# block 1

**Block 1: clock nets**

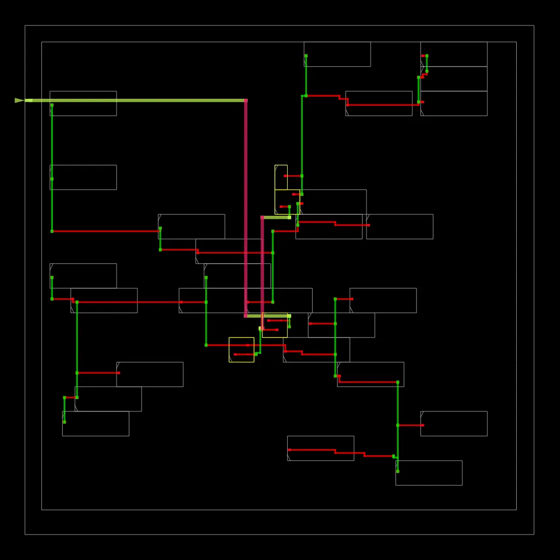

$ cat config.mk
export PLATFORM = sky130hd
export DESIGN_NAME = rete_totale_multicanale
export DESIGN_NICKNAME = d
export VERILOG_FILES = /design/src/rtl/rete_totale_pkg.sv /design/src/rtl/rete_totale_multicanale_lane.sv /design/src/rtl/rete_totale_multicanale.sv
export SDC_FILE = /design/constraint.sdc
export NUM_CORES = 1
export LEC_CHECK = 0
export CAP_MARGIN = 40
export CORE_MARGIN = 1.5
export CORE_UTILIZATION = 55
export CTS_CLUSTER_DIAMETER = 80
export DETAILED_ROUTE_END_ITERATION = 10
export MAX_ROUTING_LAYER = met4
export PLACE_DENSITY = 0.79
export SLEW_MARGIN = 25
export SYNTH_ARGS = -nofsm -noshare
export SYNTH_HDL_FRONTEND = slang
export SYNTH_HIERARCHICAL = 1
export SYNTH_SLANG_ARGS = --single-unit
export TNS_END_PERCENT = 20
$ cat constraint.sdc
create_clock -name clock -period 2.7 [get_ports clock]
set_clock_uncertainty 0.1 [all_clocks]
set_input_delay 0.405 -clock clock [delete_from_list [all_inputs] [get_ports clock]]
set_output_delay 0.405 -clock clock [all_outputs]
set_load 0.05 [all_outputs]
$ cat src/rtl/rete_totale_pkg.sv
// Shared types and the lane-fold reducer for rete_totale_multicanale.
package rete_totale_pkg;

   typedef enum logic [1:0] {
      ACCUM  = 2'd0,
      REDUCE = 2'd1,
      EMIT   = 2'd2
   } state_t;

   localparam int MAX_W = 16;
   localparam int MAX_N = 16;
   localparam int MAX_V = MAX_N * 2 * MAX_W;

   // Each lane contributes hi^lo of its 2W-bit accumulator. All lanes are then XORed together.
   // The accumulator vector is packed lane 0 first, at a stride of 2*w bits.
   function automatic logic [MAX_W-1:0] fold(input logic [MAX_V-1:0] accv, input int w, input int n);
      logic [MAX_W-1:0] r;
      r = '0;
      for (int i = 0; i < MAX_N; i++)
         for (int j = 0; j < MAX_W; j++)
            if (i < n && j < w)
               r[j] = r[j] ^ accv[i*2*w + j] ^ accv[i*2*w + w + j];
      return r;
   endfunction

endpackage

$ cat src/rtl/rete_totale_multicanale_lane.sv
// One lane accumulator: acc += zext(slice) + fb.
// The sum wraps by default and saturates when RETE_TOTALE_SAT_EN is defined.
module rete_lane
   import rete_totale_pkg::*;
#(
   parameter int W = 4
) (
   input  logic           clock,
   input  logic           reset,
   input  logic           clr,
   input  logic           en,
   input  logic [W-1:0]   slice,
   input  logic           fb,
   output logic [2*W-1:0] acc
);

`ifdef RETE_TOTALE_SAT_EN
   logic [2*W:0] sum;
   assign sum = {1'b0, acc} + (2*W+1)'(slice) + (2*W+1)'(fb);
`else
   logic [2*W-1:0] sum;
   assign sum = acc + (2*W)'(slice) + (2*W)'(fb);
`endif

   always_ff @(posedge clock) begin
      if (reset || clr)
         acc <= '0;
      else if (en) begin
`ifdef RETE_TOTALE_SAT_EN
         acc <= sum[2*W] ? '1 : sum[2*W-1:0];
`else
         acc <= sum;
`endif
      end
   end

endmodule

$ cat src/rtl/rete_totale_multicanale.sv
// N-lane block accumulator with an XOR-fold reducer, registered feedback and a backpressured result.
// Optional RETE_TOTALE_SAT_EN makes the lane adders saturate instead of wrapping.
module rete_totale_multicanale
   import rete_totale_pkg::*;
#(
   parameter int W   = 4,
   parameter int N   = 2,
   parameter int LEN = 4
) (
   input  logic           clock,
   input  logic           reset,
   input  logic [N*W-1:0] x,
   input  logic           x_valid,
   output logic           x_ready,
   output logic [W-1:0]   z,
   output logic           z_valid,
   input  logic           z_ready
);

   localparam int CW = $clog2(LEN + 1);

   state_t             state;
   logic [CW-1:0]      cnt;
   logic               fb;
   logic               accept;
   logic               clr;
   logic [N*2*W-1:0]   acc_flat;
   logic [MAX_V-1:0]   acc_ext;
   logic [MAX_W-1:0]   f_full;
   logic [W-1:0]       f;

   // x_ready is high only in ACCUM and z_valid only in EMIT, so these gates cover the states.
   assign accept = x_valid & x_ready;
   assign clr    = z_valid & z_ready;

   for (genvar i = 0; i < N; i++) begin : g_lane
      rete_lane #(.W(W)) u_lane (
         .clock (clock),
         .reset (reset),
         .clr   (clr),
         .en    (accept),
         .slice (x[i*W +: W]),
         .fb    (fb),
         .acc   (acc_flat[i*2*W +: 2*W])
      );
   end

   assign acc_ext = MAX_V'(acc_flat);
   assign f_full  = fold(acc_ext, W, N);
   assign f       = f_full[W-1:0];

   if (W < MAX_W) begin : g_pad
      logic unused_fold_hi;
      assign unused_fold_hi = ^f_full[MAX_W-1:W];
   end

   always_ff @(posedge clock) begin
      if (reset) begin
         state   <= ACCUM;
         cnt     <= '0;
         fb      <= 1'b0;
         z       <= '0;
         z_valid <= 1'b0;
         x_ready <= 1'b1;
      end else begin
         case (state)
            ACCUM: begin
               if (accept) begin
                  if (cnt == CW'(LEN - 1)) begin
                     cnt     <= '0;
                     state   <= REDUCE;
                     x_ready <= 1'b0;
                  end else
                     cnt <= cnt + 1'b1;
               end
            end
            REDUCE: begin
               z       <= f;
               fb      <= f[0];
               state   <= EMIT;
               z_valid <= 1'b1;
            end
            EMIT: begin
               if (z_ready) begin
                  state   <= ACCUM;
                  z_valid <= 1'b0;
                  x_ready <= 1'b1;
               end
            end
            default: begin
               state   <= ACCUM;
               cnt     <= '0;
               z_valid <= 1'b0;
               x_ready <= 1'b1;
            end
         endcase
      end
   end

endmodule

# block 2

## src/rtl/id_issue_buffer.sv

```systemverilog
// id_issue_buffer: decode-to-issue bundle FIFO.
//   Holds up to DEPTH bundles of LANES instructions, each lane carrying a
//   PAYLOAD_W-bit decoded record plus a valid bit. Valid/ready on both sides,
//   synchronous flush with top priority, async active-low reset.
//
// Optional build macro: ISSUE_BYPASS_EN
//   When defined, an incoming bundle is presented on the output in the same
//   cycle if the buffer is empty; it is stored only if the issue stage does
//   not take it immediately.
//
// Ports
//   aclk, aresetn          clock, async reset (active low)
//   flush                  sync flush: empties the buffer, drops same-cycle traffic
//   in_valid / in_ready    decoder handshake; in_ready = not full
//   in_lane_vld/in_payload offered bundle, lane i at [i*PAYLOAD_W +: PAYLOAD_W]
//   out_valid / out_ready  issue handshake; out_valid = not empty (or bypass)
//   out_lane_vld/out_payload head bundle, invalid lanes read as zero
//   count                  number of stored bundles
module id_issue_buffer #(
  parameter int unsigned LANES     = 2,
  parameter int unsigned DEPTH     = 4,
  parameter int unsigned PAYLOAD_W = 160,
  parameter int unsigned CNT_W     = $clog2(DEPTH + 1)
) (
  input  logic                         aclk,
  input  logic                         aresetn,
  input  logic                         flush,
  input  logic                         in_valid,
  output logic                         in_ready,
  input  logic [LANES-1:0]             in_lane_vld,
  input  logic [LANES*PAYLOAD_W-1:0]   in_payload,
  output logic                         out_valid,
  input  logic                         out_ready,
  output logic [LANES-1:0]             out_lane_vld,
  output logic [LANES*PAYLOAD_W-1:0]   out_payload,
  output logic [CNT_W-1:0]             count
);

  localparam int unsigned PTR_W = (DEPTH > 1) ? $clog2(DEPTH) : 1;
  localparam int unsigned BUN_W = LANES * PAYLOAD_W;

  logic [BUN_W-1:0] r_mem [DEPTH];
  logic [LANES-1:0] r_vld [DEPTH];
  logic [PTR_W-1:0] r_wr_ptr;
  logic [PTR_W-1:0] r_rd_ptr;
  logic [CNT_W-1:0] r_count;

  logic             w_has_lanes;
  logic             w_empty;
  logic             w_full;
  logic             w_bypass;
  logic             w_enq;
  logic             w_deq;
  logic [LANES-1:0] w_sel_vld;
  logic [BUN_W-1:0] w_sel_data;

  assign w_has_lanes = |in_lane_vld;
  assign w_empty     = (r_count == '0);
  assign w_full      = (r_count == CNT_W'(DEPTH));

`ifdef ISSUE_BYPASS_EN
  assign w_bypass = w_empty & in_valid & w_has_lanes & ~flush;
`else
  assign w_bypass = 1'b0;
`endif

  // A bundle with no valid lanes is accepted on the handshake but never stored.
  // A bypassed bundle taken by issue in the same cycle is not stored either.
  assign w_enq = in_valid & ~w_full & w_has_lanes & ~flush & ~(w_bypass & out_ready);
  assign w_deq = ~w_empty & out_ready & ~flush;

  // Explicit wrap so DEPTH need not be a power of two.
  function automatic logic [PTR_W-1:0] ptr_inc(input logic [PTR_W-1:0] p);
    return (p == PTR_W'(DEPTH - 1)) ? '0 : p + PTR_W'(1);
  endfunction

  // Pointer and occupancy state.
  always_ff @(posedge aclk or negedge aresetn) begin
    if (!aresetn) begin
      r_wr_ptr <= '0;
      r_rd_ptr <= '0;
      r_count  <= '0;
    end else if (flush) begin
      r_wr_ptr <= '0;
      r_rd_ptr <= '0;
      r_count  <= '0;
    end else begin
      if (w_enq) r_wr_ptr <= ptr_inc(r_wr_ptr);
      if (w_deq) r_rd_ptr <= ptr_inc(r_rd_ptr);
      case ({w_enq, w_deq})
        2'b10:   r_count <= r_count + CNT_W'(1);
        2'b01:   r_count <= r_count - CNT_W'(1);
        default: r_count <= r_count;
      endcase
    end
  end

  // Per-entry lane valids; cleared on dequeue so a stale entry never looks live.
  // Enqueue and dequeue never target the same slot (full blocks enqueue, empty blocks dequeue).
  always_ff @(posedge aclk or negedge aresetn) begin
    if (!aresetn) begin
      for (int i = 0; i < int'(DEPTH); i++) r_vld[i] <= '0;
    end else if (flush) begin
      for (int i = 0; i < int'(DEPTH); i++) r_vld[i] <= '0;
    end else begin
      if (w_deq) r_vld[r_rd_ptr] <= '0;
      if (w_enq) r_vld[r_wr_ptr] <= in_lane_vld;
    end
  end

  // Payload storage; left unreset, invalid lanes are masked on the way out.
  always_ff @(posedge aclk) begin
    if (w_enq) r_mem[r_wr_ptr] <= in_payload;
  end

  // Head selection: stored head, or the incoming bundle when bypassing.
  always_comb begin
    w_sel_vld  = w_empty ? '0 : r_vld[r_rd_ptr];
    w_sel_data = r_mem[r_rd_ptr];
    if (w_bypass) begin
      w_sel_vld  = in_lane_vld;
      w_sel_data = in_payload;
    end
  end

  // Zero the payload of lanes that are not valid.
  always_comb begin
    out_payload = '0;
    for (int i = 0; i < int'(LANES); i++) begin
      if (w_sel_vld[i]) out_payload[i*PAYLOAD_W +: PAYLOAD_W] = w_sel_data[i*PAYLOAD_W +: PAYLOAD_W];
    end
  end

  assign out_lane_vld = w_sel_vld;
  assign out_valid    = ~w_empty | w_bypass;
  assign in_ready     = ~w_full;
  assign count        = r_count;

endmodule

```

## config.mk

```make
export PLATFORM = sky130hd
export DESIGN_NAME = id_issue_buffer
export DESIGN_NICKNAME = d
export VERILOG_FILES = /design/src/rtl/id_issue_buffer.sv
export SDC_FILE = /design/constraint.sdc
export NUM_CORES = 1
export LEC_CHECK = 0
export CORE_UTILIZATION = 59
export DETAILED_ROUTE_END_ITERATION = 6
export GPL_TIMING_DRIVEN = 0
export PLACE_DENSITY = 0.85
export SLEW_MARGIN = 20
export SYNTH_ARGS = -nofsm -noshare
export SYNTH_HDL_FRONTEND = slang
export SYNTH_SLANG_ARGS = --single-unit
```

## constraint.sdc

```tcl
create_clock -name aclk -period 15.85 [get_ports aclk]
set_input_delay 1.585 -clock aclk [delete_from_list [all_inputs] [get_ports aclk]]
set_output_delay 1.585 -clock aclk [all_outputs]
set_load 0.02 [all_outputs]
```

# block 3

--- src/rtl/regfile_wb_arbiter.sv ---
// Two-requester register-file writeback arbiter.
// Requester 0 is ALU writeback and requester 1 is load writeback. Contested
// nonzero-rd requests are granted round-robin. A grant appears on the
// registered wb_* port one cycle later. Writes to x0 are accepted and then
// discarded.
module regfile_wb_arbiter (
    input  logic        clk,
    input  logic        rst,
    input  logic        hold,
    input  logic        req0_valid,
    input  logic [4:0]  req0_rd,
    input  logic [31:0] req0_data,
    output logic        req0_ready,
    input  logic        req1_valid,
    input  logic [4:0]  req1_rd,
    input  logic [31:0] req1_data,
    output logic        req1_ready,
    output logic        wb_we,
    output logic [4:0]  wb_rd,
    output logic [31:0] wb_data,
    output logic [31:0] busy,
    output logic        last_grant,
    output logic [15:0] conflict_cnt
);

    localparam logic [0:0] PRI0 = 1'b0;
    localparam logic [0:0] PRI1 = 1'b1;

    logic [0:0]  ptr_q, ptr_d;
    logic        last_grant_q, last_grant_d;
    logic [15:0] conflict_q, conflict_d;
    logic        wb_we_q, wb_we_d;
    logic [4:0]  wb_rd_q, wb_rd_d;
    logic [31:0] wb_data_q, wb_data_d;

    logic run;
    logic nz0, nz1;
    logic gnt0, gnt1;

    // Grant decode: x0 requests are always acknowledged but never compete.
    always_comb begin
        run  = rst & ~hold;
        nz0  = req0_valid & (req0_rd != 5'd0);
        nz1  = req1_valid & (req1_rd != 5'd0);
        gnt0 = run & nz0 & (~nz1 | (ptr_q == PRI0));
        gnt1 = run & nz1 & (~nz0 | (ptr_q == PRI1));
        req0_ready = gnt0 | (run & req0_valid & (req0_rd == 5'd0));
        req1_ready = gnt1 | (run & req1_valid & (req1_rd == 5'd0));
    end

    // Next-state logic for the write port, the pointer and the statistics.
    always_comb begin
        wb_we_d      = 1'b0;
        wb_rd_d      = wb_rd_q;
        wb_data_d    = wb_data_q;
        ptr_d        = ptr_q;
        last_grant_d = last_grant_q;
        conflict_d   = conflict_q;
        if (gnt0) begin
            wb_we_d      = 1'b1;
            wb_rd_d      = req0_rd;
            wb_data_d    = req0_data;
            ptr_d        = PRI1;
            last_grant_d = 1'b0;
        end else if (gnt1) begin
            wb_we_d      = 1'b1;
            wb_rd_d      = req1_rd;
            wb_data_d    = req1_data;
            ptr_d        = PRI0;
            last_grant_d = 1'b1;
        end
        if (run && nz0 && nz1 && (conflict_q != 16'hFFFF)) begin
            conflict_d = conflict_q + 16'd1;
        end
    end

    // State registers with asynchronous active-low reset.
    always_ff @(posedge clk or negedge rst) begin
        if (!rst) begin
            wb_we_q      <= 1'b0;
            wb_rd_q      <= '0;
            wb_data_q    <= '0;
            ptr_q        <= PRI0;
            last_grant_q <= 1'b0;
            conflict_q   <= '0;
        end else begin
            wb_we_q      <= wb_we_d;
            wb_rd_q      <= wb_rd_d;
            wb_data_q    <= wb_data_d;
            ptr_q        <= ptr_d;
            last_grant_q <= last_grant_d;
            conflict_q   <= conflict_d;
        end
    end

    // One-hot busy vector. The x0 bit is masked off even though no x0 write
    // is ever issued.
    always_comb begin
        busy = '0;
        if (wb_we_q) begin
            busy = (32'd1 << wb_rd_q) & ~32'd1;
        end
    end

    assign wb_we        = wb_we_q;
    assign wb_rd        = wb_rd_q;
    assign wb_data      = wb_data_q;
    assign last_grant   = last_grant_q;
    assign conflict_cnt = conflict_q;

endmodule
--- config.mk ---
export PLATFORM = sky130hd
export DESIGN_NAME = regfile_wb_arbiter
export DESIGN_NICKNAME = d
export VERILOG_FILES = /design/src/rtl/regfile_wb_arbiter.sv
export SDC_FILE = /design/constraint.sdc
export NUM_CORES = 1
export LEC_CHECK = 0
export CORE_UTILIZATION = 35
export DETAILED_ROUTE_END_ITERATION = 12
export PLACE_DENSITY = 0.73
export SYNTH_ARGS = -nofsm -noshare
export SYNTH_HDL_FRONTEND = slang
export SYNTH_SLANG_ARGS = --single-unit
--- constraint.sdc ---
create_clock -name clk -period 2.75 [get_ports clk]
set_input_delay 0.275 -clock clk [delete_from_list [all_inputs] [get_ports clk]]
set_output_delay 0.275 -clock clk [all_outputs]
set_load 0.05 [all_outputs]

==> screenshots <==
Supply network.
Pins as bars on the die edge.
panel A
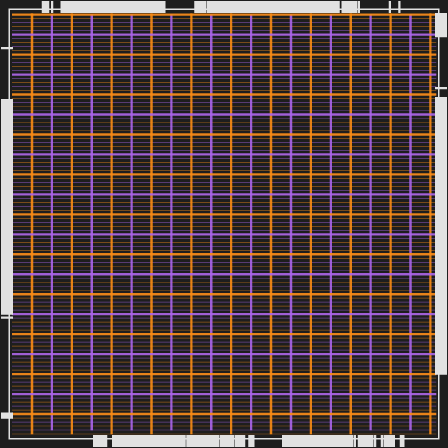
panel B
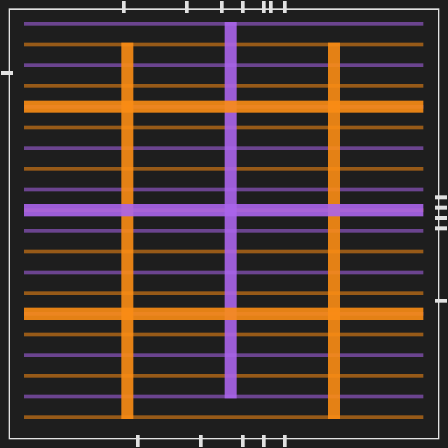
panel C
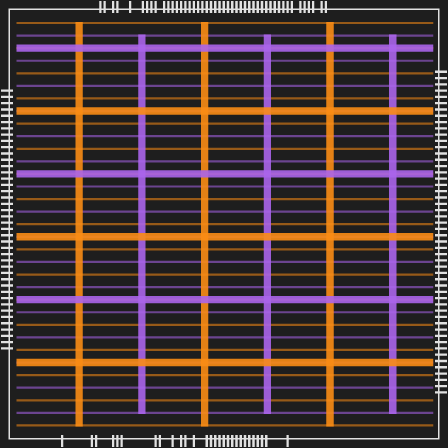
The one with the largest die is panel A.
Panel B is block 1.
Panel A is block 2.
Panel C is block 3.

**Block 1: metal 1**

Supply wires on this layer in grey.
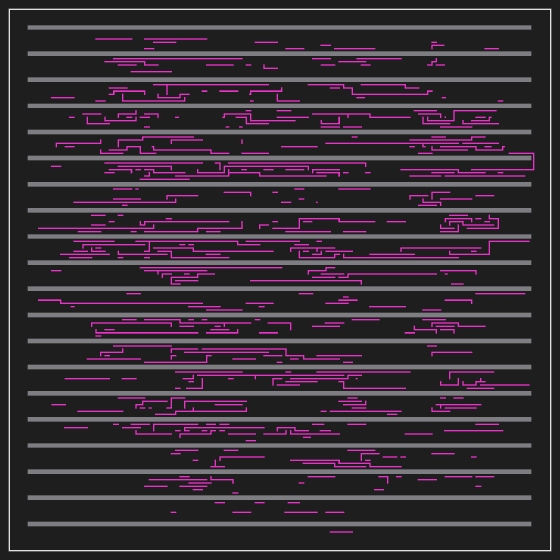
The wires run mostly horizontal. The longest straight run is 15.2 µm. The layer carries 1230 µm of wire. 202 nets have wire on it.

Notes on 'clock nets' of block 1 above:
Clk power: 0.168 mW
registers: 27
cts bufs inserted: 3
Clock Sinks: 27
Late-Pin Clk Latency: 0.31 ns

==> impl_metrics.ini, block 1 <==
; flow metrics
[outcome]
status = finished, final reports clean

[placement]
dp_hpwl_um = 2275

[min_path]
worstHoldPathType = flip-flop to flip-flop

[critical_path]
critPathCapture = g_lane[0].u_lane/acc[6]

[final_layout]
nNetsFinal = 217
final_layout_size_suffix_gt1_share_pct = 7.895
largest_class = logic gates
n_all_inverters = 14
signal_buffers = 18
top_regs = g_lane.u_lane/acc: 16 flops, z: 4 flops, cnt: 3 flops

[logic_synthesis]
yosysCellCount = 173
top_cell = dfxtp_1

[die]
dieArea_mm2 = 0.003161
die_x_um = 56.22

[power]
clkPwrFrac_pct = 19.2
switching_power_mw = 0.2719

[cts]
clockBufferDepth = 2
cts_hold_buf = 0

[routing]
drtPass1Iterations = 3
vias = 1202
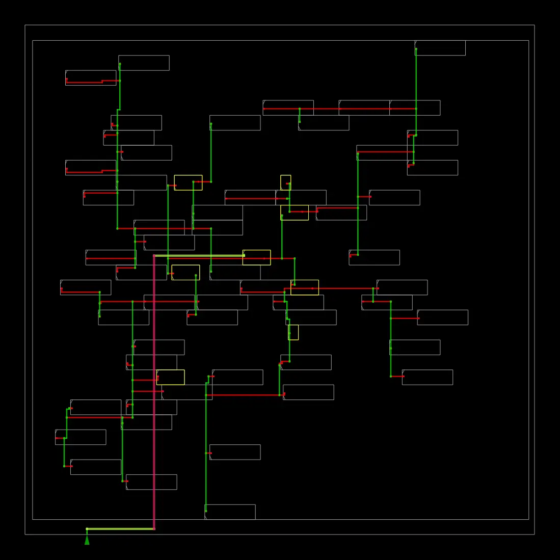
**Above:** block 3 (clock nets).
Clock Sinks: 56
registers: 56

==> impl_metrics.ini, block 3 <==
; flow metrics
[outcome]
status = finished, final reports clean

[global_route]
use_met1_pct = 22.65

[critical_path]
cp_num_buf_inv = 1

[logic_synthesis]
yosysSeqAreaShare_pct = 48.80
ys_sh_aoi_pct = 11.07
async_flop_share_pct = 100.0
netlist.area_leader.share_pct = 48.80

[job]
max_cap_viol_count = 0

[sta]
fin_crit_ns = 2.559
setup_tns_ns = 0

[cts]
cts_hold_buf = 0

[die]
die_x_um = 92.58

[final_layout]
nClkBuffers = 6
logic_gate_count = 220

[power]
p_clk_mw = 0.452
**Block 2: metal 1**

Supply wires on this layer in grey.
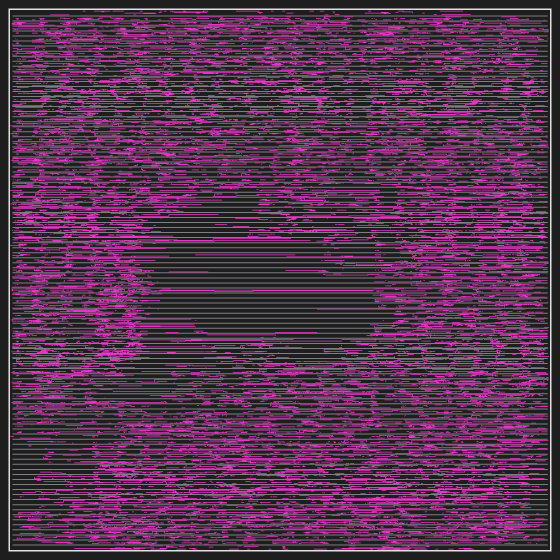
The longest straight run is 116 µm. 3155 nets have wire on it. The wires run mostly horizontal. The layer holds 34% of the routed length. The layer carries 43.1 mm of wire.

==> impl_metrics.ini, block 2 <==
; flow metrics
[global_route]
grtUsageMet2_pct = 50.19

[power]
comb_power_mw = 1.90
switching_power_mw = 2.344
powerDensity_mw_per_mm2 = 141.7
power_sequential_mw = 3.94

[routing]
drt-met1-wl_um = 43080

[final_layout]
antenna_cells = 32
n_fill_cell = 4250

[outcome]
status = finished, final reports clean

[placement]
dp_cells = 3919
place_area_mm2 = 0.05807

[sta]
finalHoldViolCount = 0
postLayoutSetupSlackWorst_ns = 10.42

[logic_synthesis]
ff_type = edfxtp_1
yosysCellCount = 2168
xor_share_pct = 0.01771

[critical_path]
arrival_ns = 3.84
cp.required_ns = 14.27
r2r-end = r_mem[0][36]

[die]
fp_util_pct = 59.93

[cts]
clock.latency.late_pin_ns = 0.71
cts_hold_buf = 0

# block 4

===== config.mk =====
export PLATFORM = sky130hd
export DESIGN_NAME = td4_run_ctrl
export DESIGN_NICKNAME = d
export VERILOG_FILES = /design/src/rtl/td4_ctrl_pkg.sv /design/src/rtl/btn_conditioner.sv /design/src/rtl/td4_run_ctrl.sv
export SDC_FILE = /design/constraint.sdc
export NUM_CORES = 1
export LEC_CHECK = 0
export CAP_MARGIN = 20
export CELL_PAD_IN_SITES_DETAIL_PLACEMENT = 0
export CELL_PAD_IN_SITES_GLOBAL_PLACEMENT = 2
export CORE_MARGIN = 2
export CORE_UTILIZATION = 39
export DETAILED_ROUTE_END_ITERATION = 12
export PLACE_DENSITY_LB_ADDON = 0.1
export SYNTH_ARGS = -nofsm -noshare
export SYNTH_HDL_FRONTEND = slang
export SYNTH_SLANG_ARGS = --single-unit

===== constraint.sdc =====
create_clock -name clk -period 2.9 [get_ports clk]
set_input_delay 0.58 -clock clk [delete_from_list [all_inputs] [get_ports clk]]
set_output_delay 0.58 -clock clk [all_outputs]
set_load 0.05 [all_outputs]

===== src/rtl/td4_ctrl_pkg.sv =====
// Shared encodings for the TD4 run/step/halt sequencer.
// The state codes are also shown by the top level, so they are fixed here.
package td4_ctrl_pkg;

    localparam logic [1:0] ST_HALT = 2'b00;
    localparam logic [1:0] ST_RUN  = 2'b01;
    localparam logic [1:0] ST_STEP = 2'b10;
    localparam logic [1:0] ST_RST  = 2'b11;

    typedef enum logic [1:0] {
        S_HALT = ST_HALT,
        S_RUN  = ST_RUN,
        S_STEP = ST_STEP,
        S_RST  = ST_RST
    } ctrl_state_e;

endpackage


===== src/rtl/btn_conditioner.sv =====
// Raw button conditioner: 2-FF synchroniser, debounce counter and
// rising-edge detector. press_o is a single-clk pulse issued once the
// synchronised level has been stable and high for DB_CYC+1 cycles.
module btn_conditioner #(
    parameter logic [15:0] DB_CYC = 16'd49_999
) (
    input  logic clk,
    input  logic n_reset,
    input  logic btn_i,
    output logic press_o
);

    logic        sync1_q, sync2_q;
    logic        stable_q, stable_d;
    logic [15:0] cnt_q, cnt_d;
    logic        press_q, press_d;

    // Debounce: count while the synchronised level differs from the accepted
    // level; accept it after DB_CYC+1 consecutive differing cycles.
    always_comb begin
        stable_d = stable_q;
        cnt_d    = '0;
        press_d  = 1'b0;
        if (sync2_q != stable_q) begin
            if (cnt_q == DB_CYC) begin
                stable_d = sync2_q;
                press_d  = sync2_q;
            end else begin
                cnt_d = cnt_q + 16'd1;
            end
        end
    end

    // Synchroniser, debounce state and registered press pulse.
    always_ff @(posedge clk or negedge n_reset) begin
        if (!n_reset) begin
            sync1_q  <= 1'b0;
            sync2_q  <= 1'b0;
            stable_q <= 1'b0;
            cnt_q    <= '0;
            press_q  <= 1'b0;
        end else begin
            sync1_q  <= btn_i;
            sync2_q  <= sync1_q;
            stable_q <= stable_d;
            cnt_q    <= cnt_d;
            press_q  <= press_d;
        end
    end

    assign press_o = press_q;

endmodule


===== src/rtl/td4_run_ctrl.sv =====
// Run/step/halt sequencer for the 4-bit TD4-style core. Produces the core's
// clock-enable pulses (divided free-run or single-step), drives the core
// reset and halts on a breakpoint address match. All outputs are registered.
module td4_run_ctrl
    import td4_ctrl_pkg::*;
#(
    parameter logic [23:0] DIV_MAX = 24'd5_999_999,
    parameter logic [15:0] DB_CYC  = 16'd49_999,
    parameter logic [3:0]  RST_CYC = 4'd8
) (
    input  logic       clk,
    input  logic       n_reset,
    input  logic       btn_run,
    input  logic       btn_step,
    input  logic       btn_rst,
    input  logic       bp_en,
    input  logic [3:0] bp_addr,
    input  logic [3:0] cpu_addr,
    output logic       cpu_ce,
    output logic       cpu_n_reset,
    output logic [1:0] state,
    output logic [7:0] retired
);

    logic run_p, step_p, rst_p;

    btn_conditioner #(.DB_CYC(DB_CYC)) u_btn_run (
        .clk(clk), .n_reset(n_reset), .btn_i(btn_run), .press_o(run_p)
    );
    btn_conditioner #(.DB_CYC(DB_CYC)) u_btn_step (
        .clk(clk), .n_reset(n_reset), .btn_i(btn_step), .press_o(step_p)
    );
    btn_conditioner #(.DB_CYC(DB_CYC)) u_btn_rst (
        .clk(clk), .n_reset(n_reset), .btn_i(btn_rst), .press_o(rst_p)
    );

    logic        bp_en_s1_q, bp_en_s2_q;
    logic [3:0]  bp_addr_s1_q, bp_addr_s2_q;

    ctrl_state_e state_q, state_d;
    logic [23:0] div_q, div_d;
    logic [3:0]  rst_cnt_q, rst_cnt_d;
    logic [7:0]  retired_q, retired_d;
    logic        bp_skip_q, bp_skip_d;
    logic        cpu_ce_q, cpu_ce_d;
    logic        cpu_n_reset_q, cpu_n_reset_d;

    logic tick, bp_hit;

    assign tick   = (div_q == DIV_MAX);
    assign bp_hit = bp_en_s2_q && (cpu_addr == bp_addr_s2_q);

    // Next-state and registered-output logic; rst press beats run beats step.
    always_comb begin
        state_d       = state_q;
        div_d         = div_q;
        rst_cnt_d     = rst_cnt_q;
        retired_d     = retired_q;
        bp_skip_d     = bp_skip_q;
        cpu_ce_d      = 1'b0;
        cpu_n_reset_d = 1'b1;
        if (rst_p) begin
            state_d       = S_RST;
            rst_cnt_d     = '0;
            retired_d     = '0;
            div_d         = '0;
            cpu_n_reset_d = 1'b0;
        end else begin
            case (state_q)
                S_RST: begin
                    retired_d     = '0;
                    div_d         = '0;
                    cpu_n_reset_d = 1'b0;
                    if (rst_cnt_q == RST_CYC - 4'd1) begin
                        state_d       = S_HALT;
                        rst_cnt_d     = '0;
                        cpu_n_reset_d = 1'b1;
                    end else begin
                        rst_cnt_d = rst_cnt_q + 4'd1;
                    end
                end
                S_HALT: begin
                    if (run_p) begin
                        state_d   = S_RUN;
                        div_d     = '0;
                        bp_skip_d = 1'b1;
                    end else if (step_p) begin
                        state_d = S_STEP;
                    end
                end
                S_STEP: begin
                    cpu_ce_d  = 1'b1;
                    retired_d = retired_q + 8'd1;
                    state_d   = S_HALT;
                end
                S_RUN: begin
                    div_d = tick ? '0 : div_q + 24'd1;
                    if (run_p) begin
                        // A tick landing in the same cycle is dropped.
                        state_d = S_HALT;
                    end else if (tick) begin
                        if (bp_hit && !bp_skip_q) begin
                            // Stop before executing the breakpointed instruction.
                            state_d = S_HALT;
                        end else begin
                            cpu_ce_d  = 1'b1;
                            retired_d = retired_q + 8'd1;
                            bp_skip_d = 1'b0;
                        end
                    end
                end
                default: state_d = S_RST;
            endcase
        end
    end

    // State, counters, breakpoint synchroniser and output registers.
    always_ff @(posedge clk or negedge n_reset) begin
        if (!n_reset) begin
            bp_en_s1_q    <= 1'b0;
            bp_en_s2_q    <= 1'b0;
            bp_addr_s1_q  <= '0;
            bp_addr_s2_q  <= '0;
            state_q       <= S_RST;
            div_q         <= '0;
            rst_cnt_q     <= '0;
            retired_q     <= '0;
            bp_skip_q     <= 1'b0;
            cpu_ce_q      <= 1'b0;
            cpu_n_reset_q <= 1'b0;
        end else begin
            bp_en_s1_q    <= bp_en;
            bp_en_s2_q    <= bp_en_s1_q;
            bp_addr_s1_q  <= bp_addr;
            bp_addr_s2_q  <= bp_addr_s1_q;
            state_q       <= state_d;
            div_q         <= div_d;
            rst_cnt_q     <= rst_cnt_d;
            retired_q     <= retired_d;
            bp_skip_q     <= bp_skip_d;
            cpu_ce_q      <= cpu_ce_d;
            cpu_n_reset_q <= cpu_n_reset_d;
        end
    end

    assign cpu_ce      = cpu_ce_q;
    assign cpu_n_reset = cpu_n_reset_q;
    assign state       = state_q;
    assign retired     = retired_q;

endmodule


# block 5

File: src/rtl/gzip_packet_arbiter_if.sv
// Stream bundle around the shared compressor: two raw byte requesters, compressor in/out, tagged output.
// slave is the arbiter's view; master is the surrounding environment's view.
interface gzip_packet_arbiter_if;
    logic        s0_tvalid;
    logic        s0_tready;
    logic [7:0]  s0_tdata;
    logic        s0_tlast;

    logic        s1_tvalid;
    logic        s1_tready;
    logic [7:0]  s1_tdata;
    logic        s1_tlast;

    logic        c_tvalid;
    logic        c_tready;
    logic [7:0]  c_tdata;
    logic        c_tlast;

    logic        z_tvalid;
    logic        z_tready;
    logic [31:0] z_tdata;
    logic [3:0]  z_tkeep;
    logic        z_tlast;

    logic        m_tvalid;
    logic        m_tready;
    logic [31:0] m_tdata;
    logic [3:0]  m_tkeep;
    logic        m_tlast;
    logic        m_tid;

    modport slave (
        input  s0_tvalid, s0_tdata, s0_tlast, output s0_tready,
        input  s1_tvalid, s1_tdata, s1_tlast, output s1_tready,
        output c_tvalid,  c_tdata,  c_tlast,  input  c_tready,
        input  z_tvalid,  z_tdata,  z_tkeep,  z_tlast, output z_tready,
        output m_tvalid,  m_tdata,  m_tkeep,  m_tlast, m_tid, input m_tready
    );

    modport master (
        output s0_tvalid, s0_tdata, s0_tlast, input  s0_tready,
        output s1_tvalid, s1_tdata, s1_tlast, input  s1_tready,
        input  c_tvalid,  c_tdata,  c_tlast,  output c_tready,
        output z_tvalid,  z_tdata,  z_tkeep,  z_tlast, input z_tready,
        input  m_tvalid,  m_tdata,  m_tkeep,  m_tlast, m_tid, output m_tready
    );
endinterface

File: src/rtl/gzip_packet_arbiter.sv
// Packet-granular round-robin share of one compressor between two requesters; output tagged with owner ID.
// Zero-latency combinational data paths; backpressure passes straight through, grants stall while the ID FIFO is full.
module gzip_packet_arbiter #(
    parameter int FIFO_EA = 2
) (
    input  logic                 clk,
    input  logic                 rstn,
    gzip_packet_arbiter_if.slave bus,
    output logic                 o_busy
);
    localparam int DEPTH = 1 << FIFO_EA;

    typedef enum logic [1:0] {
        IDLE   = 2'd0,
        GRANT0 = 2'd1,
        GRANT1 = 2'd2
    } state_t;

    state_t             state_q, state_d;
    logic               last_grant_q, last_grant_d;
    logic [FIFO_EA-1:0] wr_ptr_q, wr_ptr_d;
    logic [FIFO_EA-1:0] rd_ptr_q, rd_ptr_d;
    logic [FIFO_EA:0]   cnt_q, cnt_d;
    logic [DEPTH-1:0]   id_mem_q, id_mem_d;

    logic full, empty, push, push_id, pop;

    // Full is judged on the registered count so a same-cycle pop never frees a slot early.
    assign full  = (cnt_q == (FIFO_EA+1)'(DEPTH));
    assign empty = (cnt_q == '0);
    assign pop   = bus.z_tvalid & bus.m_tready & bus.z_tlast & ~empty;

    always_comb begin
        state_d      = state_q;
        last_grant_d = last_grant_q;
        push         = 1'b0;
        push_id      = 1'b0;
        case (state_q)
            IDLE: begin
                if (!full) begin
                    if (bus.s0_tvalid && (!bus.s1_tvalid || last_grant_q)) begin
                        state_d      = GRANT0;
                        push         = 1'b1;
                        push_id      = 1'b0;
                        last_grant_d = 1'b0;
                    end else if (bus.s1_tvalid) begin
                        state_d      = GRANT1;
                        push         = 1'b1;
                        push_id      = 1'b1;
                        last_grant_d = 1'b1;
                    end
                end
            end
            GRANT0: if (bus.s0_tvalid && bus.c_tready && bus.s0_tlast) state_d = IDLE;
            GRANT1: if (bus.s1_tvalid && bus.c_tready && bus.s1_tlast) state_d = IDLE;
            default: state_d = IDLE;
        endcase
    end

    always_comb begin
        wr_ptr_d = wr_ptr_q;
        rd_ptr_d = rd_ptr_q;
        cnt_d    = cnt_q;
        id_mem_d = id_mem_q;
        if (push) begin
            id_mem_d[wr_ptr_q] = push_id;
            wr_ptr_d           = wr_ptr_q + FIFO_EA'(1);
        end
        if (pop) rd_ptr_d = rd_ptr_q + FIFO_EA'(1);
        case ({push, pop})
            2'b10:   cnt_d = cnt_q + (FIFO_EA+1)'(1);
            2'b01:   cnt_d = cnt_q - (FIFO_EA+1)'(1);
            default: cnt_d = cnt_q;
        endcase
    end

    always_ff @(posedge clk) begin
        if (!rstn) begin
            state_q      <= IDLE;
            last_grant_q <= 1'b1;
            wr_ptr_q     <= '0;
            rd_ptr_q     <= '0;
            cnt_q        <= '0;
            id_mem_q     <= '0;
        end else begin
            state_q      <= state_d;
            last_grant_q <= last_grant_d;
            wr_ptr_q     <= wr_ptr_d;
            rd_ptr_q     <= rd_ptr_d;
            cnt_q        <= cnt_d;
            id_mem_q     <= id_mem_d;
        end
    end

    always_comb begin
        bus.s0_tready = 1'b0;
        bus.s1_tready = 1'b0;
        bus.c_tvalid  = 1'b0;
        bus.c_tdata   = '0;
        bus.c_tlast   = 1'b0;
        case (state_q)
            GRANT0: begin
                bus.c_tvalid  = bus.s0_tvalid;
                bus.c_tdata   = bus.s0_tdata;
                bus.c_tlast   = bus.s0_tlast;
                bus.s0_tready = bus.c_tready;
            end
            GRANT1: begin
                bus.c_tvalid  = bus.s1_tvalid;
                bus.c_tdata   = bus.s1_tdata;
                bus.c_tlast   = bus.s1_tlast;
                bus.s1_tready = bus.c_tready;
            end
            default: ;
        endcase
    end

    // Compressed output only moves once its owner is known, so nothing leaves untagged.
    assign bus.m_tvalid = bus.z_tvalid & ~empty;
    assign bus.z_tready = bus.m_tready & ~empty;
    assign bus.m_tdata  = bus.z_tdata;
    assign bus.m_tkeep  = bus.z_tkeep;
    assign bus.m_tlast  = bus.z_tlast;
    assign bus.m_tid    = id_mem_q[rd_ptr_q];

    assign o_busy = (state_q != IDLE) | ~empty;
endmodule
File: src/flat_wrapper.sv
// flat-port wrapper written by rule: the top's interface ports become plain ports
module gzip_packet_arbiter_flat 
#(
    parameter int FIFO_EA = 2
)
  (clk, rstn, o_busy, bus_s0_tvalid, bus_s0_tdata, bus_s0_tlast, bus_s0_tready, bus_s1_tvalid, bus_s1_tdata, bus_s1_tlast, bus_s1_tready, bus_c_tvalid, bus_c_tdata, bus_c_tlast, bus_c_tready, bus_z_tvalid, bus_z_tdata, bus_z_tkeep, bus_z_tlast, bus_z_tready, bus_m_tvalid, bus_m_tdata, bus_m_tkeep, bus_m_tlast, bus_m_tid, bus_m_tready);
  gzip_packet_arbiter_if bus_i ();
  input  logic clk;
  input  logic rstn;
  output logic o_busy;
  input wire logic [$bits(bus_i.s0_tvalid)-1:0] bus_s0_tvalid;
  input wire logic [$bits(bus_i.s0_tdata)-1:0] bus_s0_tdata;
  input wire logic [$bits(bus_i.s0_tlast)-1:0] bus_s0_tlast;
  output wire logic [$bits(bus_i.s0_tready)-1:0] bus_s0_tready;
  input wire logic [$bits(bus_i.s1_tvalid)-1:0] bus_s1_tvalid;
  input wire logic [$bits(bus_i.s1_tdata)-1:0] bus_s1_tdata;
  input wire logic [$bits(bus_i.s1_tlast)-1:0] bus_s1_tlast;
  output wire logic [$bits(bus_i.s1_tready)-1:0] bus_s1_tready;
  output wire logic [$bits(bus_i.c_tvalid)-1:0] bus_c_tvalid;
  output wire logic [$bits(bus_i.c_tdata)-1:0] bus_c_tdata;
  output wire logic [$bits(bus_i.c_tlast)-1:0] bus_c_tlast;
  input wire logic [$bits(bus_i.c_tready)-1:0] bus_c_tready;
  input wire logic [$bits(bus_i.z_tvalid)-1:0] bus_z_tvalid;
  input wire logic [$bits(bus_i.z_tdata)-1:0] bus_z_tdata;
  input wire logic [$bits(bus_i.z_tkeep)-1:0] bus_z_tkeep;
  input wire logic [$bits(bus_i.z_tlast)-1:0] bus_z_tlast;
  output wire logic [$bits(bus_i.z_tready)-1:0] bus_z_tready;
  output wire logic [$bits(bus_i.m_tvalid)-1:0] bus_m_tvalid;
  output wire logic [$bits(bus_i.m_tdata)-1:0] bus_m_tdata;
  output wire logic [$bits(bus_i.m_tkeep)-1:0] bus_m_tkeep;
  output wire logic [$bits(bus_i.m_tlast)-1:0] bus_m_tlast;
  output wire logic [$bits(bus_i.m_tid)-1:0] bus_m_tid;
  input wire logic [$bits(bus_i.m_tready)-1:0] bus_m_tready;
  assign bus_i.s0_tvalid = bus_s0_tvalid;
  assign bus_i.s0_tdata = bus_s0_tdata;
  assign bus_i.s0_tlast = bus_s0_tlast;
  assign bus_s0_tready = bus_i.s0_tready;
  assign bus_i.s1_tvalid = bus_s1_tvalid;
  assign bus_i.s1_tdata = bus_s1_tdata;
  assign bus_i.s1_tlast = bus_s1_tlast;
  assign bus_s1_tready = bus_i.s1_tready;
  assign bus_c_tvalid = bus_i.c_tvalid;
  assign bus_c_tdata = bus_i.c_tdata;
  assign bus_c_tlast = bus_i.c_tlast;
  assign bus_i.c_tready = bus_c_tready;
  assign bus_i.z_tvalid = bus_z_tvalid;
  assign bus_i.z_tdata = bus_z_tdata;
  assign bus_i.z_tkeep = bus_z_tkeep;
  assign bus_i.z_tlast = bus_z_tlast;
  assign bus_z_tready = bus_i.z_tready;
  assign bus_m_tvalid = bus_i.m_tvalid;
  assign bus_m_tdata = bus_i.m_tdata;
  assign bus_m_tkeep = bus_i.m_tkeep;
  assign bus_m_tlast = bus_i.m_tlast;
  assign bus_m_tid = bus_i.m_tid;
  assign bus_i.m_tready = bus_m_tready;
  gzip_packet_arbiter #(.FIFO_EA(FIFO_EA)) u_core (.clk(clk), .rstn(rstn), .bus(bus_i), .o_busy(o_busy));
endmodule
File: config.mk
export PLATFORM = sky130hd
export DESIGN_NAME = gzip_packet_arbiter_flat
export DESIGN_NICKNAME = d
export VERILOG_FILES = /design/src/rtl/gzip_packet_arbiter_if.sv /design/src/rtl/gzip_packet_arbiter.sv /design/src/flat_wrapper.sv
export SDC_FILE = /design/constraint.sdc
export NUM_CORES = 1
export LEC_CHECK = 0
export CORE_MARGIN = 2
export CORE_UTILIZATION = 33
export CTS_CLUSTER_DIAMETER = 200
export CTS_CLUSTER_SIZE = 20
export DETAILED_ROUTE_END_ITERATION = 7
export GPL_TIMING_DRIVEN = 0
export PLACE_DENSITY = 0.82
export SYNTH_ARGS = -nofsm -noshare
export SYNTH_HDL_FRONTEND = slang
export SYNTH_SLANG_ARGS = --single-unit
File: constraint.sdc
create_clock -name clk -period 4 [get_ports clk]
set_input_delay 0.4 -clock clk [delete_from_list [all_inputs] [get_ports clk]]
set_output_delay 0.4 -clock clk [all_outputs]
set_load 0.005 [all_outputs]
# block 6

==> config.mk <==
export PLATFORM = sky130hd
export DESIGN_NAME = if_prefetch
export DESIGN_NICKNAME = d
export VERILOG_FILES = /design/src/rtl/if_prefetch.sv
export SDC_FILE = /design/constraint.sdc
export NUM_CORES = 1
export LEC_CHECK = 0
export ABC_AREA = 1
export CELL_PAD_IN_SITES_DETAIL_PLACEMENT = 1
export CELL_PAD_IN_SITES_GLOBAL_PLACEMENT = 2
export CORE_MARGIN = 8
export CORE_UTILIZATION = 35
export DETAILED_ROUTE_END_ITERATION = 10
export MAX_ROUTING_LAYER = met4
export PLACE_DENSITY_LB_ADDON = 0.1
export SLEW_MARGIN = 20
export SYNTH_ARGS = -nofsm -noshare
export SYNTH_HDL_FRONTEND = slang
export SYNTH_SLANG_ARGS = --single-unit
==> constraint.sdc <==
create_clock -name clk -period 6.35 [get_ports clk]
set_input_delay 1.905 -clock clk [delete_from_list [all_inputs] [get_ports clk]]
set_output_delay 1.905 -clock clk [all_outputs]
set_load 0.01 [all_outputs]
==> src/rtl/if_prefetch.sv <==
// Instruction-fetch initiator with a small prefetch FIFO in front of the IF/ID boundary.
// Branch redirects honour one MIPS delay slot.
module if_prefetch #(
  parameter logic [31:0] RESET_PC   = 32'h0000_0000,
  parameter int unsigned FIFO_DEPTH = 4
) (
  input  logic        clk,
  input  logic        rst,
  input  logic        stall,
  input  logic        branch_flag_i,
  input  logic [31:0] branch_target_address_i,
  output logic        rom_ce_o,
  output logic [31:0] rom_addr_o,
  input  logic [31:0] rom_inst_i,
  output logic [31:0] if_pc_o,
  output logic [31:0] if_inst_o,
  output logic        if_valid_o
);

  localparam int unsigned PW = $clog2(FIFO_DEPTH);
  localparam int unsigned CW = PW + 1;

  logic [63:0]   fifo_mem [FIFO_DEPTH];
  logic [PW-1:0] rd_ptr;
  logic [PW-1:0] wr_ptr;
  logic [CW-1:0] count;
  logic [31:0]   fetch_pc;
  logic          rom_ce;

  logic valid;
  logic full;
  logic pop;
  logic fetch;
  logic redirect;
  logic flush;
  logic push;
  logic [63:0] head;

  always_comb begin
    valid    = (count != '0);
    full     = count[PW];
    pop      = valid & ~stall;
    fetch    = rom_ce & (~full | pop);
    redirect = branch_flag_i & ~stall & ~rst;
    // A redirect with a non-empty FIFO pops the delay slot and drops everything
    // else, including this cycle's fetch; with an empty FIFO the fetch is the slot.
    flush    = redirect & valid;
    push     = fetch & ~flush & ~rst;
    head     = fifo_mem[rd_ptr];
  end

  always_ff @(posedge clk) begin
    if (rst) begin
      fetch_pc <= RESET_PC;
      rom_ce   <= 1'b0;
      rd_ptr   <= '0;
      wr_ptr   <= '0;
      count    <= '0;
    end else begin
      rom_ce <= 1'b1;
      if (redirect) begin
        fetch_pc <= branch_target_address_i;
      end else if (fetch) begin
        fetch_pc <= fetch_pc + 32'd4;
      end
      if (flush) begin
        rd_ptr <= '0;
        wr_ptr <= '0;
        count  <= '0;
      end else begin
        if (push) wr_ptr <= wr_ptr + PW'(1);
        if (pop)  rd_ptr <= rd_ptr + PW'(1);
        count <= count + CW'(push) - CW'(pop);
      end
    end
  end

  always_ff @(posedge clk) begin
    if (push) begin
      fifo_mem[wr_ptr] <= {fetch_pc, rom_inst_i};
    end
  end

  always_comb begin
    rom_ce_o   = rom_ce;
    rom_addr_o = fetch_pc;
    if_valid_o = valid;
    if_pc_o    = valid ? head[63:32] : '0;
    if_inst_o  = valid ? head[31:0]  : '0;
  end

endmodule

# block 7

### config.mk
export PLATFORM = sky130hd
export DESIGN_NAME = code_converter_pipe
export DESIGN_NICKNAME = d
export VERILOG_FILES = /design/src/rtl/code_conv_pkg.sv /design/src/rtl/nibble_bcd_ex3.sv /design/src/rtl/code_converter_pipe.sv
export SDC_FILE = /design/constraint.sdc
export NUM_CORES = 1
export LEC_CHECK = 0
export ABC_AREA = 0
export CORE_MARGIN = 4
export CORE_UTILIZATION = 30
export CTS_BUF_LIST = sky130_fd_sc_hd__clkbuf_4 sky130_fd_sc_hd__clkbuf_8
export DETAILED_ROUTE_END_ITERATION = 8
export GPL_ROUTABILITY_DRIVEN = 0
export PLACE_DENSITY = 0.56
export SLEW_MARGIN = 20
export SYNTH_ARGS = -nofsm -noshare
export SYNTH_HDL_FRONTEND = slang
export SYNTH_SLANG_ARGS = --single-unit
### constraint.sdc
create_clock -name clk -period 4.5 [get_ports clk]
set_clock_uncertainty 0.15 [all_clocks]
set_input_delay 0.9 -clock clk [delete_from_list [all_inputs] [get_ports clk]]
set_output_delay 0.9 -clock clk [all_outputs]
set_load 0.005 [all_outputs]
### src/rtl/code_conv_pkg.sv
// Shared mode encodings and nibble width for the code converter pipeline.
package code_conv_pkg;
    localparam logic [1:0] MODE_B2G     = 2'b00;
    localparam logic [1:0] MODE_G2B     = 2'b01;
    localparam logic [1:0] MODE_BCD2EX3 = 2'b10;
    localparam logic [1:0] MODE_EX32BCD = 2'b11;
    localparam int         NIB_W        = 4;
endpackage

### src/rtl/nibble_bcd_ex3.sv
// One-nibble BCD <-> excess-3 converter; invalid codes produce 0 and raise inv_o.
module nibble_bcd_ex3
    import code_conv_pkg::*;
(
    input  logic [NIB_W-1:0] nib_i,
    input  logic             to_bcd_i,
    output logic [NIB_W-1:0] nib_o,
    output logic             inv_o
);
    always_comb begin
        nib_o = '0;
        inv_o = 1'b0;
        if (to_bcd_i) begin
            if (nib_i < 4'd3 || nib_i > 4'd12) inv_o = 1'b1;
            else                               nib_o = nib_i - 4'd3;
        end else begin
            if (nib_i > 4'd9) inv_o = 1'b1;
            else              nib_o = nib_i + 4'd3;
        end
    end
endmodule

### src/rtl/code_converter_pipe.sv
// Registered binary/Gray/BCD/excess-3 converter with one-stage valid/ready
// output register and saturating conversion / error counters.
module code_converter_pipe
    import code_conv_pkg::*;
#(
    parameter int DIGITS = 1,
    parameter int CNT_W  = 8
) (
    input  logic                  clk,
    input  logic                  rst_n,
    input  logic                  in_valid,
    output logic                  in_ready,
    input  logic [4*DIGITS-1:0]   in_data,
    input  logic [1:0]            mode,
    output logic                  out_valid,
    input  logic                  out_ready,
    output logic [4*DIGITS-1:0]   out_data,
    output logic                  out_err,
    output logic [1:0]            out_mode,
    output logic [CNT_W-1:0]      conv_cnt,
    output logic [CNT_W-1:0]      err_cnt
);
    localparam int W = NIB_W * DIGITS;

    logic [W-1:0]      gray_w, bin_w, bcd_w, res_data;
    logic [DIGITS-1:0] nib_inv;
    logic              res_err, acc_bit, accept, retire;

    logic              out_valid_q, out_valid_d;
    logic [W-1:0]      out_data_q, out_data_d;
    logic              out_err_q, out_err_d;
    logic [1:0]        out_mode_q, out_mode_d;
    logic [CNT_W-1:0]  conv_cnt_q, conv_cnt_d, err_cnt_q, err_cnt_d;

    // Gray conversion spans nibble boundaries, so it stays at full width.
    always_comb begin
        gray_w  = in_data ^ (in_data >> 1);
        bin_w   = '0;
        acc_bit = 1'b0;
        for (int i = W - 1; i >= 0; i--) begin
            acc_bit  = acc_bit ^ in_data[i];
            bin_w[i] = acc_bit;
        end
    end

    for (genvar d = 0; d < DIGITS; d++) begin : g_nib
        nibble_bcd_ex3 u_nib (
            .nib_i    (in_data[d*NIB_W +: NIB_W]),
            .to_bcd_i (mode[0]),
            .nib_o    (bcd_w[d*NIB_W +: NIB_W]),
            .inv_o    (nib_inv[d])
        );
    end

    always_comb begin
        res_data = bcd_w;
        res_err  = |nib_inv;
        case (mode)
            MODE_B2G: begin res_data = gray_w; res_err = 1'b0; end
            MODE_G2B: begin res_data = bin_w;  res_err = 1'b0; end
            default: ;
        endcase
    end

    assign in_ready = ~out_valid_q | out_ready;
    assign accept   = in_valid & in_ready;
    assign retire   = out_valid_q & out_ready;

    always_comb begin
        out_valid_d = out_valid_q;
        out_data_d  = out_data_q;
        out_err_d   = out_err_q;
        out_mode_d  = out_mode_q;
        conv_cnt_d  = conv_cnt_q;
        err_cnt_d   = err_cnt_q;
        if (accept) begin
            out_valid_d = 1'b1;
            out_data_d  = res_data;
            out_err_d   = res_err;
            out_mode_d  = mode;
            if (conv_cnt_q != '1) conv_cnt_d = conv_cnt_q + CNT_W'(1);
            if (res_err && err_cnt_q != '1) err_cnt_d = err_cnt_q + CNT_W'(1);
        end else if (retire) begin
            out_valid_d = 1'b0;
        end
    end

    always_ff @(posedge clk or negedge rst_n) begin
        if (!rst_n) begin
            out_valid_q <= 1'b0;
            out_data_q  <= '0;
            out_err_q   <= 1'b0;
            out_mode_q  <= 2'b00;
            conv_cnt_q  <= '0;
            err_cnt_q   <= '0;
        end else begin
            out_valid_q <= out_valid_d;
            out_data_q  <= out_data_d;
            out_err_q   <= out_err_d;
            out_mode_q  <= out_mode_d;
            conv_cnt_q  <= conv_cnt_d;
            err_cnt_q   <= err_cnt_d;
        end
    end

    assign out_valid = out_valid_q;
    assign out_data  = out_data_q;
    assign out_err   = out_err_q;
    assign out_mode  = out_mode_q;
    assign conv_cnt  = conv_cnt_q;
    assign err_cnt   = err_cnt_q;
endmodule

**Block 7: logic cells by family**

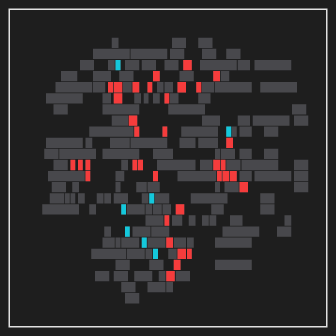
Red stands for NAND gates, cells 35. Cyan stands for inverters, cells 7.

==> impl_metrics.ini, block 7 <==
; flow metrics
[outcome]
status = finished, final reports clean

[power]
comb_power_mw = 0.280
p_seq_share_pct = 42.2

[final_layout]
seqCellArea_um2 = 600.6
logic_gate_count = 112
flop-count = 24
mostFrequentLayoutCells = clkdlybuf4s50_1 (33), dfrtp_1 (24), nand2_1 (17)
n_all_inverters = 7
sh_comb_area_pct = 42.05

[global_route]
grtUsageMet2_pct = 17.96
grt_busiest_layer = met2
use_met3_pct = 3.472

[sta]
finalHoldViolCount = 0
rsz0062_at_grt = no
fin_crit_ns = 3.124

[die]
tap_cells = 52
fp_util_pct = 32.08

[cts]
cts_tree = built

[min_path]
hold_end = out_mode[1]
hold_path_depth = 2

[critical_path]
r2r-end = err_cnt[1]

[routing]
wl_met2_um = 1628
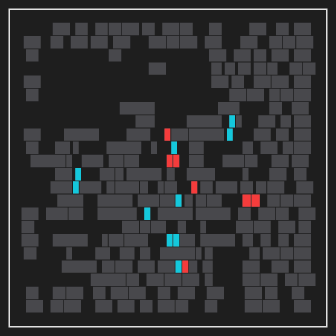
**Above:** block 5 (logic cells by family).
Red stands for NAND gates, cells 7, where middle. Cyan stands for inverters, cells 10.

==> impl_metrics.ini, block 5 <==
; flow metrics
[global_route]
grtUsageMet2_pct = 28.74
gr-total-overflow = 0
use_met1_pct = 15.06

[sta]
final.period_utilization_pct = 64.24
whs_ns = 0.5236
setup_tns_ns = 0
slew_headroom_pct = 67.50

[logic_synthesis]
syn_inst = 145
avgSynthCellArea_um2 = 8.500
logic_family = buffers and inverters
syn_area_mm2 = 0.001232
yosysWarnings = 0

[placement]
dp_cells = 271

[final_layout]
flop-count = 14
final_common_cell = clkdlybuf4s50_1

[power]
p_clk_mw = 0.112

[routing]
drt-met1-wl_um = 1157

[outcome]
status = finished, final reports clean

[critical_path]
critPathLaunch = bus_s0_tvalid
**Block 4: sequential cells grouped by signal name**

Other sequential cells in the stronger grey, the rest of the logic in the fainter grey.
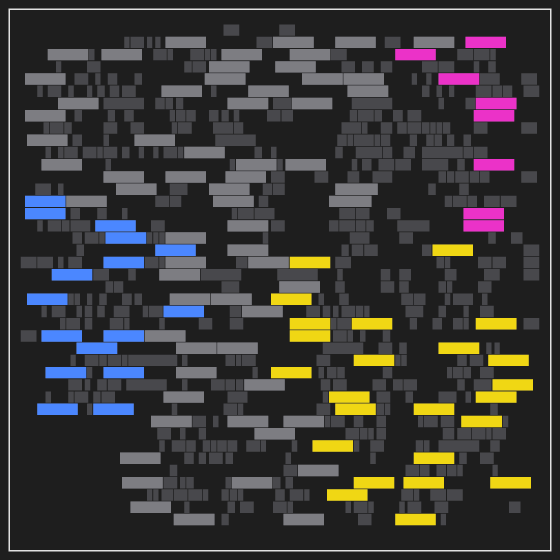
Blue stands for `u_btn_rst.cnt_q`, sequential cells 16, where left middle. Yellow stands for `div_q`, sequential cells 24. Magenta stands for `retired`, sequential cells 8, where top right.
Another 63 sequential cells are not coloured.

==> impl_metrics.ini, block 4 <==
; flow metrics
[outcome]
status = finished, final reports clean

[critical_path]
cp-start-kind = flip-flop
ff2ff_path_depth = 7
rrSetupSlack_ns = 0.39
path_depth = 7

[final_layout]
largest_reg_flops = 24
final_common_cell = dfrtp_1

[cts]
clock.latency.late_pin_ns = 0.36
postCtsResizedCells = 0
cts_hold_buf = 0

[global_route]
antenna_found_initial = 0
grt_busiest_layer = met2
grt_max_degree = 44

[power]
power.internal_mw = 2.300
leakage_nw = 2.582
maxPowerGroup = registers
p_seq_share_pct = 52.6

[logic_synthesis]
adder_share_pct = 2.381
synthTopCellsByArea = dfrtp_1 (52%), xnor2_1 (6.3%), nor2_1 (6.3%)
yosysTopAreaCell = dfrtp_1
xor_share_pct = 11.83
yosysCellCount = 513
synth_flop_count = 111

[routing]
drtPass1Iterations = 4

[sta]
slew_violations = 0

[die]
die_x_um = 120.1
num_io_pins = 26
die_h_um = 120.1
tap_cells = 176

[placement]
place_area_mm2 = 0.005739
**Block 6: clock nets**

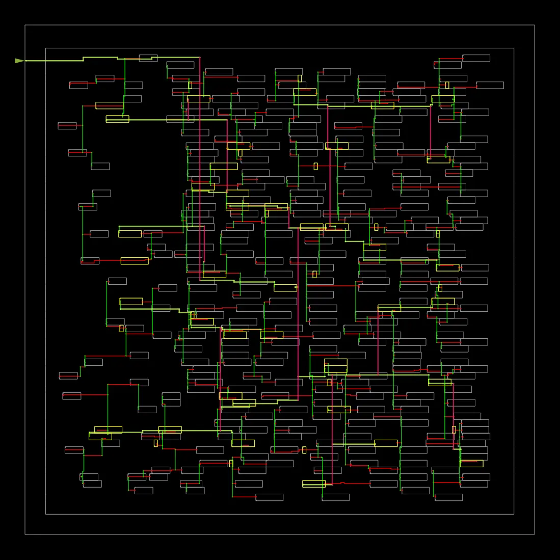
Clock Sinks: 298
CLK BUF: 44
clock skew: 0.008101 ns
Late-Pin Clk Latency: 0.50 ns

==> impl_metrics.ini, block 6 <==
; flow metrics
[outcome]
status = finished, final reports clean

[final_layout]
n_all_inverters = 57
layout-area-overhead-vs-synth_pct = 25.60
antenna_cells = 0
seq_share_pct = 54.27
largest_class = registers

[sta]
setup_viol_count_final = 0
rsz0062_at_grt = no

[cts]
postCtsSetupRepairBufs = 0

[global_route]
antenna_found_initial = 0

[die]
die_h_um = 205.2
die_x_um = 205.2

[critical_path]
path_max_fanout = 80
path_delay_family = buffers and inverters
path_depth = 6
crit_path_end_kind = primary output

[min_path]
worstHoldPathType = flip-flop to flip-flop

[logic_synthesis]
avgSynthCellArea_um2 = 10.44
ys_sh_aoi_pct = 10.82
syn_area_mm2 = 0.01252
xor_share_pct = 0.1399
yosysCellCount = 1199

[placement]
pre_cts_ws_ns = 1.125

[routing]
drt-met1-wl_um = 16610

# block 8

--- src/rtl/up_down_counter_n_pkg.sv ---
// Shared constants for the up/down counter: mode selectors and default width.
package up_down_counter_n_pkg;

  localparam int unsigned MODE_WRAP     = 0;
  localparam int unsigned MODE_SAT      = 1;
  localparam int unsigned DEFAULT_WIDTH = 4;

endpackage : up_down_counter_n_pkg

--- src/rtl/up_down_counter_n_if.sv ---
// Control/status bundle for the up/down counter. The master drives the
// requests; the slave (the counter) returns the count and status flags.
interface up_down_counter_n_if
  import up_down_counter_n_pkg::*;
#(
  parameter int unsigned WIDTH = DEFAULT_WIDTH
) ();

  logic             en;
  logic             load;
  logic [WIDTH-1:0] load_val;
  logic             up;
  logic             down;
  logic [WIDTH-1:0] count;
  logic             carry;
  logic             borrow;
  logic             at_max;
  logic             at_zero;

  modport master (
    output en, load, load_val, up, down,
    input  count, carry, borrow, at_max, at_zero
  );

  modport slave (
    input  en, load, load_val, up, down,
    output count, carry, borrow, at_max, at_zero
  );

endinterface : up_down_counter_n_if

--- src/rtl/up_down_step.sv ---
// Next-state logic for the up/down counter. Purely combinational; the
// asynchronous clear is handled by the register stage in the top level.
module up_down_step
  import up_down_counter_n_pkg::*;
#(
  parameter int unsigned      WIDTH    = DEFAULT_WIDTH,
  parameter logic [WIDTH-1:0] MAX      = {WIDTH{1'b1}},
  parameter int unsigned      SATURATE = MODE_WRAP
) (
  input  logic [WIDTH-1:0] count,
  input  logic             up,
  input  logic             down,
  input  logic             en,
  input  logic             load,
  input  logic [WIDTH-1:0] load_val,
  output logic [WIDTH-1:0] next_count,
  output logic             next_carry,
  output logic             next_borrow
);

  localparam logic IsSat = (SATURATE == MODE_SAT);

  // Priority: load > en&up > en&down > hold; pulses only on a real wrap.
  always_comb begin
    next_count  = count;
    next_carry  = 1'b0;
    next_borrow = 1'b0;
    if (load) begin
      // Clamp so the count can never leave 0..MAX.
      next_count = (load_val > MAX) ? MAX : load_val;
    end else if (en && up) begin
      if (count >= MAX) begin
        if (IsSat) begin
          next_count = MAX;
        end else begin
          next_count = '0;
          next_carry = 1'b1;
        end
      end else begin
        next_count = count + 1'b1;
      end
    end else if (en && down) begin
      if (count == '0) begin
        if (IsSat) begin
          next_count  = '0;
        end else begin
          next_count  = MAX;
          next_borrow = 1'b1;
        end
      end else begin
        next_count = count - 1'b1;
      end
    end
  end

endmodule : up_down_step

--- src/rtl/up_down_counter_n.sv ---
// Modulo-(MAX+1) up/down counter with load, wrap or saturate behaviour,
// registered carry/borrow pulses and combinational terminal flags.
module up_down_counter_n
  import up_down_counter_n_pkg::*;
#(
  parameter int unsigned      WIDTH    = DEFAULT_WIDTH,
  parameter logic [WIDTH-1:0] MAX      = {WIDTH{1'b1}},
  parameter int unsigned      SATURATE = MODE_WRAP
) (
  input logic                clk,
  input logic                clear,
  up_down_counter_n_if.slave bus
);

  logic [WIDTH-1:0] r_count;
  logic             r_carry;
  logic             r_borrow;

  logic [WIDTH-1:0] w_next_count;
  logic             w_next_carry;
  logic             w_next_borrow;

  up_down_step #(
    .WIDTH    (WIDTH),
    .MAX      (MAX),
    .SATURATE (SATURATE)
  ) u_step (
    .count       (r_count),
    .up          (bus.up),
    .down        (bus.down),
    .en          (bus.en),
    .load        (bus.load),
    .load_val    (bus.load_val),
    .next_count  (w_next_count),
    .next_carry  (w_next_carry),
    .next_borrow (w_next_borrow)
  );

  // State register; clear acts immediately and drops any pending pulse.
  always_ff @(posedge clk or posedge clear) begin
    if (clear) begin
      r_count  <= '0;
      r_carry  <= 1'b0;
      r_borrow <= 1'b0;
    end else begin
      r_count  <= w_next_count;
      r_carry  <= w_next_carry;
      r_borrow <= w_next_borrow;
    end
  end

  assign bus.count   = r_count;
  assign bus.carry   = r_carry;
  assign bus.borrow  = r_borrow;
  assign bus.at_max  = (r_count == MAX);
  assign bus.at_zero = (r_count == '0);

endmodule : up_down_counter_n

--- src/flat_wrapper.sv ---
// flat-port wrapper written by rule: the top's interface ports become plain ports
module up_down_counter_n_flat import up_down_counter_n_pkg::*;
#(
  parameter int unsigned      WIDTH    = DEFAULT_WIDTH,
  parameter logic [WIDTH-1:0] MAX      = {WIDTH{1'b1}},
  parameter int unsigned      SATURATE = MODE_WRAP
)
  (clk, clear, bus_en, bus_load, bus_load_val, bus_up, bus_down, bus_count, bus_carry, bus_borrow, bus_at_max, bus_at_zero);
  up_down_counter_n_if #(.WIDTH(WIDTH)) bus_i ();
  input logic clk;
  input logic clear;
  input wire logic [$bits(bus_i.en)-1:0] bus_en;
  input wire logic [$bits(bus_i.load)-1:0] bus_load;
  input wire logic [$bits(bus_i.load_val)-1:0] bus_load_val;
  input wire logic [$bits(bus_i.up)-1:0] bus_up;
  input wire logic [$bits(bus_i.down)-1:0] bus_down;
  output wire logic [$bits(bus_i.count)-1:0] bus_count;
  output wire logic [$bits(bus_i.carry)-1:0] bus_carry;
  output wire logic [$bits(bus_i.borrow)-1:0] bus_borrow;
  output wire logic [$bits(bus_i.at_max)-1:0] bus_at_max;
  output wire logic [$bits(bus_i.at_zero)-1:0] bus_at_zero;
  assign bus_i.en = bus_en;
  assign bus_i.load = bus_load;
  assign bus_i.load_val = bus_load_val;
  assign bus_i.up = bus_up;
  assign bus_i.down = bus_down;
  assign bus_count = bus_i.count;
  assign bus_carry = bus_i.carry;
  assign bus_borrow = bus_i.borrow;
  assign bus_at_max = bus_i.at_max;
  assign bus_at_zero = bus_i.at_zero;
  up_down_counter_n #(.WIDTH(WIDTH), .MAX(MAX), .SATURATE(SATURATE)) u_core (.clk(clk), .clear(clear), .bus(bus_i));
endmodule
--- config.mk ---
export PLATFORM = sky130hd
export DESIGN_NAME = up_down_counter_n_flat
export DESIGN_NICKNAME = d
export VERILOG_FILES = /design/src/rtl/up_down_counter_n_pkg.sv /design/src/rtl/up_down_counter_n_if.sv /design/src/rtl/up_down_step.sv /design/src/rtl/up_down_counter_n.sv /design/src/flat_wrapper.sv
export SDC_FILE = /design/constraint.sdc
export NUM_CORES = 1
export LEC_CHECK = 0
export ABC_AREA = 1
export CAP_MARGIN = 20
export CELL_PAD_IN_SITES_DETAIL_PLACEMENT = 2
export CELL_PAD_IN_SITES_GLOBAL_PLACEMENT = 2
export CORE_MARGIN = 1
export CORE_UTILIZATION = 23
export CTS_BUF_LIST = sky130_fd_sc_hd__clkbuf_4 sky130_fd_sc_hd__clkbuf_8
export DETAILED_ROUTE_END_ITERATION = 12
export GPL_TIMING_DRIVEN = 0
export PLACE_DENSITY_LB_ADDON = 0.1
export SLEW_MARGIN = 20
export SYNTH_ARGS = -nofsm -noshare
export SYNTH_HDL_FRONTEND = slang
export SYNTH_SLANG_ARGS = --single-unit
--- constraint.sdc ---
create_clock -name clk -period 1.75 [get_ports clk]
set_input_delay 0.175 -clock clk [delete_from_list [all_inputs] [get_ports clk]]
set_output_delay 0.175 -clock clk [all_outputs]
set_load 0.03 [all_outputs]
**Block 8: supply network**

Pins as bars on the die edge.
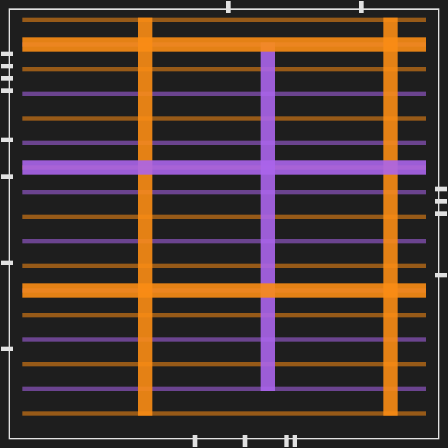
Orange stands for VSS. Purple stands for VDD.
The core has 16 rows. 17 met1 rails follow the rows.

==> impl_metrics.ini <==
; flow metrics
[final_layout]
final_layout_size_suffix_gt1_share_pct = 17.44
seq_share_pct = 21.35

[power]
finalPower_mw = 0.5721
ir_drop_mv = 0.2174
power_sequential_mw = 0.185

[placement]
pre_cts_ws_ns = -0.04991
dp_hpwl_um = 1095

[logic_synthesis]
synth_flop_count = 6
adder_share_pct = 5.291
ff_type = dfrtp_1
async_flop_share_pct = 100.0
netlist.area_leader.share_pct = 31.75

[sta]
worst_slew_pin_slew_ns = 0.3079
finalClockSkew_ns = 0.005078

[critical_path]
ff2ff_path_depth = 5
crit_slowest_cell = dfrtp_1

[die]
rows = 16

[routing]
drc = 0
viasPerCell = 4.407
drt_wl_total_um = 1291

[outcome]
status = finished, final reports clean
**Block 8: clock nets**

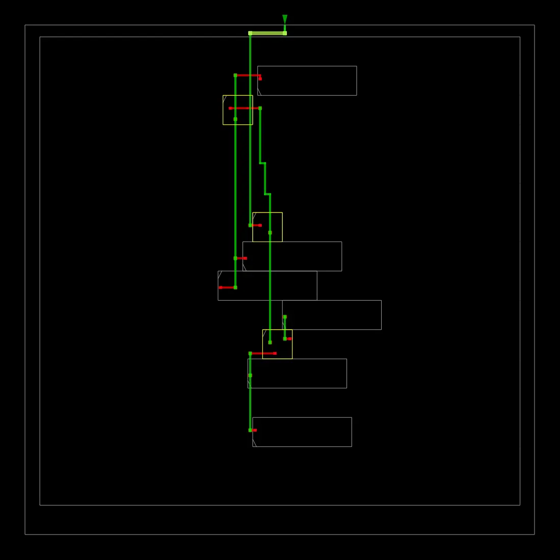
CLK BUF: 3
cts bufs inserted: 3
Clk power: 0.122 mW



==> screenshots <==
Metal 1.
Supply wires on this layer in grey.
image #1
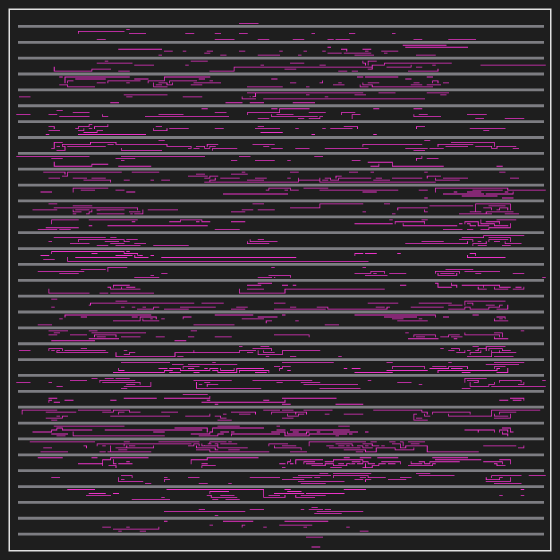
image #2
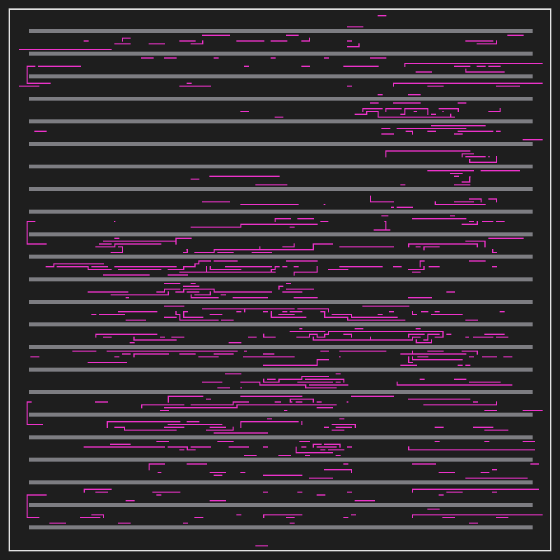
image #3
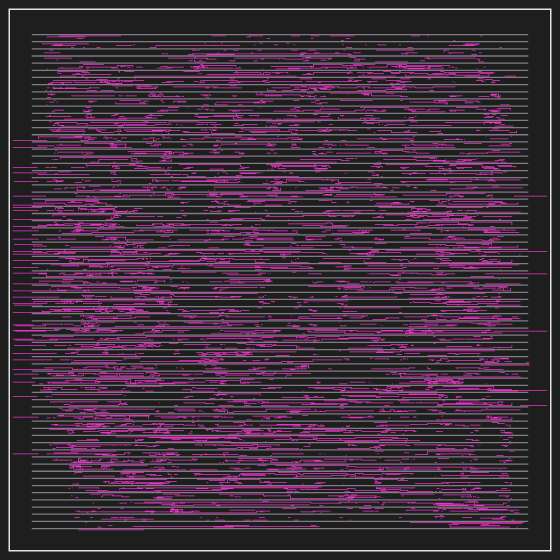
image #4
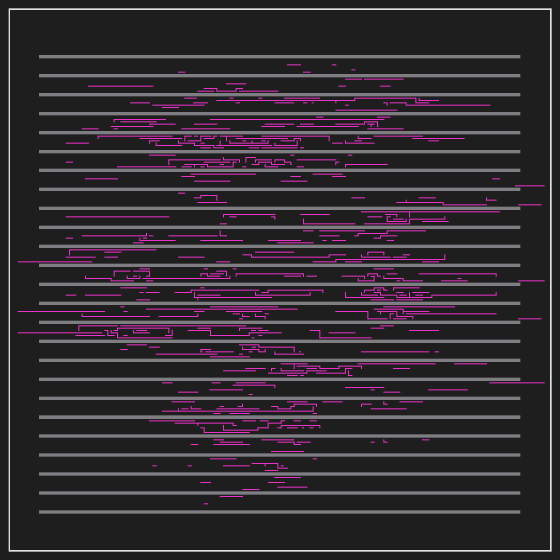
image #5
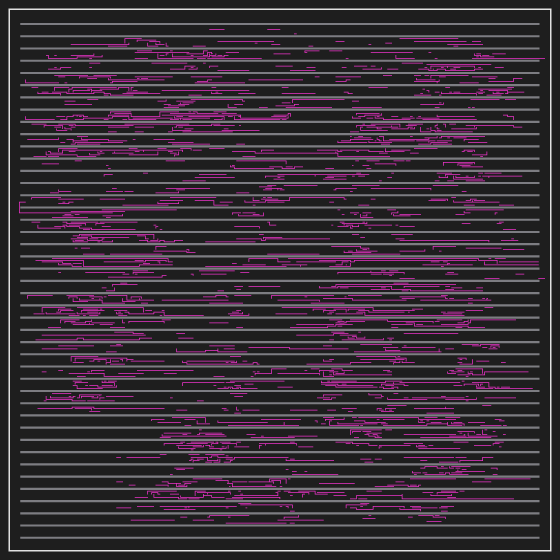
image #6
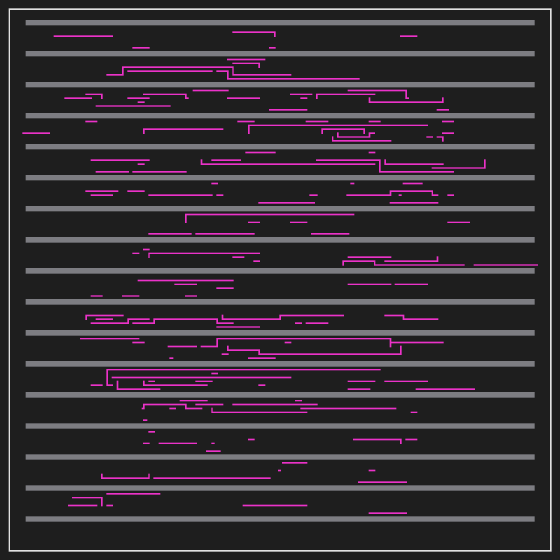
image #1: block 3
image #2: block 5
image #6: block 8
image #3: block 6
image #5: block 4
image #4: block 7

Key to image #2:
The longest straight run is 17.9 µm. 241 nets have wire on it. The layer carries 1160 µm of wire. The wires run mostly horizontal. The layer holds 36% of the routed length.


## Gallery

Logic cells by family.
Plate I
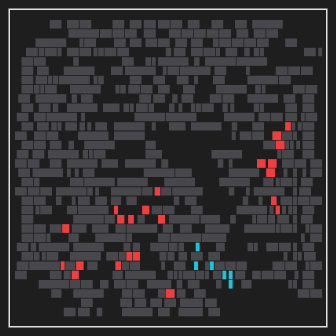
Plate II
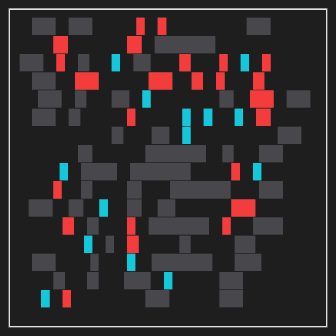
Plate III
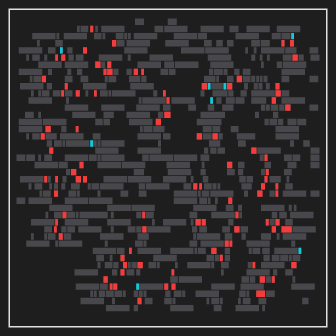
Plate IV
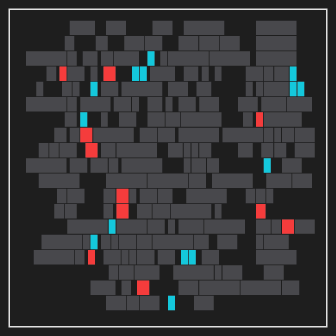
Plate V
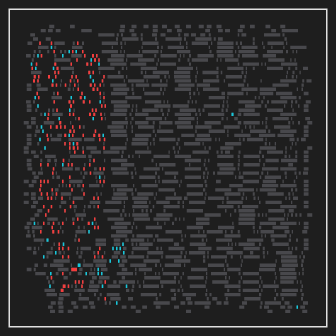
For block 4, see Plate III.
For block 3, see Plate I.
For block 1, see Plate IV.
For block 8, see Plate II.
For block 6, see Plate V.

No activity file was given, so power comes from the tool's default toggle rates.
